==================== design 1
Figure 1. Signal wires on met3 (design 1).
Scale bar: 50 µm.
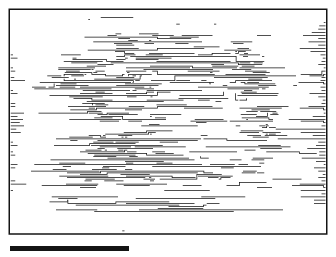
Figure 2. Clock distribution (design 1).
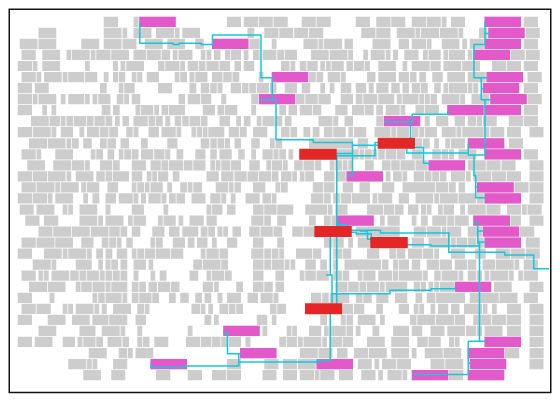
### src/rtl/alu.sv
// 32-bit MIPS ALU with combinational Result/Zero/Overflow and a clocked status register.
// Define ALU_EXT_OPS_EN to decode the extended XOR/SLL/SRL/SRA/SLTU operations.
module alu #(
  parameter int WIDTH = 32
) (
  input  logic             clk,
  input  logic             reset,
  input  logic [WIDTH-1:0] A,
  input  logic [WIDTH-1:0] B,
  input  logic [3:0]       ALUC,
  output logic [WIDTH-1:0] Result,
  output logic             Zero,
  output logic             Overflow,
  output logic [WIDTH-1:0] Result_r,
  output logic             Zero_r,
  output logic             Overflow_r
);

  localparam logic [3:0] OP_AND = 4'b0000;
  localparam logic [3:0] OP_OR  = 4'b0001;
  localparam logic [3:0] OP_ADD = 4'b0010;
  localparam logic [3:0] OP_SUB = 4'b0110;
  localparam logic [3:0] OP_SLT = 4'b0111;
  localparam logic [3:0] OP_NOR = 4'b1100;
`ifdef ALU_EXT_OPS_EN
  localparam logic [3:0] OP_XOR  = 4'b0011;
  localparam logic [3:0] OP_SLL  = 4'b1000;
  localparam logic [3:0] OP_SRL  = 4'b1001;
  localparam logic [3:0] OP_SRA  = 4'b1010;
  localparam logic [3:0] OP_SLTU = 4'b1011;
  localparam int         SHW     = $clog2(WIDTH);
`endif

  logic [WIDTH-1:0] sum_s;
  logic [WIDTH-1:0] diff_s;
  logic [WIDTH-1:0] result_s;
  logic             overflow_s;
  logic [WIDTH-1:0] result_q, result_d;
  logic             zero_q, zero_d;
  logic             overflow_q, overflow_d;

  assign sum_s  = A + B;
  assign diff_s = A - B;

  // Operation decode; overflow only ever reported for ADD and SUB.
  always_comb begin
    result_s   = {WIDTH{1'b0}};
    overflow_s = 1'b0;
    case (ALUC)
      OP_AND: result_s = A & B;
      OP_OR:  result_s = A | B;
      OP_ADD: begin
        result_s   = sum_s;
        overflow_s = (A[WIDTH-1] == B[WIDTH-1]) && (sum_s[WIDTH-1] != A[WIDTH-1]);
      end
      OP_SUB: begin
        result_s   = diff_s;
        overflow_s = (A[WIDTH-1] != B[WIDTH-1]) && (diff_s[WIDTH-1] != A[WIDTH-1]);
      end
      OP_SLT: result_s = {{(WIDTH-1){1'b0}}, ($signed(A) < $signed(B))};
      OP_NOR: result_s = ~(A | B);
`ifdef ALU_EXT_OPS_EN
      OP_XOR:  result_s = A ^ B;
      OP_SLL:  result_s = B << A[SHW-1:0];
      OP_SRL:  result_s = B >> A[SHW-1:0];
      OP_SRA:  result_s = $unsigned($signed(B) >>> A[SHW-1:0]);
      OP_SLTU: result_s = {{(WIDTH-1){1'b0}}, (A < B)};
`endif
      default: result_s = {WIDTH{1'b0}};
    endcase
  end

  assign Result   = result_s;
  assign Zero     = (result_s == {WIDTH{1'b0}});
  assign Overflow = overflow_s;

  assign result_d   = result_s;
  assign zero_d     = Zero;
  assign overflow_d = overflow_s;

  // Status register: one-cycle snapshot of the combinational outputs.
  always_ff @(posedge clk or posedge reset) begin
    if (reset) begin
      result_q   <= {WIDTH{1'b0}};
      zero_q     <= 1'b0;
      overflow_q <= 1'b0;
    end else begin
      result_q   <= result_d;
      zero_q     <= zero_d;
      overflow_q <= overflow_d;
    end
  end

  assign Result_r   = result_q;
  assign Zero_r     = zero_q;
  assign Overflow_r = overflow_q;

endmodule

### config.mk
export PLATFORM = sky130hd
export DESIGN_NAME = alu
export DESIGN_NICKNAME = d
export VERILOG_FILES = /design/src/rtl/alu.sv
export SDC_FILE = /design/constraint.sdc
export NUM_CORES = 1
export LEC_CHECK = 0
export CORE_ASPECT_RATIO = 0.7
export CORE_MARGIN = 1.5
export CORE_UTILIZATION = 58
export CTS_BUF_LIST = sky130_fd_sc_hd__clkbuf_4 sky130_fd_sc_hd__clkbuf_8 sky130_fd_sc_hd__clkbuf_16
export DETAILED_ROUTE_END_ITERATION = 10
export HOLD_SLACK_MARGIN = 0.08
export PLACE_DENSITY = 0.95
export SLEW_MARGIN = 15
export SYNTH_ARGS = -nofsm -noshare
export SYNTH_HDL_FRONTEND = slang
export SYNTH_SLANG_ARGS = --single-unit
### constraint.sdc
create_clock -name clk -period 12.7 [get_ports clk]
set_input_delay 1.905 -clock clk [delete_from_list [all_inputs] [get_ports clk]]
set_output_delay 1.905 -clock clk [all_outputs]
set_load 0.01 [all_outputs]
==> results_slide.txt <==
Key Metrics from the Run

Critical path
  – CP startpoint kind: primary input
  – Worst setup endpoint: Zero
  – CP Launch Point: ALUC[0]
  – Highest fanout seen on the critical path: 21

Finish
  – Most frequent logic cell in the layout: clkdlybuf4s50_1
  – # diodes: 0
  – Core Util, Final: 72.0%

Yosys
  – Synth Area in Adders: 19.2%
  – Synthesized area: 0.00687 mm²
  – Synthesized registers: 34
  – Cells after Synth: 917
  – Ao+oa area frac: 35.8%
  – EDFF count, synth: 0

Clocking
  – Number of gates resized after CTS: 0
  – H-Tree Depth: 2
  – TritonCTS buffer count: 5

Place
  – Setup slack after placement: 4070 ps

Outcome
  – Outcome: completed

Global route
  – Remaining global-route overflow: 0
  – First-pass GRT wire length: 39200 µm
  – Gr usage total: 39.6%

Timing
  – Final hold viol count: 0
  – RSZ-0062 raised after global routing: false
  – Final setup fails: 0

Flow run
  – Max Cap Viol: 0
## Picture notes: Figure 1
The longest straight run is 70.4 µm. 282 nets have wire on it.
vias: 8085
Routed Wire Length: 25300 µm
GRT met3 Usage: 14.0%

## Picture notes: Figure 2
Key: cyan = clock wires [length 600 µm]; red = clock drivers [count 5]; magenta = flip-flops [count 34]
There are 6 routed clock nets.
clk pwr: 0.168 mW
Clock power frac: 25.6%

[where the power goes]
| group | switching, mW | total, mW | internal [mW] |
|---|---|---|---|
| sequential | 0.00406 | 0.125 | 0.121 |
| combinational | 0.212 | 0.363 | 0.150 |
| clock | 0.0548 | 0.168 | 0.113 |
| total | 0.271 | 0.656 | 0.384 |
[area by class of cell]
type / instances / area (µm²)
Clock buffer: 5 / 125
Clock inverter: 3 / 68.8
Fill cell: 946 / 3260
Inverter: 97 / 364
Multi-Input combinational cell: 730 / 5320
Sequential cell: 34 / 851
Tap cell: 157 / 196
Timing Repair Buffer: 148 / 1450
[routing by layer]
layer / wire [µm] / GRT usage [%] / up-vias / part of all wire, %
met2: 9930 / 55.9 / 675 / 39
met4: 556 / 8.97 / 0 / 2.2
met1: 10500 / 56.7 / 3725 / 42
met3: 4300 / 14.0 / 71 / 17
li1: - / - / 3614 / -
met5: 0 / 2.56 / - / 0
[cells in the mapped netlist, drive strengths merged, types with 19 or more instances]
cell type and count:
inv 96, o21ai 59, a21o 19, nor2 89, buf 21, ha 102
nor3 22, nand3 21, a21oi 60, dfrtp 34, clkbuf 35, nand2 59
a221oi 26

==================== design 2
Figure 3. Sequential cells grouped by signal name (design 2).
Other sequential cells in the stronger gray, the rest of the logic in the fainter gray.
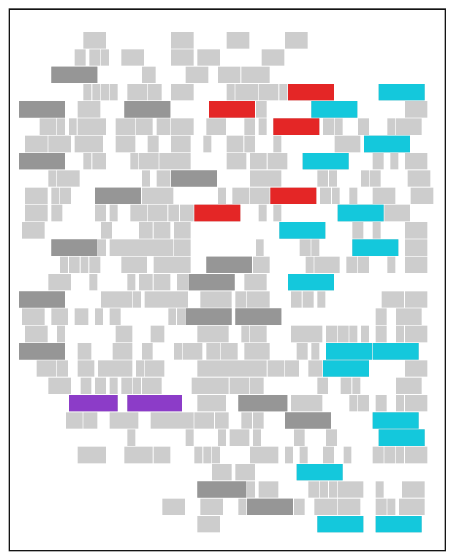
Figure 4. Metal 2 (design 2).
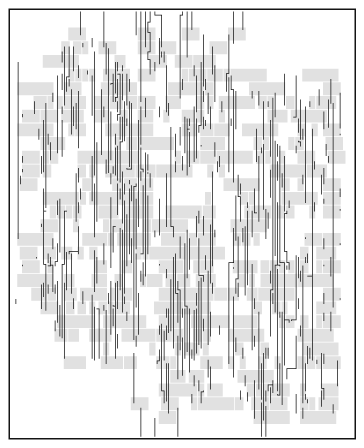
Figure 5. Gate families picked out (design 2).
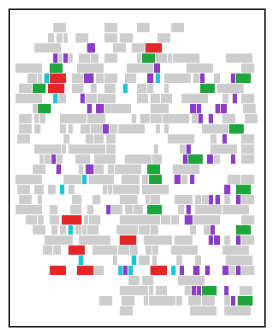
===== config.mk =====
export PLATFORM = sky130hd
export DESIGN_NAME = lifo_rd_streamer
export DESIGN_NICKNAME = d
export VERILOG_FILES = /design/src/rtl/lifo_pkg.sv /design/src/rtl/lifo_rd_skid.sv /design/src/rtl/lifo_rd_streamer.sv
export SDC_FILE = /design/constraint.sdc
export NUM_CORES = 1
export LEC_CHECK = 0
export CAP_MARGIN = 20
export CORE_ASPECT_RATIO = 1.25
export CORE_MARGIN = 1
export CORE_UTILIZATION = 38
export DETAILED_ROUTE_END_ITERATION = 12
export GPL_TIMING_DRIVEN = 0
export HOLD_SLACK_MARGIN = 0.15
export MAX_ROUTING_LAYER = met4
export PLACE_DENSITY_LB_ADDON = 0.12
export SYNTH_ARGS = -nofsm -noshare
export SYNTH_HDL_FRONTEND = slang
export SYNTH_HIERARCHICAL = 1
export SYNTH_SLANG_ARGS = --single-unit

===== constraint.sdc =====
create_clock -name clk_i -period 2.25 [get_ports clk_i]
set_input_delay 0.3375 -clock clk_i [delete_from_list [all_inputs] [get_ports clk_i]]
set_output_delay 0.3375 -clock clk_i [all_outputs]
set_load 0.01 [all_outputs]

===== src/rtl/lifo_pkg.sv =====
// ---------------------------------------------------------------------------
// lifo_pkg
//   Shared definitions for the lifo block and its read-side streamer.
//   - LIFO_AWIDTH / LIFO_DEPTH : default geometry shared with lifo and benches
//   - rd_state_t               : read streamer FSM states
//   - credit_sum()             : buffered + in-flight word count
// ---------------------------------------------------------------------------
package lifo_pkg;

    localparam int LIFO_AWIDTH = 4;
    localparam int LIFO_DEPTH  = 2**LIFO_AWIDTH;

    typedef enum logic [1:0] {
        IDLE,
        POP,
        FLUSH,
        DONE
    } rd_state_t;

    // Words already committed to the output buffer: stored plus the one
    // whose read data arrives this cycle.
    function automatic logic [1:0] credit_sum(input logic [1:0] occ,
                                              input logic       inflight);
        return occ + {1'b0, inflight};
    endfunction

endpackage


===== src/rtl/lifo_rd_skid.sv =====
// ---------------------------------------------------------------------------
// lifo_rd_skid
//   Two-entry FIFO holding data words and their last tags between the LIFO
//   read port and the output stream.
// Ports
//   clk_i, srst_i      clock, synchronous active-high reset
//   push_i             write push_data_i/push_last_i into the tail
//   pop_i              drop the head entry
//   mark_last_i        set the last tag of the current tail entry
//   head_data_o/last_o head entry (last is masked while empty)
//   occ_o              number of stored entries (0..2)
//   full_o, empty_o    occupancy flags
// ---------------------------------------------------------------------------
module lifo_rd_skid #(
    parameter int DWIDTH = 8
) (
    input  logic              clk_i,
    input  logic              srst_i,
    input  logic              push_i,
    input  logic [DWIDTH-1:0] push_data_i,
    input  logic              push_last_i,
    input  logic              pop_i,
    input  logic              mark_last_i,
    output logic [DWIDTH-1:0] head_data_o,
    output logic              head_last_o,
    output logic [1:0]        occ_o,
    output logic              full_o,
    output logic              empty_o
);

    logic [DWIDTH-1:0] data_q [2];
    logic [1:0]        last_q;
    logic              wr_ptr;
    logic              rd_ptr;
    logic [1:0]        occ;

    always_ff @(posedge clk_i) begin
        if (srst_i) begin
            data_q <= '{default: '0};
            last_q <= '0;
            wr_ptr <= 1'b0;
            rd_ptr <= 1'b0;
            occ    <= '0;
        end else begin
            // Tail is the entry written most recently, one behind wr_ptr.
            if (mark_last_i) begin
                last_q[~wr_ptr] <= 1'b1;
            end
            if (push_i) begin
                data_q[wr_ptr] <= push_data_i;
                last_q[wr_ptr] <= push_last_i;
                wr_ptr         <= ~wr_ptr;
            end
            if (pop_i) begin
                rd_ptr <= ~rd_ptr;
            end
            case ({push_i, pop_i})
                2'b10:   occ <= occ + 2'd1;
                2'b01:   occ <= occ - 2'd1;
                default: occ <= occ;
            endcase
        end
    end

    assign head_data_o = data_q[rd_ptr];
    assign head_last_o = last_q[rd_ptr] & (occ != 2'd0);
    assign occ_o       = occ;
    assign full_o      = (occ == 2'd2);
    assign empty_o     = (occ == 2'd0);

endmodule


===== src/rtl/lifo_rd_streamer.sv =====
// ---------------------------------------------------------------------------
// lifo_rd_streamer
//   Pops a burst of words from a LIFO read port on start_i and presents them
//   as a valid/ready stream with a last flag. The LIFO's 1-cycle read latency
//   and downstream backpressure are absorbed by a 2-entry output buffer.
// Ports
//   clk_i, srst_i        clock, synchronous active-high reset
//   start_i, len_i       burst request (sampled in IDLE); len 0 = drain all
//   busy_o, done_o       burst in progress / 1-cycle completion pulse
//   popped_o             words popped in the current/last burst
//   rdreq_o              LIFO pop request
//   q_i, empty_i, usedw_i LIFO read data, empty flag, fill level
//   m_data_o, m_valid_o, m_last_o, m_ready_i  output stream
// ---------------------------------------------------------------------------
module lifo_rd_streamer
    import lifo_pkg::*;
#(
    parameter int DWIDTH = 8,
    parameter int AWIDTH = LIFO_AWIDTH
) (
    input  logic              clk_i,
    input  logic              srst_i,
    input  logic              start_i,
    input  logic [AWIDTH:0]   len_i,
    output logic              busy_o,
    output logic              done_o,
    output logic [AWIDTH:0]   popped_o,
    output logic              rdreq_o,
    input  logic [DWIDTH-1:0] q_i,
    input  logic              empty_i,
    input  logic [AWIDTH:0]   usedw_i,
    output logic [DWIDTH-1:0] m_data_o,
    output logic              m_valid_o,
    output logic              m_last_o,
    input  logic              m_ready_i
);

    localparam logic [AWIDTH:0] CNT_ONE = {{AWIDTH{1'b0}}, 1'b1};

    rd_state_t       state;
    logic [AWIDTH:0] remaining;
    logic            len_mode;
    logic            last_issued;
    logic            inflight;
    logic            inflight_last;
    logic            busy_q;
    logic            done_q;
    logic [AWIDTH:0] popped_q;

    logic [1:0]      occ;
    logic            skid_full;
    logic            skid_empty;
    logic            head_last;
    logic            skid_push;
    logic            push_last;

    logic            xfer;
    logic [1:0]      committed;
    logic            credit_ok;
    logic            issue;
    logic            issue_last;
    logic            starved;
    logic            force_last;
    logic            mark_tail;
    logic            starve_done;

    assign xfer      = m_valid_o && m_ready_i;
    assign committed = credit_sum(occ, inflight);
    // A buffer slot freed by this cycle's transfer may be re-used at once,
    // which keeps one word per clock flowing with m_ready_i held high.
    assign credit_ok = (committed < 2'd2) || ((committed == 2'd2) && xfer);

    assign issue      = (state == POP) && !empty_i && credit_ok && !last_issued;
    assign issue_last = (len_mode && (remaining == CNT_ONE)) || (usedw_i == CNT_ONE);

    // LIFO ran dry before the burst's last word was tagged: the newest word
    // still on its way becomes last; failing that the buffer tail; failing
    // that (buffer emptying now) the burst ends with no last flag.
    assign starved     = (state == POP) && empty_i && !last_issued;
    assign force_last  = starved && inflight;
    assign mark_tail   = starved && !inflight && !skid_empty &&
                         !((occ == 2'd1) && xfer);
    assign starve_done = starved && !inflight && !mark_tail;

    // Buffer never overflows by construction of credit_ok; the gate is a
    // defensive guard only.
    assign skid_push = inflight && (!skid_full || xfer);
    assign push_last = inflight_last || force_last;

    lifo_rd_skid #(
        .DWIDTH (DWIDTH)
    ) u_skid (
        .clk_i       (clk_i),
        .srst_i      (srst_i),
        .push_i      (skid_push),
        .push_data_i (q_i),
        .push_last_i (push_last),
        .pop_i       (xfer),
        .mark_last_i (mark_tail),
        .head_data_o (m_data_o),
        .head_last_o (head_last),
        .occ_o       (occ),
        .full_o      (skid_full),
        .empty_o     (skid_empty)
    );

    always_ff @(posedge clk_i) begin
        if (srst_i) begin
            state         <= IDLE;
            remaining     <= '0;
            len_mode      <= 1'b0;
            last_issued   <= 1'b0;
            inflight      <= 1'b0;
            inflight_last <= 1'b0;
            busy_q        <= 1'b0;
            done_q        <= 1'b0;
            popped_q      <= '0;
        end else begin
            inflight      <= issue;
            inflight_last <= issue && issue_last;

            case (state)
                IDLE: begin
                    done_q <= 1'b0;
                    if (start_i) begin
                        popped_q    <= '0;
                        remaining   <= len_i;
                        len_mode    <= (len_i != '0);
                        last_issued <= 1'b0;
                        if (empty_i) begin
                            state  <= DONE;
                            done_q <= 1'b1;
                        end else begin
                            state  <= POP;
                            busy_q <= 1'b1;
                        end
                    end
                end

                POP: begin
                    if (issue) begin
                        popped_q <= popped_q + CNT_ONE;
                        if (len_mode) begin
                            remaining <= remaining - CNT_ONE;
                        end
                        if (issue_last) begin
                            last_issued <= 1'b1;
                            state       <= FLUSH;
                        end
                    end else if (starved) begin
                        last_issued <= 1'b1;
                        if (starve_done) begin
                            state  <= DONE;
                            busy_q <= 1'b0;
                            done_q <= 1'b1;
                        end else begin
                            state <= FLUSH;
                        end
                    end
                end

                FLUSH: begin
                    if (xfer && head_last) begin
                        state  <= DONE;
                        busy_q <= 1'b0;
                        done_q <= 1'b1;
                    end
                end

                DONE: begin
                    done_q <= 1'b0;
                    state  <= IDLE;
                end

                default: state <= IDLE;
            endcase
        end
    end

    assign rdreq_o   = issue;
    assign busy_o    = busy_q;
    assign done_o    = done_q;
    assign popped_o  = popped_q;
    assign m_valid_o = !skid_empty;
    assign m_last_o  = head_last;

endmodule


==> results_slide.txt <==
Key Metrics from the Run

Outcome
  – Outcome: completed

Critical path
  – Critical path depth: 8
  – CP startpoint kind: primary input

Power
  – Power density over the cells: 1030 mW/mm²
  – Max VDD drop: 0.569 mV
  – Internal: 1.84 mW

Floorplanning
  – Die Span Y: 85.0 µm

Finish
  – Finished Cell Area: 0.00279 mm²
  – Non-clock buffer share of cell area: 17.0%
  – Flop area: 808 µm²
  – # diodes: 0
  – Most frequent logic cell in the layout: clkdlybuf4s50_1

Place
  – Setup slack after placement: -340 ps

Global route
  – Gr usage total: 18.9%
  – Vias in the first global route: 1821

Yosys
  – YS chip area: 0.00209 mm²
  – Basic Gates by Area: 22.0%
  – Cells after Synth: 252
  – Post-synth ARST share: 0%

Timing
  – Slew headroom: 66.9%
  – Crit path time final: 2120 ps
  – Fmax: 473 MHz

Worst hold path
  – Hold endpoint: u_skid/data_q[3]

Clocking
  – Clock sinks: 40
## Picture notes: Figure 3
Key: red = popped_o [sequential cells 5]; cyan = u_skid/data_q [sequential cells 16]; purple = state [sequential cells 2]
sequential power: 0.960 mW
flop share of the area: 29.0%

## Picture notes: Figure 4
The longest straight run is 45.9 µm. The layer carries 2520 µm of wire. The layer holds 52% of the routed length. The wires run mostly vertical.
Routed Wire Length: 4880 µm
GRT met2 Usage: 33.2%

## Picture notes: Figure 5
Key: red = adder and majority cells [cells 9, most used ha_1]; green = multiplexers [cells 15, most used mux2_2, where widely spread]; purple = NAND gates [cells 50, most used nand2_1]; cyan = inverters [cells 12, most used inv_1]
logic share of the area: 45.1%
fin cells: 364

metal layers:
layer	GRT usage (%)	up-vias	wire length (µm)
li1	-	977	-
met5	-	-	0
met4	6.06	0	36
met1	20.8	854	2180
met3	3.23	2	140
met2	33.2	31	2520
power groups by stage:
stage | Combinational [mW] | Clock [mW] | Sequential, mW
2_1_floorplan | 0.852 | 0 | 0.952
3_3_place_gp | 1.18 | 0 | 0.960
3_5_place_dp | 1.20 | 0 | 0.959
6_report | 1.28 | 0.641 | 0.960
4_1_cts | 1.25 | 0.663 | 0.951
5_1_grt | 1.43 | 0.688 | 0.984
timing repair:
action,4_1_cts,5_1_grt
pin swaps,2,1
endpoints found under the setup margin,2,7
buffers inserted,2,1
gates resized,12,9
endpoints found under the hold margin,0,0
metrics by stage:
step / TNS [ps] / hold slack [ps] / power [mW] / std cells / utilization (%)
after floorplan: 0 / 410 / 1.80 / 252 / -
after global placement: -993 / 442 / 2.14 / 354 / 49.6
after detailed placement: -1060 / 447 / 2.16 / 354 / 49.6
after CTS: 0 / 458 / 2.87 / 364 / 53.3
after global routing: 0 / 471 / 3.11 / 364 / 53.7
final: 0 / 455 / 2.88 / 364 / 53.7

==================== design 3
$ cat config.mk
export PLATFORM = sky130hd
export DESIGN_NAME = sr_drive_ctrl
export DESIGN_NICKNAME = d
export VERILOG_FILES = /design/src/rtl/sr_drive_ctrl.sv
export SDC_FILE = /design/constraint.sdc
export NUM_CORES = 1
export LEC_CHECK = 0
export ABC_AREA = 1
export CAP_MARGIN = 5
export CORE_AREA = 10 10 47 49
export CTS_BUF_LIST = sky130_fd_sc_hd__clkbuf_16
export CTS_CLUSTER_SIZE = 24
export DETAILED_ROUTE_END_ITERATION = 10
export DIE_AREA = 0 0 57 59
export GPL_TIMING_DRIVEN = 0
export HOLD_SLACK_MARGIN = 0.02
export PLACE_DENSITY = 0.73
export SYNTH_ARGS = -nofsm -noshare
export SYNTH_HDL_FRONTEND = slang
export SYNTH_SLANG_ARGS = --single-unit
$ cat constraint.sdc
create_clock -name clk -period 0.95 [get_ports clk]
set_input_delay 0.19 -clock clk [delete_from_list [all_inputs] [get_ports clk]]
set_output_delay 0.19 -clock clk [all_outputs]
set_load 0.03 [all_outputs]
$ cat src/rtl/sr_drive_ctrl.sv
// -----------------------------------------------------------------------------
// sr_drive_ctrl
//
// Purpose:
//   Drives the S and R inputs of a downstream gated SR latch from single-cycle
//   set/clear command requests. Each accepted command holds S (or R) high for
//   PULSE_W clock cycles. A one-cycle gap with both drives low follows. An
//   optional check state then compares the latch Q feedback against the
//   expected state. S and R are never asserted together, so the invalid latch
//   condition is never driven.
//
// Optional feature:
//   SR_FB_CHECK_EN - when defined, adds the CHECK state, q_fb sampling and the
//                    sticky mismatch flag. Each command is then busy for
//                    PULSE_W+2 cycles. When undefined, GAP returns directly to
//                    IDLE, q_fb is ignored, mismatch is tied low, and each
//                    command is busy for PULSE_W+1 cycles.
//
// Parameters:
//   PULSE_W       - cycles S/R is held high per command (1..255)
//
// Ports:
//   clk           in   clock, all state changes on the rising edge
//   rst_n         in   asynchronous active-low reset
//   set_req       in   set-command request
//   clr_req       in   clear-command request
//   q_fb          in   Q feedback from the latch
//   S             out  registered set drive
//   R             out  registered reset drive
//   busy          out  high whenever the FSM is not idle
//   q_exp         out  latch state expected after the last accepted command
//   err_conflict  out  one-cycle pulse: set_req and clr_req together in IDLE
//   ovr           out  one-cycle pulse: request dropped because busy
//   mismatch      out  sticky: feedback disagreed with q_exp at CHECK
// -----------------------------------------------------------------------------
module sr_drive_ctrl #(
    parameter int unsigned PULSE_W = 2
) (
    input  logic clk,
    input  logic rst_n,
    input  logic set_req,
    input  logic clr_req,
    input  logic q_fb,
    output logic S,
    output logic R,
    output logic busy,
    output logic q_exp,
    output logic err_conflict,
    output logic ovr,
    output logic mismatch
);

    localparam int unsigned CNT_W = $clog2(PULSE_W + 1);
    localparam logic [CNT_W-1:0] CNT_LAST = CNT_W'(PULSE_W - 1);
    localparam logic [CNT_W-1:0] CNT_ONE  = CNT_W'(1);

    localparam logic [2:0] ST_IDLE    = 3'd0;
    localparam logic [2:0] ST_DRIVE_S = 3'd1;
    localparam logic [2:0] ST_DRIVE_R = 3'd2;
    localparam logic [2:0] ST_GAP     = 3'd3;
`ifdef SR_FB_CHECK_EN
    localparam logic [2:0] ST_CHECK   = 3'd4;
`endif

    // Reject out-of-range pulse widths at elaboration time.
    generate
        if ((PULSE_W < 1) || (PULSE_W > 255)) begin : g_bad_pulse_w
            $error("sr_drive_ctrl: PULSE_W must be in 1..255");
        end
    endgenerate

    logic [2:0]       state_q, state_d;
    logic [CNT_W-1:0] cnt_q,   cnt_d;
    logic             s_q,     s_d;
    logic             r_q,     r_d;
    logic             busy_q,  busy_d;
    logic             q_exp_q, q_exp_d;
    logic             err_q,   err_d;
    logic             ovr_q,   ovr_d;

`ifdef SR_FB_CHECK_EN
    logic             mism_q,  mism_d;
`endif

    // -------------------------------------------------------------------------
    // Next-state logic
    // -------------------------------------------------------------------------
    always_comb begin
        state_d = state_q;
        cnt_d   = cnt_q;
        q_exp_d = q_exp_q;
        err_d   = 1'b0;
        ovr_d   = 1'b0;
`ifdef SR_FB_CHECK_EN
        mism_d  = mism_q;
`endif

        case (state_q)
            ST_IDLE: begin
                if (set_req && clr_req) begin
                    // Ambiguous command: flag it and stay idle, q_exp untouched.
                    err_d = 1'b1;
                end else if (set_req) begin
                    state_d = ST_DRIVE_S;
                    cnt_d   = '0;
                    q_exp_d = 1'b1;
                end else if (clr_req) begin
                    state_d = ST_DRIVE_R;
                    cnt_d   = '0;
                    q_exp_d = 1'b0;
                end
            end

            ST_DRIVE_S, ST_DRIVE_R: begin
                // cnt_q counts completed drive cycles; leave after the last one.
                if (cnt_q == CNT_LAST) begin
                    state_d = ST_GAP;
                    cnt_d   = '0;
                end else begin
                    cnt_d = cnt_q + CNT_ONE;
                end
            end

            ST_GAP: begin
`ifdef SR_FB_CHECK_EN
                state_d = ST_CHECK;
`else
                state_d = ST_IDLE;
`endif
            end

`ifdef SR_FB_CHECK_EN
            ST_CHECK: begin
                // The latch has had the whole gap cycle to settle.
                if (q_fb != q_exp_q) begin
                    mism_d = 1'b1;
                end
                state_d = ST_IDLE;
            end
`endif

            default: begin
                state_d = ST_IDLE;
                cnt_d   = '0;
            end
        endcase

        // Any request seen outside IDLE is dropped, including the edge on
        // which the FSM returns to IDLE.
        if ((state_q != ST_IDLE) && (set_req || clr_req)) begin
            ovr_d = 1'b1;
        end

        // Outputs are decoded from the next state so they are registered
        // yet still line up with the state they describe.
        s_d    = (state_d == ST_DRIVE_S);
        r_d    = (state_d == ST_DRIVE_R);
        busy_d = (state_d != ST_IDLE);
    end

    // -------------------------------------------------------------------------
    // State and output registers
    // -------------------------------------------------------------------------
    always_ff @(posedge clk or negedge rst_n) begin
        if (!rst_n) begin
            state_q <= ST_IDLE;
            cnt_q   <= '0;
            s_q     <= 1'b0;
            r_q     <= 1'b0;
            busy_q  <= 1'b0;
            q_exp_q <= 1'b0;
            err_q   <= 1'b0;
            ovr_q   <= 1'b0;
        end else begin
            state_q <= state_d;
            cnt_q   <= cnt_d;
            s_q     <= s_d;
            r_q     <= r_d;
            busy_q  <= busy_d;
            q_exp_q <= q_exp_d;
            err_q   <= err_d;
            ovr_q   <= ovr_d;
        end
    end

`ifdef SR_FB_CHECK_EN
    // Sticky flag: only reset clears it.
    always_ff @(posedge clk or negedge rst_n) begin
        if (!rst_n) begin
            mism_q <= 1'b0;
        end else begin
            mism_q <= mism_d;
        end
    end

    assign mismatch = mism_q;
`else
    // Feedback is not examined in this build.
    logic unused_q_fb;
    assign unused_q_fb = q_fb;
    assign mismatch    = 1'b0;
`endif

    assign S            = s_q;
    assign R            = r_q;
    assign busy         = busy_q;
    assign q_exp        = q_exp_q;
    assign err_conflict = err_q;
    assign ovr          = ovr_q;

endmodule

Figure 6. Signal wires on met3 (design 3).
Scale bar: 20 µm.
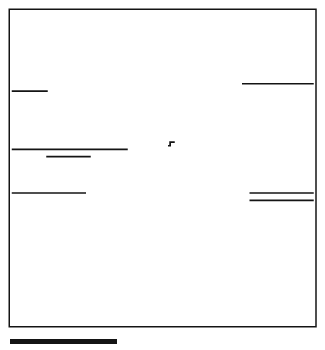
The layer carries 87.6 µm of wire. 7 nets have wire on it. The layer holds 8.6% of the routed length. The longest straight run is 21.4 µm. The wires run mostly horizontal.
Routed Wire Length: 1010 µm
vias: 409

Figure 7. Congestion heat map (design 3).
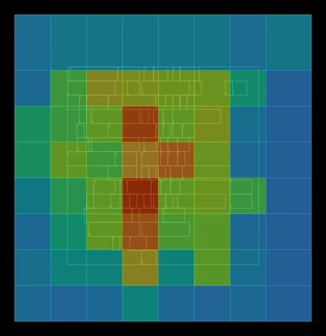
Top Usage Layer GRT: met2
Core Util, Final: 52.7%

==> results_slide.txt <==
Key Metrics from the Run

Flow run
  – OpenROAD warning count: 31

Finish
  – Flop area: 277 µm²
  – Number of logic gates: 39
  – Logic area: 211 µm²

Timing
  – Fmax: 946 MHz
  – Final setup fails: 8
  – Setup ws final: -107 ps

Critical path
  – Critical path type: reg -> reg
  – R2r startpoint: state_q[1]
  – Highest fanout seen on the critical path: 5
  – Cells on worst reg2reg path: 7

Yosys
  – Synthesized area: 517 µm²

Power
  – Power density over the cells: 2800 mW/mm²

Outcome
  – Outcome: complete, but fails checks
  – Failing checks: negative setup slack

Global route
  – GR Util met1: 6.33%

Routing
  – Wire per inst: 11.1 µm
Figure 8. Gate families picked out (design 3).
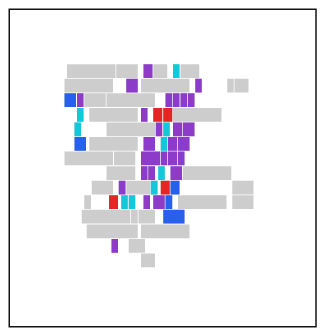
Key: purple = NAND gates [cells 26, most used nand2_1]; blue = NOR gates [cells 5, most used nor2_2, where middle]; red = inverting AOI/OAI gates [cells 4, where middle]; cyan = inverters [cells 9, most used inv_2, where middle]
most frequent logic cell in the layout: nand2_1
fin cells: 91

[critical path, cell delays in order, from the launching register on]
cell     delay (ps)
dfrtp_1         400
inv_2            90
nand2_2          70
nor2_4          130
nand3_2          90
nand2_2         100
inv_2            50
nor2_2           60
[per-stage QoR]
stage               hold WS (ps)  setup WS (ps)  cell area, µm²  instances
floorplan                   -106          -8.99             520         60
global placement             459           -533             631         85
detailed placement           473           -578             631         85
CTS                          308           -106             696         90
global route                 317           -190             738         91
finish                       291           -107             738         91
[metal layers]
metal  share of wire (%)  vias to the layer above
met5                   0                        -
met4                 1.2                        0
met3                 8.6                        2
met2                  53                        8
met1                  37                      188
li1                    -                      211
[flip-flops by register name, summed over array words and instances, names as in the netlist]
register	cells
q_exp	1
R	1
state_q	3
S	1
busy	1
ovr	1
cnt_q	2
err_conflict	1
[power breakdown]
group          switching [mW]  leakage [nW]  internal (mW)  total [mW]
Combinational           0.413         0.210          0.266       0.679
Clock                   0.185        0.0423          0.550       0.735
Sequential             0.0739         0.142          0.583       0.656
[cell usage after synthesis, drive strengths merged]
cell type / number
nand2: 21
conb: 1
o21ai: 4
dfrtp: 11
nand3: 5
inv: 9
nor2: 4
nor3: 1
buf: 1
ha: 2

==================== design 4
Figure 9. Congestion heat map (design 4).
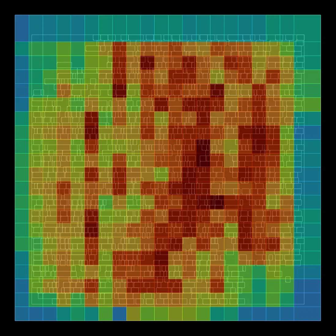
Figure 10. Sequential cells grouped by signal name (design 4).
Other sequential cells in the stronger gray, the rest of the logic in the fainter gray.
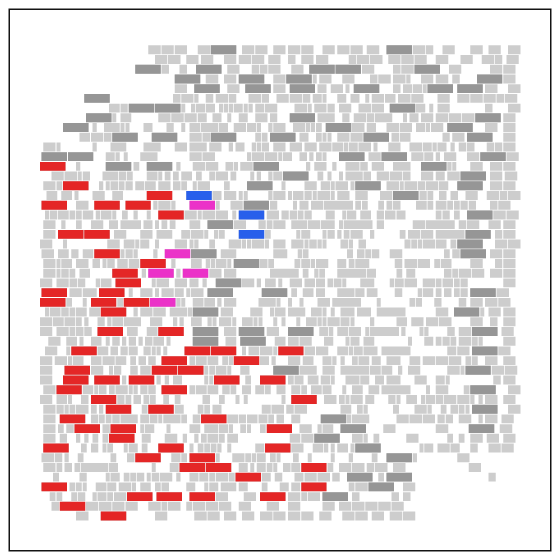
$ cat config.mk
export PLATFORM = sky130hd
export DESIGN_NAME = writeback_stage
export DESIGN_NICKNAME = d
export VERILOG_FILES = /design/src/rtl/writeback_stage.sv
export SDC_FILE = /design/constraint.sdc
export NUM_CORES = 1
export LEC_CHECK = 0
export CORE_MARGIN = 8
export CORE_UTILIZATION = 49
export CTS_BUF_LIST = sky130_fd_sc_hd__clkbuf_4 sky130_fd_sc_hd__clkbuf_8
export CTS_CLUSTER_DIAMETER = 60
export CTS_CLUSTER_SIZE = 14
export DETAILED_ROUTE_END_ITERATION = 12
export GPL_TIMING_DRIVEN = 0
export PLACE_DENSITY = 0.84
export SLEW_MARGIN = 25
export SYNTH_ARGS = -nofsm -noshare
export SYNTH_HDL_FRONTEND = slang
export SYNTH_SLANG_ARGS = --single-unit
$ cat constraint.sdc
create_clock -name clk -period 2.9 [get_ports clk]
set_input_delay 0.435 -clock clk [delete_from_list [all_inputs] [get_ports clk]]
set_output_delay 0.435 -clock clk [all_outputs]
set_load 0.02 [all_outputs]
$ cat src/rtl/writeback_stage.sv
// MEM/WB writeback stage: retires ALU results and dmem loads into the register file write port,
// counts retired instructions and keeps sticky error flags for misaligned, timed-out and spurious loads.
module writeback_stage #(
  parameter int XLEN           = 64,
  parameter int TIMEOUT_CYCLES = 16
) (
  input  logic            clk,
  input  logic            rst,
  input  logic            in_valid,
  output logic            in_ready,
  input  logic            in_reg_write,
  input  logic [4:0]      in_rd_idx,
  input  logic            in_is_load,
  input  logic [2:0]      in_funct3,
  input  logic [2:0]      in_addr_lo,
  input  logic [XLEN-1:0] in_alu_result,
  input  logic            dmem_rvalid,
  input  logic [XLEN-1:0] dmem_rdata,
  output logic            rf_we,
  output logic [4:0]      rf_rd_idx,
  output logic [XLEN-1:0] rf_rd_data,
  output logic [63:0]     instret,
  output logic            err_misaligned,
  output logic            err_timeout,
  output logic            err_spurious
);

  localparam int CW = $clog2(TIMEOUT_CYCLES + 1);

  typedef enum logic [0:0] {IDLE, WAIT_RESP} state_t;

  state_t          state, state_nxt;
  logic [CW-1:0]   cnt;
  logic            ld_reg_write;
  logic [4:0]      ld_rd_idx;
  logic [2:0]      ld_funct3;
  logic [2:0]      ld_addr_lo;

  logic            accept;
  logic            wr_en;
  logic [4:0]      wr_idx;
  logic [XLEN-1:0] wr_data;
  logic            retire;
  logic            capture;
  logic            set_mis;
  logic            set_to;
  logic            set_sp;

  function automatic logic load_misaligned(input logic [2:0] f3, input logic [2:0] a);
    case (f3)
      3'b001, 3'b101: load_misaligned = a[0];
      3'b010, 3'b110: load_misaligned = |a[1:0];
      3'b011:         load_misaligned = |a;
      3'b111:         load_misaligned = 1'b1;
      default:        load_misaligned = 1'b0;
    endcase
  endfunction

  // Lane select from the aligned doubleword; funct3[2] marks the zero-extending variants.
  function automatic logic [XLEN-1:0] load_extract(input logic [2:0] f3, input logic [2:0] a,
                                                    input logic [XLEN-1:0] d);
    logic [7:0]  b;
    logic [15:0] h;
    logic [31:0] w;
    logic        sx;
    b  = d[int'(a) * 8 +: 8];
    h  = d[int'(a[2:1]) * 16 +: 16];
    w  = d[int'(a[2]) * 32 +: 32];
    sx = ~f3[2];
    case (f3[1:0])
      2'b00:   load_extract = {{(XLEN-8){sx & b[7]}}, b};
      2'b01:   load_extract = {{(XLEN-16){sx & h[15]}}, h};
      2'b10:   load_extract = {{(XLEN-32){sx & w[31]}}, w};
      default: load_extract = d;
    endcase
  endfunction

  assign in_ready = (state == IDLE);
  assign accept   = in_valid && in_ready;

  // NOTE: every signal gets a default before the case so no path leaves it unassigned (no latches).
  always_comb begin
    state_nxt = state;
    wr_en     = 1'b0;
    wr_idx    = in_rd_idx;
    wr_data   = in_alu_result;
    retire    = 1'b0;
    capture   = 1'b0;
    set_mis   = 1'b0;
    set_to    = 1'b0;
    set_sp    = 1'b0;
    case (state)
      IDLE: begin
        set_sp = dmem_rvalid;
        if (accept) begin
          if (!in_is_load) begin
            retire = 1'b1;
            wr_en  = in_reg_write && (in_rd_idx != 5'd0);
          end else if (load_misaligned(in_funct3, in_addr_lo)) begin
            set_mis = 1'b1;
          end else begin
            capture   = 1'b1;
            state_nxt = WAIT_RESP;
          end
        end
      end
      WAIT_RESP: begin
        if (dmem_rvalid) begin
          retire    = 1'b1;
          wr_en     = ld_reg_write && (ld_rd_idx != 5'd0);
          wr_idx    = ld_rd_idx;
          wr_data   = load_extract(ld_funct3, ld_addr_lo, dmem_rdata);
          state_nxt = IDLE;
        end else if (cnt == CW'(TIMEOUT_CYCLES - 1)) begin
          // Last permitted wait cycle: a response arriving now would still have been taken above.
          set_to    = 1'b1;
          state_nxt = IDLE;
        end
      end
      default: state_nxt = IDLE;
    endcase
  end

  // NOTE: sequential state uses non-blocking assignments so every register samples pre-edge values.
  always_ff @(posedge clk) begin
    if (rst) begin
      state          <= IDLE;
      cnt            <= '0;
      ld_reg_write   <= 1'b0;
      ld_rd_idx      <= '0;
      ld_funct3      <= '0;
      ld_addr_lo     <= '0;
      rf_we          <= 1'b0;
      rf_rd_idx      <= '0;
      rf_rd_data     <= '0;
      instret        <= '0;
      err_misaligned <= 1'b0;
      err_timeout    <= 1'b0;
      err_spurious   <= 1'b0;
    end else begin
      state <= state_nxt;
      rf_we <= wr_en;
      if (wr_en) begin
        rf_rd_idx  <= wr_idx;
        rf_rd_data <= wr_data;
      end
      if (retire) instret <= instret + 64'd1;
      if (capture) begin
        ld_reg_write <= in_reg_write;
        ld_rd_idx    <= in_rd_idx;
        ld_funct3    <= in_funct3;
        ld_addr_lo   <= in_addr_lo;
        cnt          <= '0;
      end else if (state == WAIT_RESP) begin
        cnt <= cnt + CW'(1);
      end
      err_misaligned <= err_misaligned | set_mis;
      err_timeout    <= err_timeout | set_to;
      err_spurious   <= err_spurious | set_sp;
    end
  end

endmodule

==> results_slide.txt <==
Key Metrics from the Run

Outcome
  – Outcome: completed

Critical path
  – R2r startpoint: state
  – Cells on worst reg2reg path: 8
  – Critical path depth: 8
  – Cell with the most instances on the worst path: clkbuf_1
  – Crit end category: flop
  – CP startpoint kind: primary input

Power
  – Net Sw Power: 1.40 mW

Yosys
  – Register area share after synthesis: 34.6%
  – Ys Warns: 0

Routing
  – Met2 routed wirelength: 16400 µm
  – Antenna-violating nets left: 0
  – Number of detailed-route iterations in the first pass: 6

Clocking
  – CTS tree: done

Floorplanning
  – I/O pin total: 283

Worst hold path
  – Hold path startpoint: rf_rd_data[50]
  – Hold Path Stages: 1

Global route
  – Vias in the first global route: 9500

Place
  – Port Buffer Count: 282

Finish
  – Most frequent logic cell in the layout: clkdlybuf4s50_1
## Picture notes: Figure 9
GRT met2 Usage: 47.9%
wire per inst: 22.7 µm
GR Util met1: 36.2%
GRT met3 Usage: 8.93%

## Picture notes: Figure 10
Key: red = instret [sequential cells 64]; blue = ld_addr_lo [sequential cells 3]; magenta = ld_rd_idx [sequential cells 5]
Another 83 sequential cells are not colored.
sequential power: 2.21 mW
Core Util, Final: 69.2%
Flop area: 0.00310 mm²

==> per-stage QoR <==
stage | utilization [%] | worst slack (ps) | hold slack [ps] | power [mW] | instance area, µm²
after floorplan | - | 752 | 460 | 2.66 | 8960
after global placement | 67.2 | -344 | 447 | 3.11 | 12100
after detailed placement | 67.2 | -298 | 454 | 3.12 | 12100
after CTS | 69.1 | 104 | 473 | 4.61 | 12400
after global routing | 69.2 | 104 | 484 | 4.75 | 12400
final | 69.2 | 228 | 471 | 4.62 | 12400
==> cell type report <==
class | instances | share of cell area (%)
multi-input cells | 792 | 43.6
flip-flops and latches | 155 | 25.0
repair buffers | 282 | 22.7
plain buffers | 94 | 3.23
well taps | 229 | 2.31
clock buffers | 17 | 1.88
clock inverters | 14 | 0.916
inverters | 13 | 0.393
diodes | 1 | 0.0201
==> logic make-up after synthesis <==
family,Yosys count,share of synthesized area [%]
flip-flops,155,34.6
XOR/XNOR,31,3.03
adder cells (fa/ha/maj),3,0.419
multiplexers,83,11.1
buffers and inverters,107,5.03
AND-OR/OR-AND,275,22.1
AND/OR/NAND/NOR,400,23.7

==================== design 5
Figure 11. Gate families picked out (design 5).
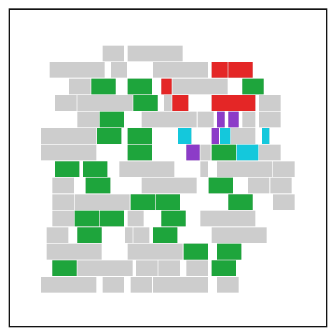
Figure 12. Signal wires on met3 (design 5).
Scale bar: 20 µm.
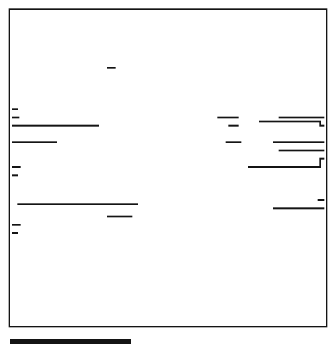
Figure 13. Metal 2 (design 5).
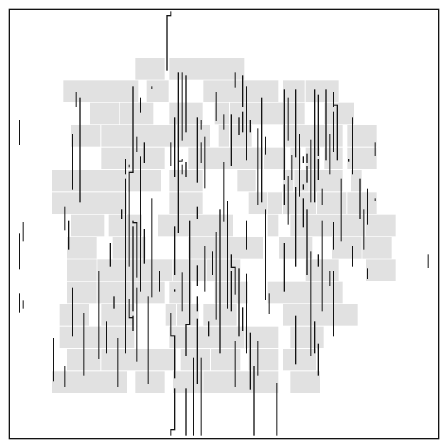
<file path="config.mk">
export PLATFORM = sky130hd
export DESIGN_NAME = fifo_rd_stream
export DESIGN_NICKNAME = d
export VERILOG_FILES = /design/src/rtl/fifo_rd_stream_pkg.sv /design/src/rtl/fifo_rd_stream.sv
export SDC_FILE = /design/constraint.sdc
export NUM_CORES = 1
export LEC_CHECK = 0
export ABC_AREA = 0
export CAP_MARGIN = 20
export CORE_MARGIN = 5
export CORE_UTILIZATION = 50
export CTS_CLUSTER_SIZE = 20
export DETAILED_ROUTE_END_ITERATION = 8
export GPL_TIMING_DRIVEN = 0
export PLACE_DENSITY = 0.87
export SLEW_MARGIN = 20
export SYNTH_ARGS = -nofsm -noshare
export SYNTH_HDL_FRONTEND = slang
export SYNTH_SLANG_ARGS = --single-unit
</file>
<file path="constraint.sdc">
create_clock -name CLK -period 2.9 [get_ports CLK]
set_clock_uncertainty 0.1 [all_clocks]
set_input_delay 0.435 -clock CLK [delete_from_list [all_inputs] [get_ports CLK]]
set_output_delay 0.435 -clock CLK [all_outputs]
set_load 0.1 [all_outputs]
</file>
<file path="src/rtl/fifo_rd_stream_pkg.sv">
// Shared types and defaults for the FIFO read-side stream adapter.
package fifo_rd_stream_pkg;

   localparam int DATA_WIDTH_DEF = 8;

   typedef enum logic [1:0] {
      S_EMPTY = 2'b00,
      S_ONE   = 2'b01,
      S_TWO   = 2'b10
   } state_t;

endpackage

</file>
<file path="src/rtl/fifo_rd_stream.sv">
// Pops an async FIFO read side into a registered valid/ready stream via a 2-entry skid buffer.
// Optional even parity on the output, enabled by defining FIFO_RD_STREAM_PAR_EN.
//
// state   | meaning
// S_EMPTY | no word held, OUT_VALID low
// S_ONE   | HEAD holds a word, SKID free
// S_TWO   | HEAD and SKID both hold words, popping stalled
module fifo_rd_stream
   import fifo_rd_stream_pkg::*;
#(
   parameter int DATA_WIDTH = DATA_WIDTH_DEF
) (
   input  logic                  CLK,
   input  logic                  RST,
   input  logic                  FIFO_EMPTY,
   input  logic [DATA_WIDTH-1:0] FIFO_RD_DATA,
   output logic                  FIFO_R_INC,
   output logic [DATA_WIDTH-1:0] OUT_DATA,
   output logic                  OUT_VALID,
   input  logic                  OUT_READY
`ifdef FIFO_RD_STREAM_PAR_EN
   ,
   output logic                  OUT_PAR
`endif
);

`ifdef FIFO_RD_STREAM_PAR_EN
   localparam int SW = DATA_WIDTH + 1;
`else
   localparam int SW = DATA_WIDTH;
`endif

   state_t          state_q, state_d;
   logic [SW-1:0]   head_q, head_d;
   logic [SW-1:0]   skid_q, skid_d;
   logic            valid_q, valid_d;
   logic [SW-1:0]   in_word;
   logic            pop;
   logic            accept;

   // Parity travels with the word through HEAD and SKID so it stays aligned.
`ifdef FIFO_RD_STREAM_PAR_EN
   assign in_word = {^FIFO_RD_DATA, FIFO_RD_DATA};
   assign OUT_PAR = head_q[SW-1];
`else
   assign in_word = FIFO_RD_DATA;
`endif

   assign OUT_DATA   = head_q[DATA_WIDTH-1:0];
   assign OUT_VALID  = valid_q;
   assign FIFO_R_INC = pop;

   always_comb begin
      state_d = state_q;
      head_d  = head_q;
      skid_d  = skid_q;
      // RST gates the pop so nothing leaves the FIFO while the buffer is held clear.
      pop     = !RST && !FIFO_EMPTY && (state_q != S_TWO);
      accept  = valid_q && OUT_READY;

      case (state_q)
         S_EMPTY: begin
            if (pop) begin
               head_d  = in_word;
               state_d = S_ONE;
            end
         end
         S_ONE: begin
            if (pop && accept) begin
               head_d = in_word;
            end else if (pop) begin
               skid_d  = in_word;
               state_d = S_TWO;
            end else if (accept) begin
               state_d = S_EMPTY;
            end
         end
         S_TWO: begin
            if (accept) begin
               head_d  = skid_q;
               state_d = S_ONE;
            end
         end
         default: state_d = S_EMPTY;
      endcase

      valid_d = (state_d != S_EMPTY);
   end

   always_ff @(posedge CLK or posedge RST) begin
      if (RST) begin
         state_q <= S_EMPTY;
         head_q  <= '0;
         skid_q  <= '0;
         valid_q <= 1'b0;
      end else begin
         state_q <= state_d;
         head_q  <= head_d;
         skid_q  <= skid_d;
         valid_q <= valid_d;
      end
   end

endmodule

</file>
==> results_slide.txt <==
Key Metrics from the Run

Clocking
  – Hold_buf cts: 0
  – Clock Tree Buf Depth: 2

Timing
  – Crit path time final: 2780 ps
  – Final hold viol count: 0
  – Max-slew violation count: 0
  – Min Hold Slack: 414 ps

Place
  – Setup slack after placement: 118 ps
  – Post-DP HPWL: 1150 µm

Worst hold path
  – Hold Path Class: reg -> reg
  – Hold path startpoint: skid_q[1]
  – Hold endpoint: skid_q[1]

Critical path
  – Cells on worst reg2reg path: 3
  – Highest fanout seen on the critical path: 5

Yosys
  – Cells after Synth: 63
  – Basic Gates by Area: 6.37%

Outcome
  – Outcome: completed

Finish
  – Fin nets: 101

Floorplanning
  – Die Span X: 52.0 µm
  – Fp util: 51.7%
## Picture notes: Figure 11
Key: green = multiplexers [cells 25, most used mux2_2]; cyan = NOR gates [cells 4]; red = inverting AOI/OAI gates [cells 5]; purple = NAND gates [cells 4, most used nand2_1]
most frequent logic cell in the layout: mux2_2
fin cells: 113
logic share of the area: 34.6%

## Picture notes: Figure 12
19 nets have wire on it. The layer carries 114 µm of wire. The longest straight run is 19.5 µm. The wires run mostly horizontal.
GRT met3 Usage: 4.87%
vias: 607
Routed Wire Length: 1590 µm

## Picture notes: Figure 13
91 nets have wire on it. The layer carries 773 µm of wire. The layer holds 49% of the routed length.
GRT met2 Usage: 24.9%

placed cells by master (no fill, tap or decap), types with 2 or more instances in the layout:
cell type        instances
clkbuf_4                 3
dfrtp_1                 19
inv_1                    2
mux2_2                  24
nand2_1                  2
clkdlybuf4s50_1         21
cell type report:
class / count / area, µm² / area share (%)
Clock buffer: 4 / 26.3 / 2.27
Inverter: 2 / 7.51 / 0.649
Multi-Input combinational cell: 41 / 400 / 34.6
Sequential cell: 19 / 475 / 41.1
Buffer: 1 / 5.00 / 0.433
Tap cell: 25 / 31.3 / 2.71
Timing Repair Buffer: 21 / 210 / 18.2
synthesized netlist by cell type (all sizes together), types with 2 or more instances:
library cell	count	area, µm²
dfrtp	19	475
inv	2	7.51
mux2	24	270
nand2	2	7.51
nor3	2	10.0
metal layers:
metal	up-vias	track usage, %	share of wire (%)
li1	281	-	-
met1	299	17.5	42
met2	23	24.9	49
met3	4	4.87	7.2
met4	0	7.86	2.4
met5	-	0	0

==================== design 6
==> config.mk <==
export PLATFORM = sky130hd
export DESIGN_NAME = mult_prec_scalable_mac_pipelined
export DESIGN_NICKNAME = d
export VERILOG_FILES = /design/src/rtl/mult_prec_pkg.sv /design/src/rtl/mult_prec_scalable_core.sv /design/src/rtl/mult_prec_scalable_mac_pipelined.sv
export SDC_FILE = /design/constraint.sdc
export NUM_CORES = 2
export LEC_CHECK = 0
export CAP_MARGIN = 40
export CELL_PAD_IN_SITES_DETAIL_PLACEMENT = 1
export CELL_PAD_IN_SITES_GLOBAL_PLACEMENT = 2
export CORE_AREA = 5 5 203 402
export DETAILED_ROUTE_END_ITERATION = 12
export DIE_AREA = 0 0 208 407
export PLACE_DENSITY_LB_ADDON = 0.1
export SLEW_MARGIN = 20
export SYNTH_ARGS = -nofsm -noshare
export SYNTH_HDL_FRONTEND = slang
export SYNTH_HIERARCHICAL = 1
export SYNTH_SLANG_ARGS = --single-unit
==> constraint.sdc <==
create_clock -name clk -period 6.2 [get_ports clk]
set_input_delay 0.93 -clock clk [delete_from_list [all_inputs] [get_ports clk]]
set_output_delay 0.93 -clock clk [all_outputs]
set_load 0.02 [all_outputs]
==> src/rtl/mult_prec_pkg.sv <==
// Shared mode encodings and lane-geometry helpers for the precision-scalable MAC.
package mult_prec_pkg;

   typedef enum logic [1:0] {
      MODE_FULL    = 2'b00,
      MODE_HALF    = 2'b01,
      MODE_QUARTER = 2'b10
   } mode_e;

   localparam int MAX_LANES = 4;

   // Encoding 11 is folded onto full mode so later comparisons see one canonical value.
   function automatic mode_e norm_mode(input logic [1:0] m);
      case (m)
         2'b01:   return MODE_HALF;
         2'b10:   return MODE_QUARTER;
         default: return MODE_FULL;
      endcase
   endfunction

   function automatic mode_e mode_at(input int idx);
      case (idx)
         1:       return MODE_HALF;
         2:       return MODE_QUARTER;
         default: return MODE_FULL;
      endcase
   endfunction

   function automatic int lane_count(input mode_e m);
      case (m)
         MODE_HALF:    return 2;
         MODE_QUARTER: return 4;
         default:      return 1;
      endcase
   endfunction

   function automatic int slice_w(input int total, input mode_e m);
      return total / lane_count(m);
   endfunction

endpackage

==> src/rtl/mult_prec_scalable_core.sv <==
// Combinational fracturable multiplier: one WxW, two (W/2)x(W/2) or four (W/4)x(W/4)
// products, each sign-extended into its CW/L slice of the packed result.
module mult_prec_scalable_core
   import mult_prec_pkg::*;
#(
   parameter  int W  = 16,
   parameter  int G  = 4,
   localparam int CW = 2*W + 4*G
) (
   input  logic [W-1:0]  a,
   input  logic [W-1:0]  b,
   input  logic          a_sign,
   input  logic          b_sign,
   input  mode_e         mode,
   output logic [CW-1:0] prod
);

   logic [2:0][CW-1:0] prod_m;

   for (genvar m = 0; m < 3; m++) begin : g_mode
      localparam int L  = lane_count(mode_at(m));
      localparam int LW = W / L;
      localparam int SW = slice_w(CW, mode_at(m));

      for (genvar k = 0; k < L; k++) begin : g_lane
         logic signed [SW-1:0] a_ext;
         logic signed [SW-1:0] b_ext;

         // Extending both operands to the slice width makes the modular product
         // the already sign-extended lane result, covering the mixed-sign case too.
         assign a_ext = {{(SW-LW){a_sign & a[k*LW+LW-1]}}, a[k*LW +: LW]};
         assign b_ext = {{(SW-LW){b_sign & b[k*LW+LW-1]}}, b[k*LW +: LW]};
         assign prod_m[m][k*SW +: SW] = a_ext * b_ext;
      end
   end

   always_comb begin
      case (mode)
         MODE_HALF:    prod = prod_m[1];
         MODE_QUARTER: prod = prod_m[2];
         default:      prod = prod_m[0];
      endcase
   end

endmodule

==> src/rtl/mult_prec_scalable_mac_pipelined.sv <==
// Three-stage precision-scalable MAC: input register, lane products, per-lane
// accumulators with guard bits and sticky overflow.
module mult_prec_scalable_mac_pipelined
   import mult_prec_pkg::*;
#(
   parameter  int W  = 16,
   parameter  int G  = 4,
   localparam int CW = 2*W + 4*G
) (
   input  logic          clk,
   input  logic          reset,
   input  logic          in_valid,
   input  logic [W-1:0]  A,
   input  logic [W-1:0]  B,
   input  logic          A_sign,
   input  logic          B_sign,
   input  logic [1:0]    MODE,
   input  logic          acc_en,
   output logic          out_valid,
   output logic [CW-1:0] C,
   output logic [3:0]    ovf
);

   function automatic logic lane_ovf(input logic sgn, input logic carry,
                                     input logic acc_msb, input logic add_msb,
                                     input logic sum_msb);
      if (sgn) return (acc_msb == add_msb) && (sum_msb != acc_msb);
      return carry;
   endfunction

   logic          vld_p0;
   logic [W-1:0]  a_p0;
   logic [W-1:0]  b_p0;
   logic          as_p0;
   logic          bs_p0;
   mode_e         mode_p0;
   logic          acc_en_p0;

   logic [CW-1:0] prod;

   logic          vld_p1;
   logic [CW-1:0] prod_p1;
   mode_e         mode_p1;
   logic          sgn_p1;
   logic          acc_en_p1;

   mode_e         mode_q;
   logic          sgn_q;
   logic          load;

   logic [2:0][CW-1:0] acc_m;
   logic [2:0][3:0]    ovf_m;
   logic [CW-1:0]      c_nxt;
   logic [3:0]         ovf_nxt;

   // ---- S1: input register ----
   always_ff @(posedge clk) begin
      if (reset) vld_p0 <= 1'b0;
      else       vld_p0 <= in_valid;
   end

   always_ff @(posedge clk) begin
      if (in_valid) begin
         a_p0      <= A;
         b_p0      <= B;
         as_p0     <= A_sign;
         bs_p0     <= B_sign;
         mode_p0   <= norm_mode(MODE);
         acc_en_p0 <= acc_en;
      end
   end

   mult_prec_scalable_core #(
      .W (W),
      .G (G)
   ) u_core (
      .a      (a_p0),
      .b      (b_p0),
      .a_sign (as_p0),
      .b_sign (bs_p0),
      .mode   (mode_p0),
      .prod   (prod)
   );

   // ---- S2: lane product register ----
   always_ff @(posedge clk) begin
      if (reset) vld_p1 <= 1'b0;
      else       vld_p1 <= vld_p0;
   end

   always_ff @(posedge clk) begin
      if (vld_p0) begin
         prod_p1   <= prod;
         mode_p1   <= mode_p0;
         sgn_p1    <= as_p0 | bs_p0;
         acc_en_p1 <= acc_en_p0;
      end
   end

   // ---- S3: per-lane accumulate ----
   // A change of lane geometry or signedness makes the old sums meaningless, so it restarts them.
   assign load = !acc_en_p1 || (mode_p1 != mode_q) || (sgn_p1 != sgn_q);

   for (genvar m = 0; m < 3; m++) begin : g_acc
      localparam int L  = lane_count(mode_at(m));
      localparam int SW = slice_w(CW, mode_at(m));

      for (genvar k = 0; k < L; k++) begin : g_lane
         logic [SW:0] sum;

         assign sum = {1'b0, C[k*SW +: SW]} + {1'b0, prod_p1[k*SW +: SW]};
         assign acc_m[m][k*SW +: SW] = load ? prod_p1[k*SW +: SW] : sum[SW-1:0];
         assign ovf_m[m][k] = !load &&
                              (ovf[k] || lane_ovf(sgn_p1, sum[SW], C[k*SW+SW-1],
                                                  prod_p1[k*SW+SW-1], sum[SW-1]));
      end

      if (L < MAX_LANES) begin : g_unused
         assign ovf_m[m][MAX_LANES-1:L] = '0;
      end
   end

   always_comb begin
      case (mode_p1)
         MODE_HALF: begin
            c_nxt   = acc_m[1];
            ovf_nxt = ovf_m[1];
         end
         MODE_QUARTER: begin
            c_nxt   = acc_m[2];
            ovf_nxt = ovf_m[2];
         end
         default: begin
            c_nxt   = acc_m[0];
            ovf_nxt = ovf_m[0];
         end
      endcase
   end

   always_ff @(posedge clk) begin
      if (reset) begin
         out_valid <= 1'b0;
         C         <= '0;
         ovf       <= '0;
         mode_q    <= MODE_FULL;
         sgn_q     <= 1'b0;
      end else begin
         out_valid <= vld_p1;
         if (vld_p1) begin
            C      <= c_nxt;
            ovf    <= ovf_nxt;
            mode_q <= mode_p1;
            sgn_q  <= sgn_p1;
         end
      end
   end

endmodule

==> results_slide.txt <==
Key Metrics from the Run

Yosys
  – Synthesized area: 0.0286 mm²
  – Synth Area in Adders: 43.0%

Global route
  – Top Usage Layer GRT: met2

Timing
  – Setup ws final: -173 ps
  – Clock skew: 26.9 ps
  – Final setup fails: 18

Place
  – Port Buffer Count: 92

Worst hold path
  – Hold path startpoint: acc_en_p0
  – Hold endpoint: acc_en_p1

Clocking
  – Number of gates resized after CTS: 95
  – Clock sinks: 147

Finish
  – Seq_cells: 147
  – # clk buffers: 21

Outcome
  – Outcome: complete, but fails checks
  – Failing checks: negative setup slack
## cell families after synthesis
kind of cell | Yosys count
fa+ha+maj | 714
simple gates | 798
mux | 13
xor+xnor | 152
buf+inv | 769
compound gates | 623
flops | 147
## state kept, by name (all words and copies together), names as in the netlist
signal	count
acc_en_p0	1
mode_p1	2
mode_q	2
sgn_q	1
sgn_p1	1
mode_p0	2
a_p0	16
vld_p1	1
acc_en_p1	1
out_valid	1
bs_p0	1
as_p0	1
vld_p0	1
b_p0	16
C	48
prod_p1	48
ovf	4
## critical path, cell delays in order (launching register included)
cell      delay, ps
edfxtp_1        490
and2_4          200
fa_1            560
inv_2            40
fa_1            530
fa_1            430
fa_1            520
inv_2            40
fa_1            530
inv_1            50
fa_1            490
inv_2            50
ha_4            260
nand3_2          70
or3_4           370
o211ai_1        300
a41o_2          330
a31oi_4         110
and4_4          190
nor3_4          240
buf_6           170
o21ai_1          80
## stage by stage
step / hold slack [ps] / TNS, ps
6_report: 432 / -2420
3_5_place_dp: 426 / -7510
5_1_grt: 455 / -7460
2_1_floorplan: 400 / 0
4_1_cts: 440 / -2570
3_3_place_gp: 412 / -4460
Figure 14. Sequential cells grouped by signal name (design 6).
Other sequential cells in the stronger gray, the rest of the logic in the fainter gray.
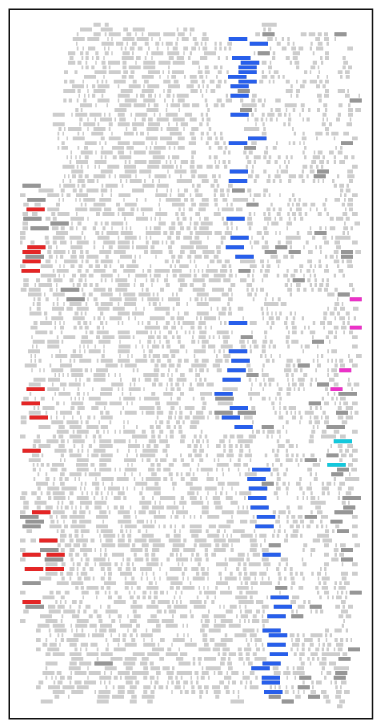
Key: red = a_p0 [sequential cells 16]; blue = prod_p1 [sequential cells 48]; cyan = mode_p0 [sequential cells 2]; magenta = ovf [sequential cells 4, where right middle]
Another 77 sequential cells are not colored.
Core Util, Final: 43.9%
Flop area: 0.00383 mm²
flop share of the area: 11.2%

Figure 15. Metal 2 (design 6).
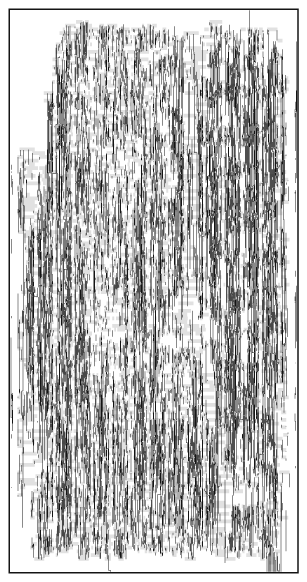
The longest straight run is 111 µm. The wires run mostly vertical.
Routed Wire Length: 104000 µm
GRT met2 Usage: 49.1%
vias: 24065


==================== design 7
Figure 16. Metal 2 (design 7).
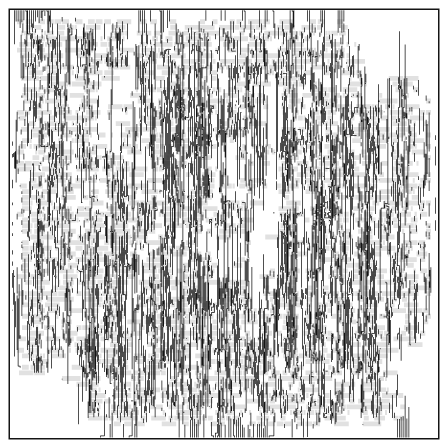
===== src/rtl/mul_pkg.sv =====
// Shared definitions for the iterative multiplier.
//   mul_state_t : FSM state encoding (IDLE, BUSY, DONE)
//   MUL_WIDTH   : default operand/result width
//   MUL_CNT_W   : default iteration counter width (2**MUL_CNT_W > MUL_WIDTH)
package mul_pkg;

  typedef enum logic [1:0] {
    IDLE = 2'd0,
    BUSY = 2'd1,
    DONE = 2'd2
  } mul_state_t;

  localparam int MUL_WIDTH = 64;
  localparam int MUL_CNT_W = 7;

endpackage


===== src/rtl/add64.sv =====
// Ripple-free behavioural adder shared with the ALU datapath.
// Ports:
//   a, b : addends (WIDTH bits)
//   sum  : a + b, modulo 2**WIDTH. The carry-out is dropped because the
//          multiplier only keeps the low WIDTH bits of the product.
module add64
  import mul_pkg::*;
#(
  parameter int WIDTH = MUL_WIDTH
) (
  input  logic [WIDTH-1:0] a,
  input  logic [WIDTH-1:0] b,
  output logic [WIDTH-1:0] sum
);

  assign sum = a + b;

endmodule


===== src/rtl/mul_iter64.sv =====
// Iterative radix-2 shift-and-add multiplier for the EX stage. Produces the
// low WIDTH bits of a*b after WIDTH iterations and stalls the front end
// while a multiply is in flight.
// Ports:
//   clk, reset        : clock, synchronous active-high reset
//   start, flush      : request a multiply / squash the one in flight
//   a, b              : multiplicand, multiplier (sampled on accepted start)
//   busy              : multiply in progress (state BUSY)
//   done              : one-cycle pulse, result valid (state DONE)
//   stall             : combinational hold for IF/ID/EX registers
//   result            : low WIDTH bits of the product, held until next result
//   zero, negative    : flags registered together with result
//
// Handshake: a request is taken on a rising edge where the block is IDLE,
// start=1 and flush=0; there is no ready output, the requester learns of
// acceptance through stall/busy. done is a single-cycle pulse that is never
// back-pressured; the consumer must capture result (or use the held value).
module mul_iter64
  import mul_pkg::*;
#(
  parameter int WIDTH = MUL_WIDTH,
  parameter int CNT_W = MUL_CNT_W
) (
  input  logic             clk,
  input  logic             reset,
  input  logic             start,
  input  logic             flush,
  input  logic [WIDTH-1:0] a,
  input  logic [WIDTH-1:0] b,
  output logic             busy,
  output logic             done,
  output logic             stall,
  output logic [WIDTH-1:0] result,
  output logic             zero,
  output logic             negative
);

  mul_state_t       state_q,    state_d;
  logic [WIDTH-1:0] mcand_q,    mcand_d;
  logic [WIDTH-1:0] mplier_q,   mplier_d;
  logic [WIDTH-1:0] acc_q,      acc_d;
  logic [CNT_W-1:0] cnt_q,      cnt_d;
  logic [WIDTH-1:0] result_q,   result_d;
  logic             zero_q,     zero_d;
  logic             negative_q, negative_d;

  logic [WIDTH-1:0] acc_sum;

  add64 #(.WIDTH(WIDTH)) u_add (
    .a   (acc_q),
    .b   (mcand_q),
    .sum (acc_sum)
  );

  always_comb begin
    state_d    = state_q;
    mcand_d    = mcand_q;
    mplier_d   = mplier_q;
    acc_d      = acc_q;
    cnt_d      = cnt_q;
    result_d   = result_q;
    zero_d     = zero_q;
    negative_d = negative_q;

    case (state_q)
      IDLE: begin
        if (start && !flush) begin
          mcand_d  = a;
          mplier_d = b;
          acc_d    = '0;
          cnt_d    = '0;
          state_d  = BUSY;
        end
      end

      BUSY: begin
        if (flush) begin
          // Squash: the partial product is abandoned, outputs keep the
          // last committed result.
          state_d = IDLE;
        end else begin
          acc_d    = mplier_q[0] ? acc_sum : acc_q;
          mcand_d  = mcand_q << 1;
          mplier_d = mplier_q >> 1;
          cnt_d    = cnt_q + 1'b1;
          if (cnt_q == CNT_W'(WIDTH - 1)) begin
            // Last iteration: commit the final accumulator value directly.
            state_d    = DONE;
            result_d   = acc_d;
            zero_d     = (acc_d == '0);
            negative_d = acc_d[WIDTH-1];
          end
        end
      end

      DONE: begin
        // Flush and start are both ignored here; the result is committed.
        state_d = IDLE;
      end

      default: begin
        state_d = IDLE;
      end
    endcase
  end

  always_ff @(posedge clk) begin
    if (reset) begin
      state_q    <= IDLE;
      mcand_q    <= '0;
      mplier_q   <= '0;
      acc_q      <= '0;
      cnt_q      <= '0;
      result_q   <= '0;
      zero_q     <= 1'b1;
      negative_q <= 1'b0;
    end else begin
      state_q    <= state_d;
      mcand_q    <= mcand_d;
      mplier_q   <= mplier_d;
      acc_q      <= acc_d;
      cnt_q      <= cnt_d;
      result_q   <= result_d;
      zero_q     <= zero_d;
      negative_q <= negative_d;
    end
  end

  assign busy     = (state_q == BUSY);
  assign done     = (state_q == DONE);
  // Zero in DONE so the pipeline advances and captures result this cycle.
  assign stall    = ((state_q == IDLE) && start && !flush) ||
                    ((state_q == BUSY) && !flush);
  assign result   = result_q;
  assign zero     = zero_q;
  assign negative = negative_q;

endmodule


===== config.mk =====
export PLATFORM = sky130hd
export DESIGN_NAME = mul_iter64
export DESIGN_NICKNAME = d
export VERILOG_FILES = /design/src/rtl/mul_pkg.sv /design/src/rtl/add64.sv /design/src/rtl/mul_iter64.sv
export SDC_FILE = /design/constraint.sdc
export NUM_CORES = 1
export LEC_CHECK = 0
export CORE_MARGIN = 3
export CORE_UTILIZATION = 40
export DETAILED_ROUTE_END_ITERATION = 6
export SETUP_SLACK_MARGIN = 0.02
export SKIP_LAST_GASP = 1
export SYNTH_ARGS = -nofsm -noshare
export SYNTH_HDL_FRONTEND = slang
export SYNTH_HIERARCHICAL = 1
export SYNTH_SLANG_ARGS = --single-unit

===== constraint.sdc =====
create_clock -name clk -period 3.4 [get_ports clk]
set_input_delay 0.68 -clock clk [delete_from_list [all_inputs] [get_ports clk]]
set_output_delay 0.68 -clock clk [all_outputs]
set_load 0.1 [all_outputs]

==> results_slide.txt <==
Key Metrics from the Run

Outcome
  – Outcome: complete, but fails checks
  – Failing checks: negative setup slack

Critical path
  – CP startpoint kind: flop
  – CP Launch Point: mcand_q[0]
  – Critical path type: reg -> reg

Flow run
  – Max Cap Viol: 0

Finish
  – Seq_cells: 266
  – Commonest cells after routing, fill and taps aside: 393 x buf_4, 365 x nand2_1, 261 x dfxtp_1
  – # diodes: 0

Routing
  – Number of detailed-route iterations in the first pass: 5

Timing
  – Min Hold Slack: 474 ps
  – Final setup fails: 2
  – Final hold viol count: 0
  – Setup ws final: -358 ps

Clocking
  – TritonCTS buffer count: 31

Global route
  – Antenna violations before repair: 0

Power
  – Combinational power: 1.54 mW
## Picture notes: Figure 16
The longest straight run is 106 µm. 2172 nets have wire on it. The wires run mostly vertical. The layer carries 25.1 mm of wire. The layer holds 48% of the routed length.
Routed Wire Length: 52700 µm
GRT met2 Usage: 41.7%

==> critical path: stages, from the launching register on <==
cell and delay (ps):
dfxtp_2 350, ha_4 150, fa_2 190, a21o_1 150
a21oi_4 80, nor2b_4 140, o21ai_4 90, a2111o_1 440
a31o_4 270, o41ai_4 260, buf_4 200, buf_4 100
xor2_1 90, nor4_1 270, nand4_1 330, nor4_4 310
o2111ai_1 130, o21ai_1 150
==> Yosys cell counts, types with 8 or more instances <==
master,number
a211oi_1,66
a21o_1,48
a21oi_1,143
a22oi_1,10
a311oi_1,38
a311oi_2,91
a31oi_1,9
and3_1,9
buf_2,44
buf_6,10
clkbuf_1,93
dfxtp_1,266
ha_1,64
inv_1,19
mux2i_1,65
nand2_1,366
nand2b_1,8
nand3_1,82
nand4_1,23
nor2_1,249
nor3_1,24
nor4_1,29
o21a_1,9
o21ai_0,30
o21bai_1,14
xnor2_1,38
xor2_1,24
==> sequential cells by signal, summed over array words and instances, names as in the netlist <==
name	flops
acc_q	64
mcand_q	64
mplier_q	64
result	64
cnt_q	7
state_q	2
zero	1

==================== design 8
===== src/rtl/fifo_pkg.sv =====
// Shared defaults for the self-pointered FIFO: geometry, flag thresholds and
// the per-edge operation encoding used by the occupancy counter.
package fifo_pkg;

  localparam int FIFO_MEM_SIZE        = 8;
  localparam int FIFO_WORD_SIZE       = 10;
  localparam int FIFO_PTR             = 3;
  localparam int FIFO_ALMOST_FULL_TH  = 6;
  localparam int FIFO_ALMOST_EMPTY_TH = 2;

  // {write accepted, read accepted} for one clock edge
  typedef enum logic [1:0] {
    OP_IDLE  = 2'b00,
    OP_READ  = 2'b01,
    OP_WRITE = 2'b10,
    OP_BOTH  = 2'b11
  } fifo_op_e;

endpackage


===== src/rtl/fifo_ram.sv =====
// Simple dual-port storage: synchronous write, registered read that holds its
// output while rd_en is low. Only the read register is reset, never the array.
module fifo_ram
  import fifo_pkg::*;
#(
  parameter int MEM_SIZE  = FIFO_MEM_SIZE,
  parameter int WORD_SIZE = FIFO_WORD_SIZE,
  parameter int PTR       = FIFO_PTR
)
(
  input  logic                 clk,
  input  logic                 reset,
  input  logic                 wr_en,
  input  logic [PTR-1:0]       wr_addr,
  input  logic [WORD_SIZE-1:0] wr_data,
  input  logic                 rd_en,
  input  logic [PTR-1:0]       rd_addr,
  output logic [WORD_SIZE-1:0] rd_data
);

  logic [WORD_SIZE-1:0] mem [MEM_SIZE];

  always_ff @(posedge clk) begin
    if (wr_en) begin
      mem[wr_addr] <= wr_data;
    end
  end

  // A same-address write and read on one edge returns the old word.
  always_ff @(posedge clk or negedge reset) begin
    if (!reset) begin
      rd_data <= '0;
    end else if (rd_en) begin
      rd_data <= mem[rd_addr];
    end
  end

endmodule


===== src/rtl/fifo_ctrl_mem.sv =====
// Synchronous FIFO with internal pointers, occupancy count and status flags.
// Defining FIFO_ERR_EN adds a sticky error output for dropped pushes / ignored pops.
module fifo_ctrl_mem
  import fifo_pkg::*;
#(
  parameter int MEM_SIZE        = FIFO_MEM_SIZE,
  parameter int WORD_SIZE       = FIFO_WORD_SIZE,
  parameter int PTR             = FIFO_PTR,
  parameter int ALMOST_FULL_TH  = FIFO_ALMOST_FULL_TH,
  parameter int ALMOST_EMPTY_TH = FIFO_ALMOST_EMPTY_TH
)
(
  input  logic                 clk,
  input  logic                 reset,
  input  logic [WORD_SIZE-1:0] data_in,
  input  logic                 push,
  input  logic                 pop,
  output logic [WORD_SIZE-1:0] data_out,
  output logic                 valid_out,
  output logic                 full,
  output logic                 empty,
  output logic                 almost_full,
  output logic                 almost_empty,
  output logic [PTR:0]         fifo_count
`ifdef FIFO_ERR_EN
  ,
  output logic                 error
`endif
);

  localparam logic [PTR:0] FULL_CNT = (PTR+1)'(MEM_SIZE);
  localparam logic [PTR:0] AF_CNT   = (PTR+1)'(ALMOST_FULL_TH);
  localparam logic [PTR:0] AE_CNT   = (PTR+1)'(ALMOST_EMPTY_TH);

  logic [PTR-1:0] wr_ptr_reg, wr_ptr_next;
  logic [PTR-1:0] rd_ptr_reg, rd_ptr_next;
  logic [PTR:0]   count_reg, count_next;
  logic           valid_reg;
  logic           wr_accept, rd_accept;
  fifo_op_e       op;

  // A pop frees a slot on the same edge, so a push at full still lands.
  assign wr_accept = push && (!full || pop);
  assign rd_accept = pop && !empty;
  assign op        = fifo_op_e'({wr_accept, rd_accept});

  assign full         = (count_reg == FULL_CNT);
  assign empty        = (count_reg == '0);
  assign almost_full  = (count_reg >= AF_CNT);
  assign almost_empty = (count_reg <= AE_CNT);
  assign fifo_count   = count_reg;
  assign valid_out    = valid_reg;

  always_comb begin
    wr_ptr_next = wr_accept ? wr_ptr_reg + 1'b1 : wr_ptr_reg;
    rd_ptr_next = rd_accept ? rd_ptr_reg + 1'b1 : rd_ptr_reg;
    count_next  = count_reg;
    case (op)
      OP_WRITE: count_next = count_reg + 1'b1;
      OP_READ:  count_next = count_reg - 1'b1;
      default:  count_next = count_reg;
    endcase
  end

  always_ff @(posedge clk or negedge reset) begin
    if (!reset) begin
      wr_ptr_reg <= '0;
      rd_ptr_reg <= '0;
      count_reg  <= '0;
      valid_reg  <= 1'b0;
    end else begin
      wr_ptr_reg <= wr_ptr_next;
      rd_ptr_reg <= rd_ptr_next;
      count_reg  <= count_next;
      valid_reg  <= rd_accept;
    end
  end

  fifo_ram #(
    .MEM_SIZE  (MEM_SIZE),
    .WORD_SIZE (WORD_SIZE),
    .PTR       (PTR)
  ) u_ram (
    .clk     (clk),
    .reset   (reset),
    .wr_en   (wr_accept && reset),
    .wr_addr (wr_ptr_reg),
    .wr_data (data_in),
    .rd_en   (rd_accept),
    .rd_addr (rd_ptr_reg),
    .rd_data (data_out)
  );

`ifdef FIFO_ERR_EN
  logic error_reg;

  always_ff @(posedge clk or negedge reset) begin
    if (!reset) begin
      error_reg <= 1'b0;
    end else if ((push && !wr_accept) || (pop && !rd_accept)) begin
      error_reg <= 1'b1;
    end
  end

  assign error = error_reg;
`endif

endmodule


===== config.mk =====
export PLATFORM = sky130hd
export DESIGN_NAME = fifo_ctrl_mem
export DESIGN_NICKNAME = d
export VERILOG_FILES = /design/src/rtl/fifo_pkg.sv /design/src/rtl/fifo_ram.sv /design/src/rtl/fifo_ctrl_mem.sv
export SDC_FILE = /design/constraint.sdc
export NUM_CORES = 1
export LEC_CHECK = 0
export CAP_MARGIN = 5
export CORE_ASPECT_RATIO = 0.5
export CORE_MARGIN = 4
export CORE_UTILIZATION = 40
export DETAILED_ROUTE_END_ITERATION = 8
export GPL_TIMING_DRIVEN = 0
export PLACE_DENSITY = 0.61
export RECOVER_POWER = 100
export SLEW_MARGIN = 20
export SYNTH_ARGS = -nofsm -noshare
export SYNTH_HDL_FRONTEND = slang
export SYNTH_SLANG_ARGS = --single-unit

===== constraint.sdc =====
create_clock -name clk -period 3.4 [get_ports clk]
set_input_delay 0.68 -clock clk [delete_from_list [all_inputs] [get_ports clk]]
set_output_delay 0.68 -clock clk [all_outputs]
set_load 0.01 [all_outputs]

Figure 17. Congestion heat map (design 8).
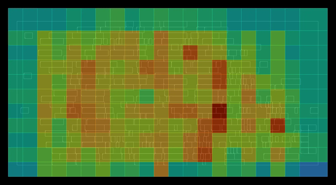
GRT met2 Usage: 25.0%
GRT met3 Usage: 4.42%

Figure 18. Sequential cells grouped by signal name (design 8).
Other sequential cells in the stronger gray, the rest of the logic in the fainter gray.
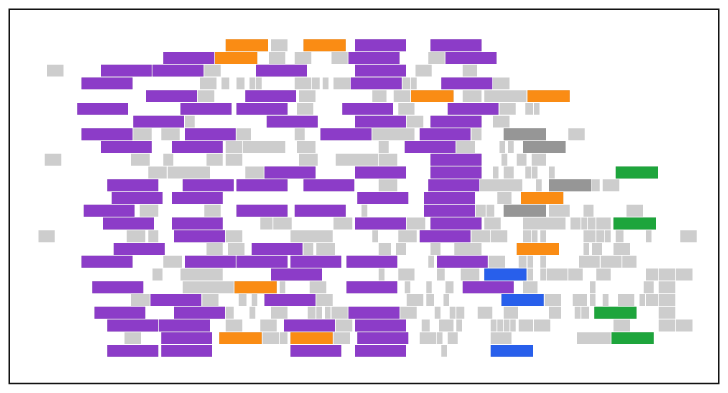
Key: orange = u_ram.rd_data [sequential cells 10]; green = fifo_count [sequential cells 4]; purple = u_ram.mem [sequential cells 80]; blue = wr_ptr_reg [sequential cells 3]
sequential power: 1.68 mW
Flop area: 0.00293 mm²
flop share of the area: 59.6%

==> results_slide.txt <==
Key Metrics from the Run

Outcome
  – Outcome: completed

Timing
  – Min Hold Slack: 337 ps

Worst hold path
  – Hold Path Class: in -> async

Clocking
  – CTS tree: done
  – Insertion Delay late pin: 340 ps

Routing
  – Vias/cell: 5.23
  – Number of detailed-route iterations in the first pass: 4
  – Routed length on met3: 443 µm
  – DR iter-0 viols: 151
  – Met2 routed wirelength: 4320 µm

Critical path
  – CP top delay family: simple AND/OR/NAND/NOR gates
  – Critical path type: in -> reg
  – R2r startpoint: fifo_count[0]

Yosys
  – Cells in synth_stat.txt: 257
  – Cells after Synth: 257
  – Syn Area/Cell: 16.0 µm²

Global route
  – First-pass GRT wire length: 13700 µm

Floorplanning
  – Fp util: 42.3%

Finish
  – Max reg flops: 80
## power by group through the flow
stage               Combinational [mW]  Sequential (mW)  Clock (mW)
global placement                  1.35             1.70           0
floorplan                        0.832             1.72           0
detailed placement                1.40             1.72           0
finish                            1.32             1.68        1.04
global route                      1.44             1.71        1.11
CTS                               1.41             1.69        1.05
## cell type report
class	instances	area (µm²)
clock buffers	9	225
plain buffers	11	65.1
inverters	8	35.0
flip-flops and latches	101	2930
clock inverters	7	85.1
fillers	829	4780
multi-input cells	137	1060
repair buffers	40	345
well taps	135	169
## worst min path at each step
stage                startpoint                to  depth (start not counted)
2_1_floorplan             reset     fifo_count[0]                          0
3_3_place_gp   u_ram.rd_data[4]  u_ram.rd_data[4]                          2
3_5_place_dp   u_ram.rd_data[5]  u_ram.rd_data[5]                          2
4_1_cts                   reset  u_ram.rd_data[4]                          1
5_1_grt                   reset  u_ram.rd_data[5]                          1
6_report                  reset  u_ram.rd_data[4]                          1
## kinds of logic (layout without fill, tap and decap cells)
family,after synthesis,in the layout
xor gates and xnor gates,6,6
and+or+nand+nor,45,45
adders and majority gates,6,6
buffers and inverters,19,75
DFF,101,101
muxes,41,41
AOI/OAI and AO/OA,39,39

==================== design 9
`config.mk`:
```
export PLATFORM = sky130hd
export DESIGN_NAME = param_word_serializer
export DESIGN_NICKNAME = d
export VERILOG_FILES = /design/src/rtl/param_word_serializer.sv
export SDC_FILE = /design/constraint.sdc
export NUM_CORES = 1
export LEC_CHECK = 0
export ABC_AREA = 1
export CAP_MARGIN = 20
export CORE_MARGIN = 2
export CORE_UTILIZATION = 40
export CTS_BUF_LIST = sky130_fd_sc_hd__clkbuf_4 sky130_fd_sc_hd__clkbuf_8
export DETAILED_ROUTE_END_ITERATION = 16
export GPL_TIMING_DRIVEN = 0
export PLACE_DENSITY = 0.65
export SYNTH_ARGS = -nofsm -noshare
export SYNTH_HDL_FRONTEND = slang
export SYNTH_SLANG_ARGS = --single-unit
```
`constraint.sdc`:
```
create_clock -name fast_clk_in -period 4.13 [get_ports fast_clk_in]
set_clock_uncertainty 0.05 [all_clocks]
set_input_delay 0.413 -clock fast_clk_in [delete_from_list [all_inputs] [get_ports fast_clk_in]]
set_output_delay 0.413 -clock fast_clk_in [all_outputs]
set_load 0.01 [all_outputs]
```
`src/rtl/param_word_serializer.sv`:
```
// Word serializer: accepts a DATA_W-bit word over valid/ready and shifts it out one bit per
// fast_clk_in cycle, with a word-framing slow clock, optional idle gap, done pulse and word counter.
module param_word_serializer #(
  parameter int DATA_W     = 24,
  parameter int MSB_FIRST  = 1,
  parameter int GAP_CYCLES = 0,
  parameter int CNT_W      = 16
) (
  input  logic              fast_clk_in,
  input  logic              reset,
  input  logic [DATA_W-1:0] data_in,
  input  logic              data_valid,
  output logic              data_ready,
  output logic              serial_out,
  output logic              slow_clk_out,
  output logic              done,
  output logic              busy,
  output logic [CNT_W-1:0]  word_cnt,
  output logic [1:0]        fsm_state
);

  // Handshake: a word transfers on a rising edge where data_valid and data_ready are both high;
  // data_ready never depends on data_valid, and data_in is sampled only on that edge.

  localparam int IDX_W = $clog2(DATA_W);
  localparam int GAP_W = (GAP_CYCLES > 1) ? $clog2(GAP_CYCLES) : 1;
  localparam int HALF  = (DATA_W + 1) / 2;

  localparam logic [IDX_W-1:0] LAST_IDX = IDX_W'(DATA_W - 1);
  localparam logic [IDX_W-1:0] HALF_IDX = IDX_W'(HALF);
  localparam logic [GAP_W-1:0] LAST_GAP = GAP_W'((GAP_CYCLES > 0) ? GAP_CYCLES - 1 : 0);

  typedef enum logic [1:0] {
    IDLE  = 2'd0,
    SHIFT = 2'd1,
    GAP   = 2'd2
  } state_t;

  state_t            state, state_nxt;
  logic [DATA_W-1:0] shreg, shreg_nxt;
  logic [IDX_W-1:0]  bit_idx, bit_idx_nxt;
  logic [GAP_W-1:0]  gap_cnt, gap_cnt_nxt;
  logic              serial_nxt, slow_nxt, done_nxt;
  logic [CNT_W-1:0]  cnt_nxt;
  logic              last_bit, accept;

  function automatic logic head_bit(input logic [DATA_W-1:0] w);
    return (MSB_FIRST != 0) ? w[DATA_W-1] : w[0];
  endfunction

  // The shift register is kept one bit ahead of serial_out, so its head is always the next bit.
  function automatic logic [DATA_W-1:0] advance(input logic [DATA_W-1:0] w);
    return (MSB_FIRST != 0) ? {w[DATA_W-2:0], 1'b0} : {1'b0, w[DATA_W-1:1]};
  endfunction

  assign last_bit   = (state == SHIFT) && (bit_idx == LAST_IDX);
  assign data_ready = (state == IDLE) || (last_bit && (GAP_CYCLES == 0));
  assign accept     = data_valid && data_ready;
  assign busy       = (state != IDLE);
  assign fsm_state  = state;

  always_comb begin
    state_nxt   = state;
    shreg_nxt   = shreg;
    bit_idx_nxt = bit_idx;
    gap_cnt_nxt = gap_cnt;
    serial_nxt  = serial_out;
    slow_nxt    = slow_clk_out;
    done_nxt    = 1'b0;
    cnt_nxt     = word_cnt;
    case (state)
      IDLE: begin
        serial_nxt = 1'b0;
        slow_nxt   = 1'b0;
      end
      SHIFT: begin
        if (!last_bit) begin
          bit_idx_nxt = bit_idx + IDX_W'(1);
          serial_nxt  = head_bit(shreg);
          shreg_nxt   = advance(shreg);
          slow_nxt    = (bit_idx_nxt < HALF_IDX);
        end else begin
          done_nxt   = 1'b1;
          cnt_nxt    = word_cnt + CNT_W'(1);
          serial_nxt = 1'b0;
          slow_nxt   = 1'b0;
          if (GAP_CYCLES > 0) begin
            state_nxt   = GAP;
            gap_cnt_nxt = '0;
          end else if (!accept) begin
            state_nxt = IDLE;
          end
        end
      end
      GAP: begin
        if (gap_cnt == LAST_GAP) state_nxt = IDLE;
        else                     gap_cnt_nxt = gap_cnt + GAP_W'(1);
      end
      default: state_nxt = IDLE;
    endcase
    // Loading overrides the above: accept is only possible in IDLE or on a back-to-back last bit.
    if (accept) begin
      state_nxt   = SHIFT;
      shreg_nxt   = advance(data_in);
      serial_nxt  = head_bit(data_in);
      slow_nxt    = 1'b1;
      bit_idx_nxt = '0;
    end
  end

  always_ff @(posedge fast_clk_in or posedge reset) begin
    if (reset) begin
      state        <= IDLE;
      shreg        <= '0;
      bit_idx      <= '0;
      gap_cnt      <= '0;
      serial_out   <= 1'b0;
      slow_clk_out <= 1'b0;
      done         <= 1'b0;
      word_cnt     <= '0;
    end else begin
      state        <= state_nxt;
      shreg        <= shreg_nxt;
      bit_idx      <= bit_idx_nxt;
      gap_cnt      <= gap_cnt_nxt;
      serial_out   <= serial_nxt;
      slow_clk_out <= slow_nxt;
      done         <= done_nxt;
      word_cnt     <= cnt_nxt;
    end
  end

endmodule
```
==> results_slide.txt <==
Key Metrics from the Run

Outcome
  – Outcome: completed

Power
  – PnR Total Power: 1.42 mW
  – Max VDD drop: 0.238 mV
  – Seq pwr share: 49.0%

Yosys
  – Synthesized registers: 48
  – Syn Area/Cell: 8.63 µm²
  – EDFF count, synth: 0
  – YS chip area: 0.00232 mm²

Critical path
  – Crit end category: output pin
  – CP startpoint kind: flop
  – WP buf/inv: 2
  – R2r startpoint: bit_idx[0]
  – CP max stage delay: 490 ps
  – Critical Path RT: 3670 ps
  – Reg-to-reg endpoint: shreg[7]
  – CP top delay family: buffers and inverters

Finish
  – Layout clock area frac: 2.72%
  – Fraction of layout cells with a size suffix above 1: 10.8%
  – Leading cell kind: flip-flops and latches
  – Finished Cell Area: 0.00299 mm²

Flow run
  – Max Cap Viol: 0

Place
  – GP Congestion: 0.805
  – Placed inst area: 0.00291 mm²

Routing
  – Vias: 1853

Timing
  – Min Hold Slack: 317 ps
  – Period utilization: 56.4%

Global route
  – Vias in the first global route: 1722

Clocking
  – Post-CTS setup buffer count: 0
  – Insertion Delay late pin: 300 ps

Floorplanning
  – I/O pin total: 50
-- layer usage --
metal / share of wire [%] / up-vias / GRT usage [%]
met5: 0 / - / 0
met4: 1.1 / 0 / 3.90
met3: 5.5 / 6 / 4.16
met2: 48 / 49 / 25.3
met1: 46 / 852 / 18.2
li1: - / 946 / -
-- how the worst max path moves through the flow --
stage	depth (start not counted)	slack, ps	to	from
floorplan	1	2520	bit_idx[0]	reset
global placement	2	1550	serial_out	reset
detailed placement	6	2110	data_ready	bit_idx[0]
CTS	6	1770	data_ready	bit_idx[0]
global route	6	1710	data_ready	bit_idx[0]
finish	6	1800	data_ready	bit_idx[0]
-- cells in the final DEF (no fill, tap or decap), types with 2 or more instances in the layout --
cell	instances
nand2_1	108
dfrtp_1	48
clkdlybuf4s50_1	48
nand3_1	35
inv_1	15
nor2_1	9
xnor2_1	7
buf_4	6
xor2_1	5
clkbuf_8	5
inv_2	4
nand2_4	4
o21ai_0	4
nor2_4	3
nor3_1	3
clkinv_2	2
inv_4	2
buf_6	2
nand4_1	2
ha_1	2
-- registers in the layout (all words and copies together), names as in the netlist --
signal,cells
done,1
serial_out,1
shreg,23
word_cnt,16
bit_idx,5
fsm_state,1
slow_clk_out,1
Figure 19. Sequential cells grouped by signal name (design 9).
Other sequential cells in the stronger gray, the rest of the logic in the fainter gray.
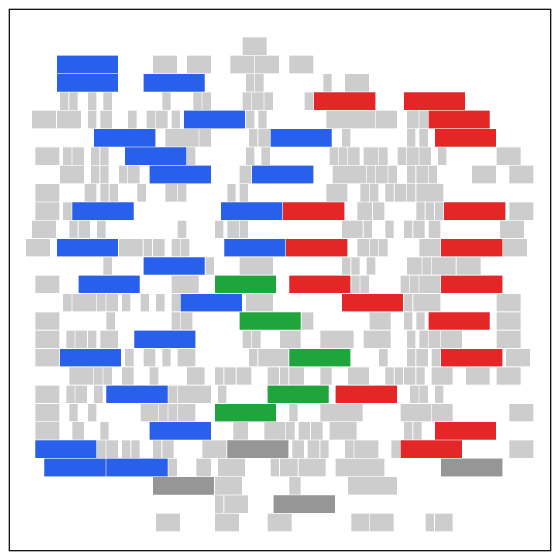
Key: red = word_cnt [sequential cells 16]; blue = shreg [sequential cells 23]; green = bit_idx [sequential cells 5]
Another 4 sequential cells are not colored.
Flop area: 0.00120 mm²
Core Util, Final: 54.0%

Figure 20. Congestion heat map (design 9).
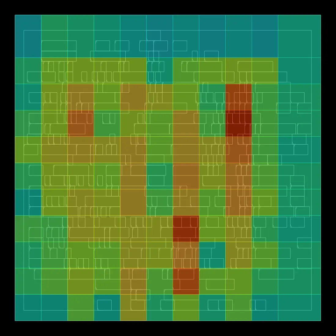
GRT met3 Usage: 4.16%
gr usage total: 14.7%
GRT met2 Usage: 25.3%
Top Usage Layer GRT: met2


==================== design 10
--- src/rtl/lsu_handshake.sv ---
// Load/store unit: req/ack memory handshake, lane alignment, load extension.
// Optional LSU_PERF_CNT_EN adds a 32-bit stall cycle counter (stall_cnt).
module lsu_handshake #(
   parameter int N       = 64,
   parameter int TIMEOUT = 16
) (
   input  logic               clk,
   input  logic               reset,
   input  logic               op_read,
   input  logic               op_write,
   input  logic               op_signed,
   input  logic [1:0]         op_width,
   input  logic [N-1:0]       op_addr,
   input  logic [N-1:0]       op_wdata,
   input  logic               flush,
   output logic               stall,
   output logic [N-1:0]       rd_data,
   output logic               rd_valid,
   output logic               exc_misalign,
   output logic               exc_fault,
   output logic               dm_req,
   output logic               dm_we,
   output logic [N-1:0]       dm_addr,
   output logic [N/8-1:0]     dm_be,
   output logic [N-1:0]       dm_wdata,
   input  logic [N-1:0]       dm_rdata,
   input  logic               dm_ack
`ifdef LSU_PERF_CNT_EN
   ,
   output logic [31:0]        stall_cnt
`endif
);

   localparam int LANES = N / 8;
   localparam int MAXW  = $clog2(LANES);
   localparam int CW    = (TIMEOUT > 1) ? $clog2(TIMEOUT) : 1;

   typedef enum logic [1:0] {IDLE, WAIT, DONE} state_t;

   state_t            state, state_nx;
   logic              req, illegal, accept, tmo;
   logic [2:0]        amask;
   logic [MAXW-1:0]   off, off_q;
   logic [1:0]        width_q;
   logic              signed_q;
   logic [CW-1:0]     cnt;
   logic              req_q, rd_valid_q, fault_q;
   logic [LANES-1:0]  be_base;
   logic [N-1:0]      sh, msk, ext;
   logic              sb;

   assign req     = op_read | op_write;
   assign off     = op_addr[MAXW-1:0];
   assign amask   = 3'((4'd1 << op_width) - 4'd1);
   assign illegal = (op_width > 2'(MAXW)) | (|(op_addr[2:0] & amask));
   assign accept  = (state == IDLE) & req & ~illegal & ~flush;
   assign tmo     = (TIMEOUT != 0) && (cnt == CW'(TIMEOUT - 1)) && !dm_ack;

   assign stall        = accept | (state == WAIT);
   assign exc_misalign = (state == IDLE) & req & illegal;
   assign dm_req       = req_q & ~flush;
   assign rd_valid     = rd_valid_q & ~flush;
   assign exc_fault    = fault_q & ~flush;

   always_comb begin
      be_base = '1;
      case (op_width)
         2'd0:    be_base = LANES'(1);
         2'd1:    be_base = LANES'(3);
         2'd2:    be_base = LANES'(15);
         default: be_base = '1;
      endcase
   end

   // Load result: shift lane down, mask to width, fill upper bits.
   always_comb begin
      sh  = dm_rdata >> {off_q, 3'b000};
      msk = '1;
      sb  = 1'b0;
      case (width_q)
         2'd0: begin msk = N'(8'hFF);         sb = sh[7];  end
         2'd1: begin msk = N'(16'hFFFF);      sb = sh[15]; end
         2'd2: begin msk = N'(32'hFFFF_FFFF); sb = sh[31]; end
         default: begin msk = '1;             sb = 1'b0;   end
      endcase
      ext = (sh & msk) | ({N{signed_q & sb}} & ~msk);
   end

   always_comb begin
      state_nx = state;
      unique case (state)
         IDLE: if (accept) state_nx = WAIT;
         WAIT: begin
            if (flush)               state_nx = IDLE;
            else if (dm_ack || tmo)  state_nx = DONE;
         end
         DONE:    state_nx = IDLE;
         default: state_nx = IDLE;
      endcase
   end

   always_ff @(posedge clk or posedge reset) begin
      if (reset) begin
         state      <= IDLE;
         req_q      <= 1'b0;
         rd_valid_q <= 1'b0;
         fault_q    <= 1'b0;
         rd_data    <= '0;
         dm_we      <= 1'b0;
         dm_addr    <= '0;
         dm_be      <= '0;
         dm_wdata   <= '0;
         off_q      <= '0;
         width_q    <= '0;
         signed_q   <= 1'b0;
         cnt        <= '0;
      end else begin
         state      <= state_nx;
         rd_valid_q <= 1'b0;
         fault_q    <= 1'b0;
         if (accept) begin
            dm_addr  <= {op_addr[N-1:MAXW], MAXW'(0)};
            dm_we    <= op_write;
            dm_be    <= be_base << off;
            dm_wdata <= op_wdata << {off, 3'b000};
            off_q    <= off;
            width_q  <= op_width;
            signed_q <= op_signed;
            cnt      <= '0;
            req_q    <= 1'b1;
         end
         if (state == WAIT) begin
            if (cnt != '1) cnt <= cnt + 1'b1;
            if (state_nx != WAIT) req_q <= 1'b0;
            if (!flush && dm_ack) begin
               rd_valid_q <= ~dm_we;
               if (!dm_we) rd_data <= ext;
            end else if (!flush && tmo) begin
               fault_q <= 1'b1;
               rd_data <= '0;
            end
         end
      end
   end

`ifdef LSU_PERF_CNT_EN
   always_ff @(posedge clk or posedge reset) begin
      if (reset)      stall_cnt <= '0;
      else if (stall) stall_cnt <= stall_cnt + 32'd1;
   end
`endif

endmodule

--- config.mk ---
export PLATFORM = sky130hd
export DESIGN_NAME = lsu_handshake
export DESIGN_NICKNAME = d
export VERILOG_FILES = /design/src/rtl/lsu_handshake.sv
export SDC_FILE = /design/constraint.sdc
export NUM_CORES = 1
export LEC_CHECK = 0
export ABC_AREA = 1
export CAP_MARGIN = 0
export CORE_UTILIZATION = 45
export DETAILED_ROUTE_END_ITERATION = 16
export PLACE_DENSITY = 0.87
export REMOVE_ABC_BUFFERS = 1
export SLEW_MARGIN = 25
export SYNTH_ARGS = -nofsm -noshare
export SYNTH_HDL_FRONTEND = slang
export SYNTH_SLANG_ARGS = --single-unit
export TNS_END_PERCENT = 5
--- constraint.sdc ---
create_clock -name clk -period 11.26 [get_ports clk]
set_clock_uncertainty 0.1 [all_clocks]
set_input_delay 1.126 -clock clk [delete_from_list [all_inputs] [get_ports clk]]
set_output_delay 1.126 -clock clk [all_outputs]
set_load 0.01 [all_outputs]
==> results_slide.txt <==
Key Metrics from the Run

Outcome
  – Outcome: completed

Power
  – Switching part of the total: 35.9%
  – Leakage: 8.01 nW
  – Largest Pwr Group: combinational cells
  – Clk pwr: 0.784 mW
  – Net Sw Power: 1.16 mW

Critical path
  – CP startpoint kind: primary input
  – Critical Path RT: 10030 ps

Yosys
  – Logic family by area: simple AND/OR/NAND/NOR gates
  – Most used flip-flop cell: dfrtp_1
  – MUX area fraction: 1.44%
  – Yosys cell types: 39

Finish
  – Area Growth Syn to Fin: 40.1%
  – Fin nets: 2183

Flow run
  – Max Cap Viol: 0

Place
  – GP Congestion: 0.915
  – Post-DP HPWL: 27400 µm
  – Port Buffer Count: 403

Global route
  – GRT met3 Usage: 7.25%
  – Gr usage total: 29.6%
  – Largest net degree at the start of global routing: 138

Timing
  – Period utilization: 49.8%
  – Final setup fails: 0
  – Min Hold Slack: 369 ps

Clocking
  – Clock Tree Buf Depth: 3

Routing
  – Routed length on met3: 4340 µm
  – Wire per inst: 17.7 µm
[final timing paths]
check                                start  slack (ps)  cells past startpoint           end
worst min register to register  dm_addr[7]         370                      2    dm_addr[7]
worst max-delay path            op_addr[2]        5660                      7         stall
worst min-delay path            dm_addr[7]         370                      2    dm_addr[7]
max in group asynchronous            reset        8880                      3  dm_wdata[41]
min in group asynchronous            reset         970                      2    dm_addr[5]
worst max register to register    off_q[1]        8230                     11    rd_data[9]
[cell type report]
type	count	area [µm²]	area share, %
Inverter	73	292	1.76
Tap cell	330	413	2.50
Clock inverter	6	60.1	0.363
Antenna cell	2	5.00	0.0302
Timing Repair Buffer	413	4110	24.8
Multi-Input combinational cell	1256	5620	33.9
Sequential cell	213	5330	32.2
Clock buffer	35	723	4.37
[state kept, by name (all words and copies together), names as in the netlist, 2 cells and up]
name,count
state,2
rd_data,64
dm_wdata,64
dm_be,8
dm_addr,61
off_q,3
cnt,4
width_q,2
[worst max-delay path, stage by stage]
cell	delay (ps)
clkdlybuf4s50_1	1180
inv_2	650
o221ai_2	460
nor2_4	70
inv_4	290
nand2_1	90
clkdlybuf4s50_1	490
Figure 21. Metal 2 (design 10).
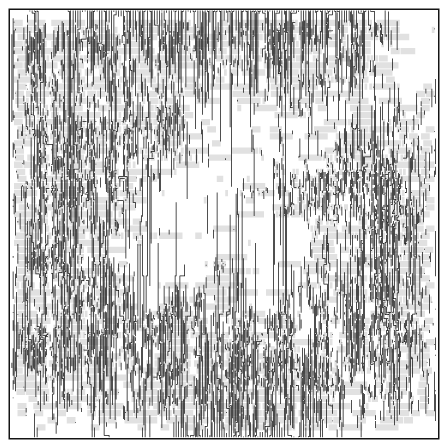
The layer holds 48% of the routed length. The layer carries 19800 µm of wire. The longest straight run is 56.4 µm. 1791 nets have wire on it. The wires run mostly vertical.
GRT met2 Usage: 50.2%
vias: 12660
Routed Wire Length: 41200 µm

Figure 22. Sequential cells grouped by signal name (design 10).
Other sequential cells in the stronger gray, the rest of the logic in the fainter gray.
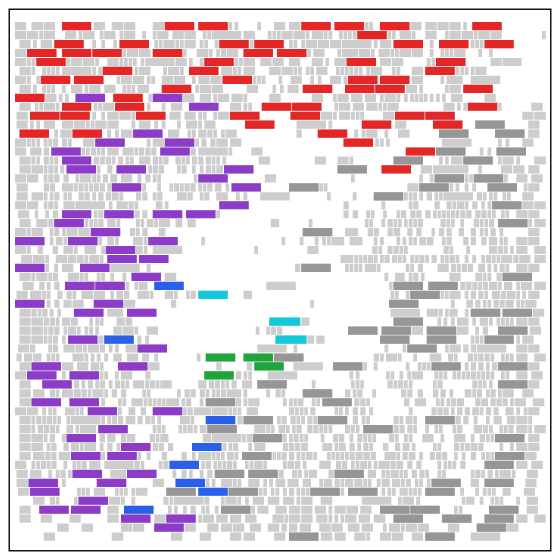
Key: blue = dm_be [sequential cells 8]; purple = dm_wdata [sequential cells 64, where a column on the left]; red = dm_addr [sequential cells 61, where a horizontal strip, top]; green = cnt [sequential cells 4]; cyan = off_q [sequential cells 3]
Core Util, Final: 65.0%
sequential power: 1.14 mW


==================== design 11
Figure 23. Signal wires on met3 (design 11).
Scale bar: 50 µm.
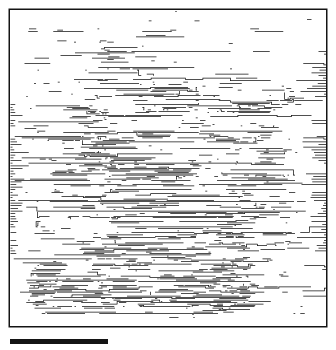
Figure 24. Sequential cells grouped by signal name (design 11).
Other sequential cells in the stronger gray, the rest of the logic in the fainter gray.
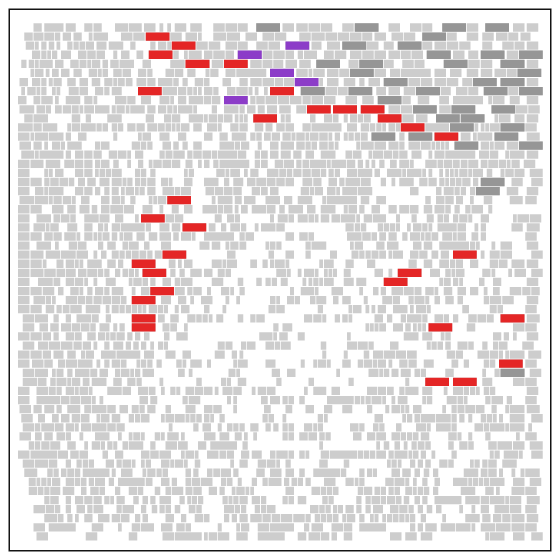
File: src/rtl/core_ex.sv
// core_ex: RV32I integer execute stage for R-type and I-type ALU instructions with registered write-back outputs.
// Optional feature macro SERIAL_SHIFT_EN: shifts run one bit per cycle in a SHIFT state instead of the barrel shifter.

module core_ex (
   input  logic        clk,
   input  logic        rst,
   input  logic        valid_in,
   output logic        ready_out,
   input  logic        flush_in,
   input  logic [31:0] inst_in,
   input  logic [31:0] inst_addr_in,
   input  logic        reg_we_in,
   input  logic [4:0]  reg_write_addr_in,
   input  logic [31:0] reg1_data_in,
   input  logic [31:0] reg2_data_in,
   input  logic [31:0] opnum2_in,
   output logic        valid_out,
   output logic [31:0] inst_addr_out,
   output logic        reg_we_out,
   output logic [4:0]  reg_write_addr_out,
   output logic [31:0] reg_write_data_out
);

   localparam logic [6:0] OP_R = 7'b0110011;
   localparam logic [6:0] OP_I = 7'b0010011;

   typedef enum logic {S_IDLE, S_SHIFT} state_t;

   state_t      r_state;
   logic        r_valid;
   logic        r_we;
   logic [4:0]  r_wAddr;
   logic [31:0] r_wData;
   logic [31:0] r_instAddr;
   logic [31:0] r_shData;
   logic [4:0]  r_shCount;
   logic        r_shLeft;
   logic        r_shArith;
   logic [31:0] r_pendAddr;
   logic [4:0]  r_pendRd;
   logic        r_pendWe;

   logic [6:0]  w_opcode;
   logic [2:0]  w_funct3;
   logic        w_alt;
   logic        w_isR;
   logic        w_isI;
   logic        w_supported;
   logic [31:0] w_opA;
   logic [31:0] w_opB;
   logic [4:0]  w_shamt;
   logic        w_isShift;
   logic        w_serialStart;
   logic        w_accept;
   logic        w_rdWe;
   logic [31:0] w_result;
   logic [31:0] w_shNext;
   logic        w_unused;

   assign w_opcode    = inst_in[6:0];
   assign w_funct3    = inst_in[14:12];
   assign w_alt       = inst_in[30];
   assign w_isR       = (w_opcode == OP_R);
   assign w_isI       = (w_opcode == OP_I);
   assign w_supported = w_isR || w_isI;
   assign w_opA       = reg1_data_in;
   assign w_opB       = w_isR ? reg2_data_in : opnum2_in;
   assign w_shamt     = w_opB[4:0];
   assign w_isShift   = w_supported && ((w_funct3 == 3'b001) || (w_funct3 == 3'b101));
   assign w_rdWe      = reg_we_in && (reg_write_addr_in != 5'd0);
   assign w_accept    = valid_in && ready_out && !flush_in;
   assign ready_out   = (r_state == S_IDLE);

   // The instruction fields not decoded here (rs1/rs2/rd indices, funct7 apart from bit 30) arrive pre-resolved on other ports.
   assign w_unused = &{1'b0, inst_in[31], inst_in[29:15], inst_in[11:7]};

`ifdef SERIAL_SHIFT_EN
   assign w_serialStart = w_isShift && (w_shamt != 5'd0);
`else
   assign w_serialStart = 1'b0;
`endif

   // Single-cycle ALU; the ADD/SUB variant bit only applies to R-type because I-type bit 30 belongs to the immediate.
   always_comb begin
      w_result = 32'd0;
      if (w_supported) begin
         case (w_funct3)
            3'b000:  w_result = (w_isR && w_alt) ? (w_opA - w_opB) : (w_opA + w_opB);
            3'b001:  w_result = w_opA << w_shamt;
            3'b010:  w_result = {31'd0, ($signed(w_opA) < $signed(w_opB))};
            3'b011:  w_result = {31'd0, (w_opA < w_opB)};
            3'b100:  w_result = w_opA ^ w_opB;
            3'b101:  w_result = w_alt ? $unsigned($signed(w_opA) >>> w_shamt) : (w_opA >> w_shamt);
            3'b110:  w_result = w_opA | w_opB;
            default: w_result = w_opA & w_opB;
         endcase
      end
   end

   // One step of the serial shifter; arithmetic right shifts replicate bit 31.
   always_comb begin
      w_shNext = r_shData;
      if (r_shLeft) begin
         w_shNext = {r_shData[30:0], 1'b0};
      end else begin
         w_shNext = {(r_shArith ? r_shData[31] : 1'b0), r_shData[31:1]};
      end
   end

   // Control FSM and registered write-back. valid_out and reg_we_out default low so every completion is a single-cycle pulse,
   // while address and data hold their last values between completions.
   always_ff @(posedge clk) begin
      if (rst) begin
         r_state    <= S_IDLE;
         r_valid    <= 1'b0;
         r_we       <= 1'b0;
         r_wAddr    <= 5'd0;
         r_wData    <= 32'd0;
         r_instAddr <= 32'd0;
         r_shData   <= 32'd0;
         r_shCount  <= 5'd0;
         r_shLeft   <= 1'b0;
         r_shArith  <= 1'b0;
         r_pendAddr <= 32'd0;
         r_pendRd   <= 5'd0;
         r_pendWe   <= 1'b0;
      end else begin
         r_valid <= 1'b0;
         r_we    <= 1'b0;
         case (r_state)
            S_IDLE: begin
               if (w_accept) begin
                  if (w_serialStart) begin
                     r_state    <= S_SHIFT;
                     r_shData   <= w_opA;
                     r_shCount  <= w_shamt;
                     r_shLeft   <= (w_funct3 == 3'b001);
                     r_shArith  <= w_alt;
                     r_pendAddr <= inst_addr_in;
                     r_pendRd   <= reg_write_addr_in;
                     r_pendWe   <= w_rdWe;
                  end else begin
                     r_valid    <= 1'b1;
                     r_we       <= w_supported && w_rdWe;
                     r_wAddr    <= reg_write_addr_in;
                     r_wData    <= w_result;
                     r_instAddr <= inst_addr_in;
                  end
               end
            end
            S_SHIFT: begin
               if (flush_in) begin
                  r_state <= S_IDLE;
               end else if (r_shCount == 5'd1) begin
                  r_state    <= S_IDLE;
                  r_shCount  <= 5'd0;
                  r_shData   <= w_shNext;
                  r_valid    <= 1'b1;
                  r_we       <= r_pendWe;
                  r_wAddr    <= r_pendRd;
                  r_wData    <= w_shNext;
                  r_instAddr <= r_pendAddr;
               end else begin
                  r_shCount <= r_shCount - 5'd1;
                  r_shData  <= w_shNext;
               end
            end
            default: r_state <= S_IDLE;
         endcase
      end
   end

   assign valid_out          = r_valid;
   assign reg_we_out         = r_we;
   assign reg_write_addr_out = r_wAddr;
   assign reg_write_data_out = r_wData;
   assign inst_addr_out      = r_instAddr;

endmodule

File: config.mk
export PLATFORM = sky130hd
export DESIGN_NAME = core_ex
export DESIGN_NICKNAME = d
export VERILOG_FILES = /design/src/rtl/core_ex.sv
export SDC_FILE = /design/constraint.sdc
export NUM_CORES = 1
export LEC_CHECK = 0
export CORE_MARGIN = 2
export CORE_UTILIZATION = 49
export DETAILED_ROUTE_END_ITERATION = 12
export PLACE_DENSITY = 0.77
export SLEW_MARGIN = 15
export SYNTH_ARGS = -nofsm -noshare
export SYNTH_HDL_FRONTEND = slang
export SYNTH_SLANG_ARGS = --single-unit
File: constraint.sdc
create_clock -name clk -period 5 [get_ports clk]
set_input_delay 1 -clock clk [delete_from_list [all_inputs] [get_ports clk]]
set_output_delay 1 -clock clk [all_outputs]
set_load 0.01 [all_outputs]
==> results_slide.txt <==
Key Metrics from the Run

Routing
  – Drc violations: 0
  – Wire per inst: 26.2 µm

Finish
  – Inverter count: 104
  – Commonest cells after routing, fill and taps aside: 283 x buf_4, 219 x clkdlybuf4s50_1, 171 x a21oi_1
  – Fin nets: 2419

Clocking
  – Clock Pin Slew Worst Setup and Hold Paths: 70 ps
  – Clock Tree Buf Depth: 2
  – Hold_buf cts: 0
  – CTS root buf: clkbuf_16

Yosys
  – EDFF count, synth: 0
  – Cells in synth_stat.txt: 1774
  – Ao+oa area frac: 39.8%

Critical path
  – Crit path max-delay cell type: clkdlybuf4s50_1
  – Critical Path RT: 5230 ps
  – R2R setup slack: 1580 ps
  – CP max stage delay: 420 ps

Timing
  – Slew @ Worst Pin: 1040 ps

Place
  – Port Buffer Count: 220

Floorplanning
  – Core Region: 0.0244 mm²
  – Std cell rows: 57

Power
  – Max VDD drop: 0.169 mV

Global route
  – Largest net degree at the start of global routing: 75

Worst hold path
  – Hold Path Stages: 2

Outcome
  – Outcome: completed
Notes on Figure 23 above:
The longest straight run is 137 µm. 496 nets have wire on it.
GRT met3 Usage: 11.8%
Routed Wire Length: 65000 µm
vias: 16882

Notes on Figure 24 above:
Key: purple = reg_write_addr_out [sequential cells 5, where top middle]; red = reg_write_data_out [sequential cells 32]
Another 40 sequential cells are not colored.
Flop area: 0.00154 mm²
sequential power: 0.637 mW

[routing by layer]
| metal | vias up | part of all wire (%) | GRT usage (%) |
|---|---|---|---|
| li1 | 7437 | - | - |
| met1 | 7735 | 36 | 58.4 |
| met2 | 1379 | 41 | 73.3 |
| met3 | 331 | 13 | 11.8 |
| met4 | 0 | 10 | 38.8 |
| met5 | - | 0 | 0 |
[what timing repair did]
| item | in CTS | in global routing |
|---|---|---|
| endpoints found under the setup margin | 0 | 9 |
| hold endpoints to repair | 0 | 0 |
| resized | 0 | 3 |
[power breakdown]
| part | total (mW) | switching (mW) | internal (mW) |
|---|---|---|---|
| logic | 1.63 | 0.936 | 0.693 |
| clock network | 0.657 | 0.309 | 0.348 |
| registers | 0.637 | 0.00879 | 0.629 |
| total | 2.92 | 1.25 | 1.67 |
[stage by stage]
step / hold slack [ps] / total power, mW / setup TNS, ps / worst slack (ps) / instances
global route: 460 / 3.04 / 0 / 13.2 / 2484
global placement: 425 / 2.18 / -1790 / -251 / 2468
CTS: 440 / 2.85 / 0 / 123 / 2484
floorplan: 463 / 1.46 / 0 / 78.7 / 1774
detailed placement: 432 / 2.20 / -2070 / -226 / 2468
finish: 437 / 2.92 / 0 / 138 / 2484

==================== design 12
**src/rtl/ai_core_rst_seq.sv**
```systemverilog
// Reset sequencer: asserts all channel resets, then releases them one at a time
// in index order, each release gated by the previous channel's ack or an ack timeout.
module ai_core_rst_seq #(
    parameter int NumChannels = 4,
    parameter int ResetCycles = 5,
    parameter int GapCycles   = 2,
    parameter int AckTimeout  = 64
) (
    input  logic                   clk_i,
    input  logic                   rst_ni,
    input  logic                   req_i,
    input  logic [NumChannels-1:0] ack_i,
    output logic [NumChannels-1:0] rst_no,
    output logic                   busy_o,
    output logic                   done_o,
    output logic [NumChannels-1:0] timeout_o
);

    localparam int CntMaxA = (ResetCycles > GapCycles) ? ResetCycles : GapCycles;
    localparam int CntMax  = (CntMaxA > AckTimeout) ? CntMaxA : AckTimeout;
    localparam int CntW    = $clog2(CntMax + 1);
    localparam int IdxW    = (NumChannels > 1) ? $clog2(NumChannels) : 1;

    localparam logic [CntW-1:0] AssertLast = CntW'(ResetCycles - 1);
    localparam logic [CntW-1:0] GapLast    = CntW'((GapCycles > 0) ? (GapCycles - 1) : 0);
    localparam logic [CntW-1:0] AckLast    = CntW'(AckTimeout - 1);
    localparam logic [IdxW-1:0] LastIdx    = IdxW'(NumChannels - 1);

    typedef enum logic [1:0] {
        ST_ASSERT   = 2'd0,
        ST_WAIT_ACK = 2'd1,
        ST_GAP      = 2'd2,
        ST_DONE     = 2'd3
    } state_e;

    state_e                 state_q, state_d;
    logic [CntW-1:0]        cnt_q, cnt_d;
    logic [IdxW-1:0]        idx_q, idx_d;
    logic [NumChannels-1:0] rst_q, rst_d;
    logic                   busy_q, busy_d;
    logic                   done_q, done_d;
    logic [NumChannels-1:0] to_q, to_d;
    logic [IdxW-1:0]        next_idx_s;
    logic                   ack_sel_s;

    assign next_idx_s = idx_q + IdxW'(1);
    assign ack_sel_s  = ack_i[idx_q];

    always_comb begin
        state_d = state_q;
        cnt_d   = cnt_q;
        idx_d   = idx_q;
        rst_d   = rst_q;
        busy_d  = busy_q;
        done_d  = done_q;
        to_d    = to_q;
        if (req_i) begin
            // Restart dominates every state; timeout flags deliberately survive.
            state_d = ST_ASSERT;
            cnt_d   = '0;
            idx_d   = '0;
            rst_d   = '0;
            busy_d  = 1'b1;
            done_d  = 1'b0;
        end else begin
            case (state_q)
                ST_ASSERT: begin
                    if (cnt_q == AssertLast) begin
                        state_d  = ST_WAIT_ACK;
                        cnt_d    = '0;
                        idx_d    = '0;
                        rst_d[0] = 1'b1;
                    end else begin
                        cnt_d = cnt_q + CntW'(1);
                    end
                end
                ST_WAIT_ACK: begin
                    // An ack on the expiry edge wins, so the flag is set only without one.
                    if (ack_sel_s || (cnt_q == AckLast)) begin
                        if (!ack_sel_s) begin
                            to_d[idx_q] = 1'b1;
                        end else begin
                            to_d = to_q;
                        end
                        cnt_d = '0;
                        if (idx_q == LastIdx) begin
                            state_d = ST_DONE;
                            busy_d  = 1'b0;
                            done_d  = 1'b1;
                        end else if (GapCycles == 0) begin
                            idx_d             = next_idx_s;
                            rst_d[next_idx_s] = 1'b1;
                        end else begin
                            state_d = ST_GAP;
                        end
                    end else begin
                        cnt_d = cnt_q + CntW'(1);
                    end
                end
                ST_GAP: begin
                    if (cnt_q == GapLast) begin
                        state_d           = ST_WAIT_ACK;
                        cnt_d             = '0;
                        idx_d             = next_idx_s;
                        rst_d[next_idx_s] = 1'b1;
                    end else begin
                        cnt_d = cnt_q + CntW'(1);
                    end
                end
                ST_DONE: begin
                    state_d = ST_DONE;
                end
                default: begin
                    state_d = ST_ASSERT;
                    cnt_d   = '0;
                    idx_d   = '0;
                    rst_d   = '0;
                    busy_d  = 1'b1;
                    done_d  = 1'b0;
                end
            endcase
        end
    end

    always_ff @(posedge clk_i) begin
        if (!rst_ni) begin
            state_q <= ST_ASSERT;
            cnt_q   <= '0;
            idx_q   <= '0;
            rst_q   <= '0;
            busy_q  <= 1'b1;
            done_q  <= 1'b0;
            to_q    <= '0;
        end else begin
            state_q <= state_d;
            cnt_q   <= cnt_d;
            idx_q   <= idx_d;
            rst_q   <= rst_d;
            busy_q  <= busy_d;
            done_q  <= done_d;
            to_q    <= to_d;
        end
    end

    assign rst_no    = rst_q;
    assign busy_o    = busy_q;
    assign done_o    = done_q;
    assign timeout_o = to_q;

endmodule
```
**config.mk**
```make
export PLATFORM = sky130hd
export DESIGN_NAME = ai_core_rst_seq
export DESIGN_NICKNAME = d
export VERILOG_FILES = /design/src/rtl/ai_core_rst_seq.sv
export SDC_FILE = /design/constraint.sdc
export NUM_CORES = 1
export LEC_CHECK = 0
export ABC_AREA = 1
export CAP_MARGIN = 10
export CORE_MARGIN = 8
export CORE_UTILIZATION = 30
export CTS_CLUSTER_SIZE = 16
export DETAILED_ROUTE_END_ITERATION = 12
export PLACE_DENSITY_LB_ADDON = 0.25
export SYNTH_ARGS = -nofsm -noshare
export SYNTH_HDL_FRONTEND = slang
export SYNTH_SLANG_ARGS = --single-unit
```
**constraint.sdc**
```tcl
create_clock -name clk_i -period 1.98 [get_ports clk_i]
set_input_delay 0.198 -clock clk_i [delete_from_list [all_inputs] [get_ports clk_i]]
set_output_delay 0.198 -clock clk_i [all_outputs]
set_load 0.005 [all_outputs]
```
Figure 25. Congestion heat map (design 12).
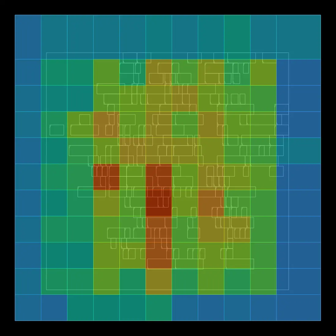
Top Usage Layer GRT: met1
GRT met3 Usage: 1.12%
GR Util met1: 12.2%
Core Util, Final: 38.1%
gr usage total: 8.38%

Figure 26. Signal wires on met3 (design 12).
Scale bar: 20 µm.
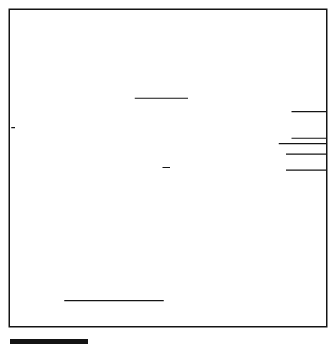
The layer holds 3.5% of the routed length. 8 nets have wire on it.
vias: 1029
Routed Wire Length: 2560 µm

==> results_slide.txt <==
Key Metrics from the Run

Outcome
  – Outcome: completed

Floorplanning
  – N_taps: 50
  – Full die area: 0.00651 mm²

Yosys
  – Ys Warns: 0
  – Post-synth ARST share: 0%
  – EDFF count, synth: 0
  – Logic family by area: simple AND/OR/NAND/NOR gates
  – Most used flip-flop cell: dfxtp_1

Flow run
  – OpenROAD warning count: 36

Finish
  – Number of logic gates: 119
  – Flop area: 420 µm²

Clocking
  – TritonCTS buffer count: 3

Routing
  – Wire per inst: 10.8 µm

Power
  – Power density over the cells: 498 mW/mm²

Worst hold path
  – Hold path startpoint: busy_o
  – Hold Path Class: reg -> reg
==> synth_stat cells, types with 2 or more instances <==
cell / count / area (µm²)
a21oi_1: 17 / 85.1
dfxtp_1: 21 / 420
ha_1: 13 / 163
inv_1: 23 / 86.3
nand2_1: 34 / 128
nand2_2: 2 / 12.5
nand2_4: 2 / 22.5
nand3_1: 5 / 25.0
nand3_2: 2 / 20.0
nand3_4: 3 / 52.6
nand4_1: 8 / 50.1
nor2_1: 23 / 86.3
o21ai_0: 2 / 10.0
xor2_1: 2 / 17.5
==> state kept, by name (all words and copies together), names as in the netlist <==
register / flops
timeout_o: 4
idx_q: 2
cnt_q: 7
state_q: 2
busy_o: 1
done_o: 1
rst_no: 4
==> logic make-up (layout without fill, tap and decap cells) <==
kind of cell	after synthesis	in the layout
simple gates	81	81
buf+inv	27	46
compound gates	22	22
flops	21	21
fa+ha+maj	13	13
xor+xnor	3	3
==> power breakdown <==
part | internal (mW) | switching, mW
clock | 0.140 | 0.142
sequential | 0.425 | 0.00351
combinational | 0.0233 | 0.0265
total | 0.588 | 0.172


==> notes/layouts.md <==
Pictures saved along the way, in no particular order.

Signal wires on met3.
Plate I
Scale bar: 50 µm.
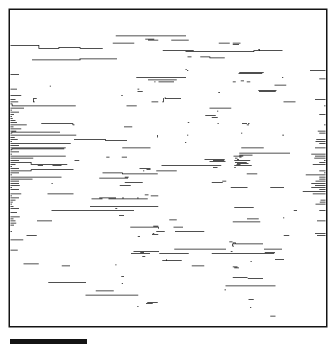
Plate II
Scale bar: 50 µm.
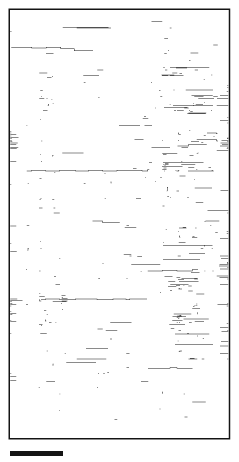
Plate III
Scale bar: 50 µm.
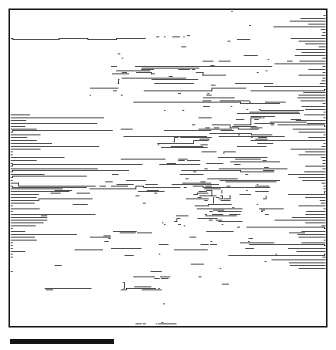
Plate IV
Scale bar: 20 µm.
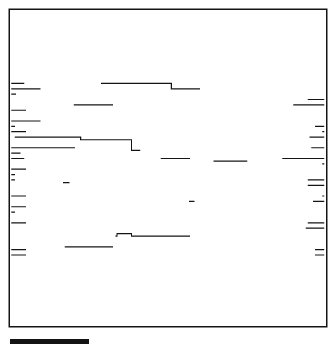
Plate V
Scale bar: 20 µm.
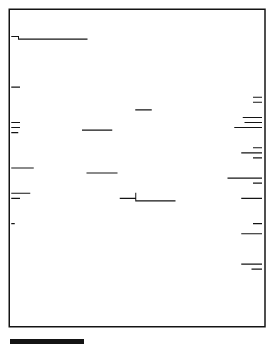
Plate VI
Scale bar: 50 µm.
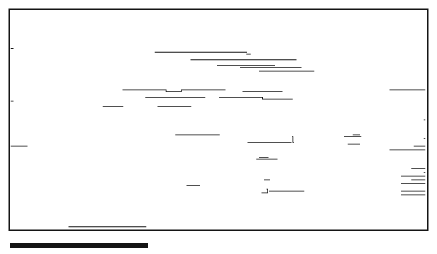
| picture | from |
|---|---|
| Plate I | design 7 |
| Plate IV | design 9 |
| Plate III | design 4 |
| Plate II | design 6 |
| Plate VI | design 8 |
| Plate V | design 2 |
Of these, largest die: Plate II


==> screenshots <==
Gate families picked out.
picture 1
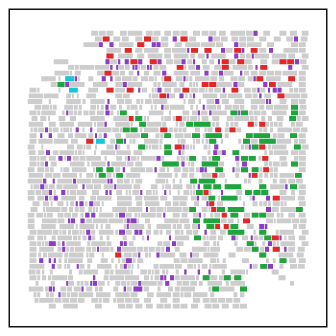
picture 2
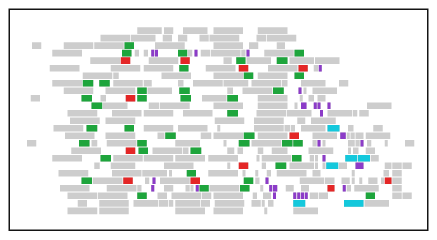
picture 3
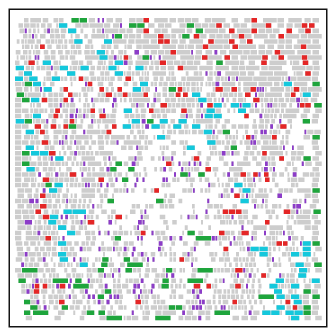
picture 4
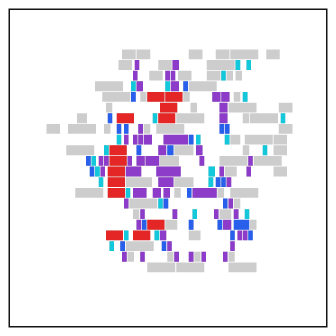
picture 5
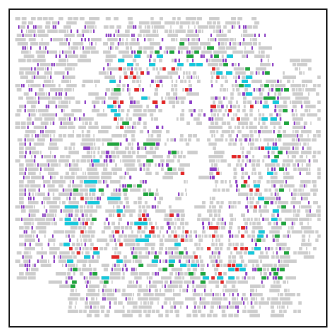
picture 6
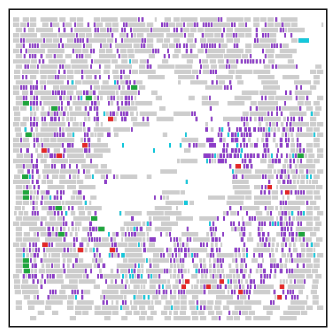
The one with the most cells is picture 5.
The one with the fewest cells is picture 4.
For design 7, see picture 5.
For design 4, see picture 1.
For design 10, see picture 6.
For design 8, see picture 2.
For design 11, see picture 3.
For design 12, see picture 4.

Key to picture 2:
Key: purple = NAND gates [cells 28, most used nand2_1]; red = AND-OR and OR-AND gates [cells 12, most used a221o_1]; cyan = adder and majority cells [cells 6, most used ha_1]; green = multiplexers [cells 41, most used mux2i_1]

Power and IR drop assume default switching activity.
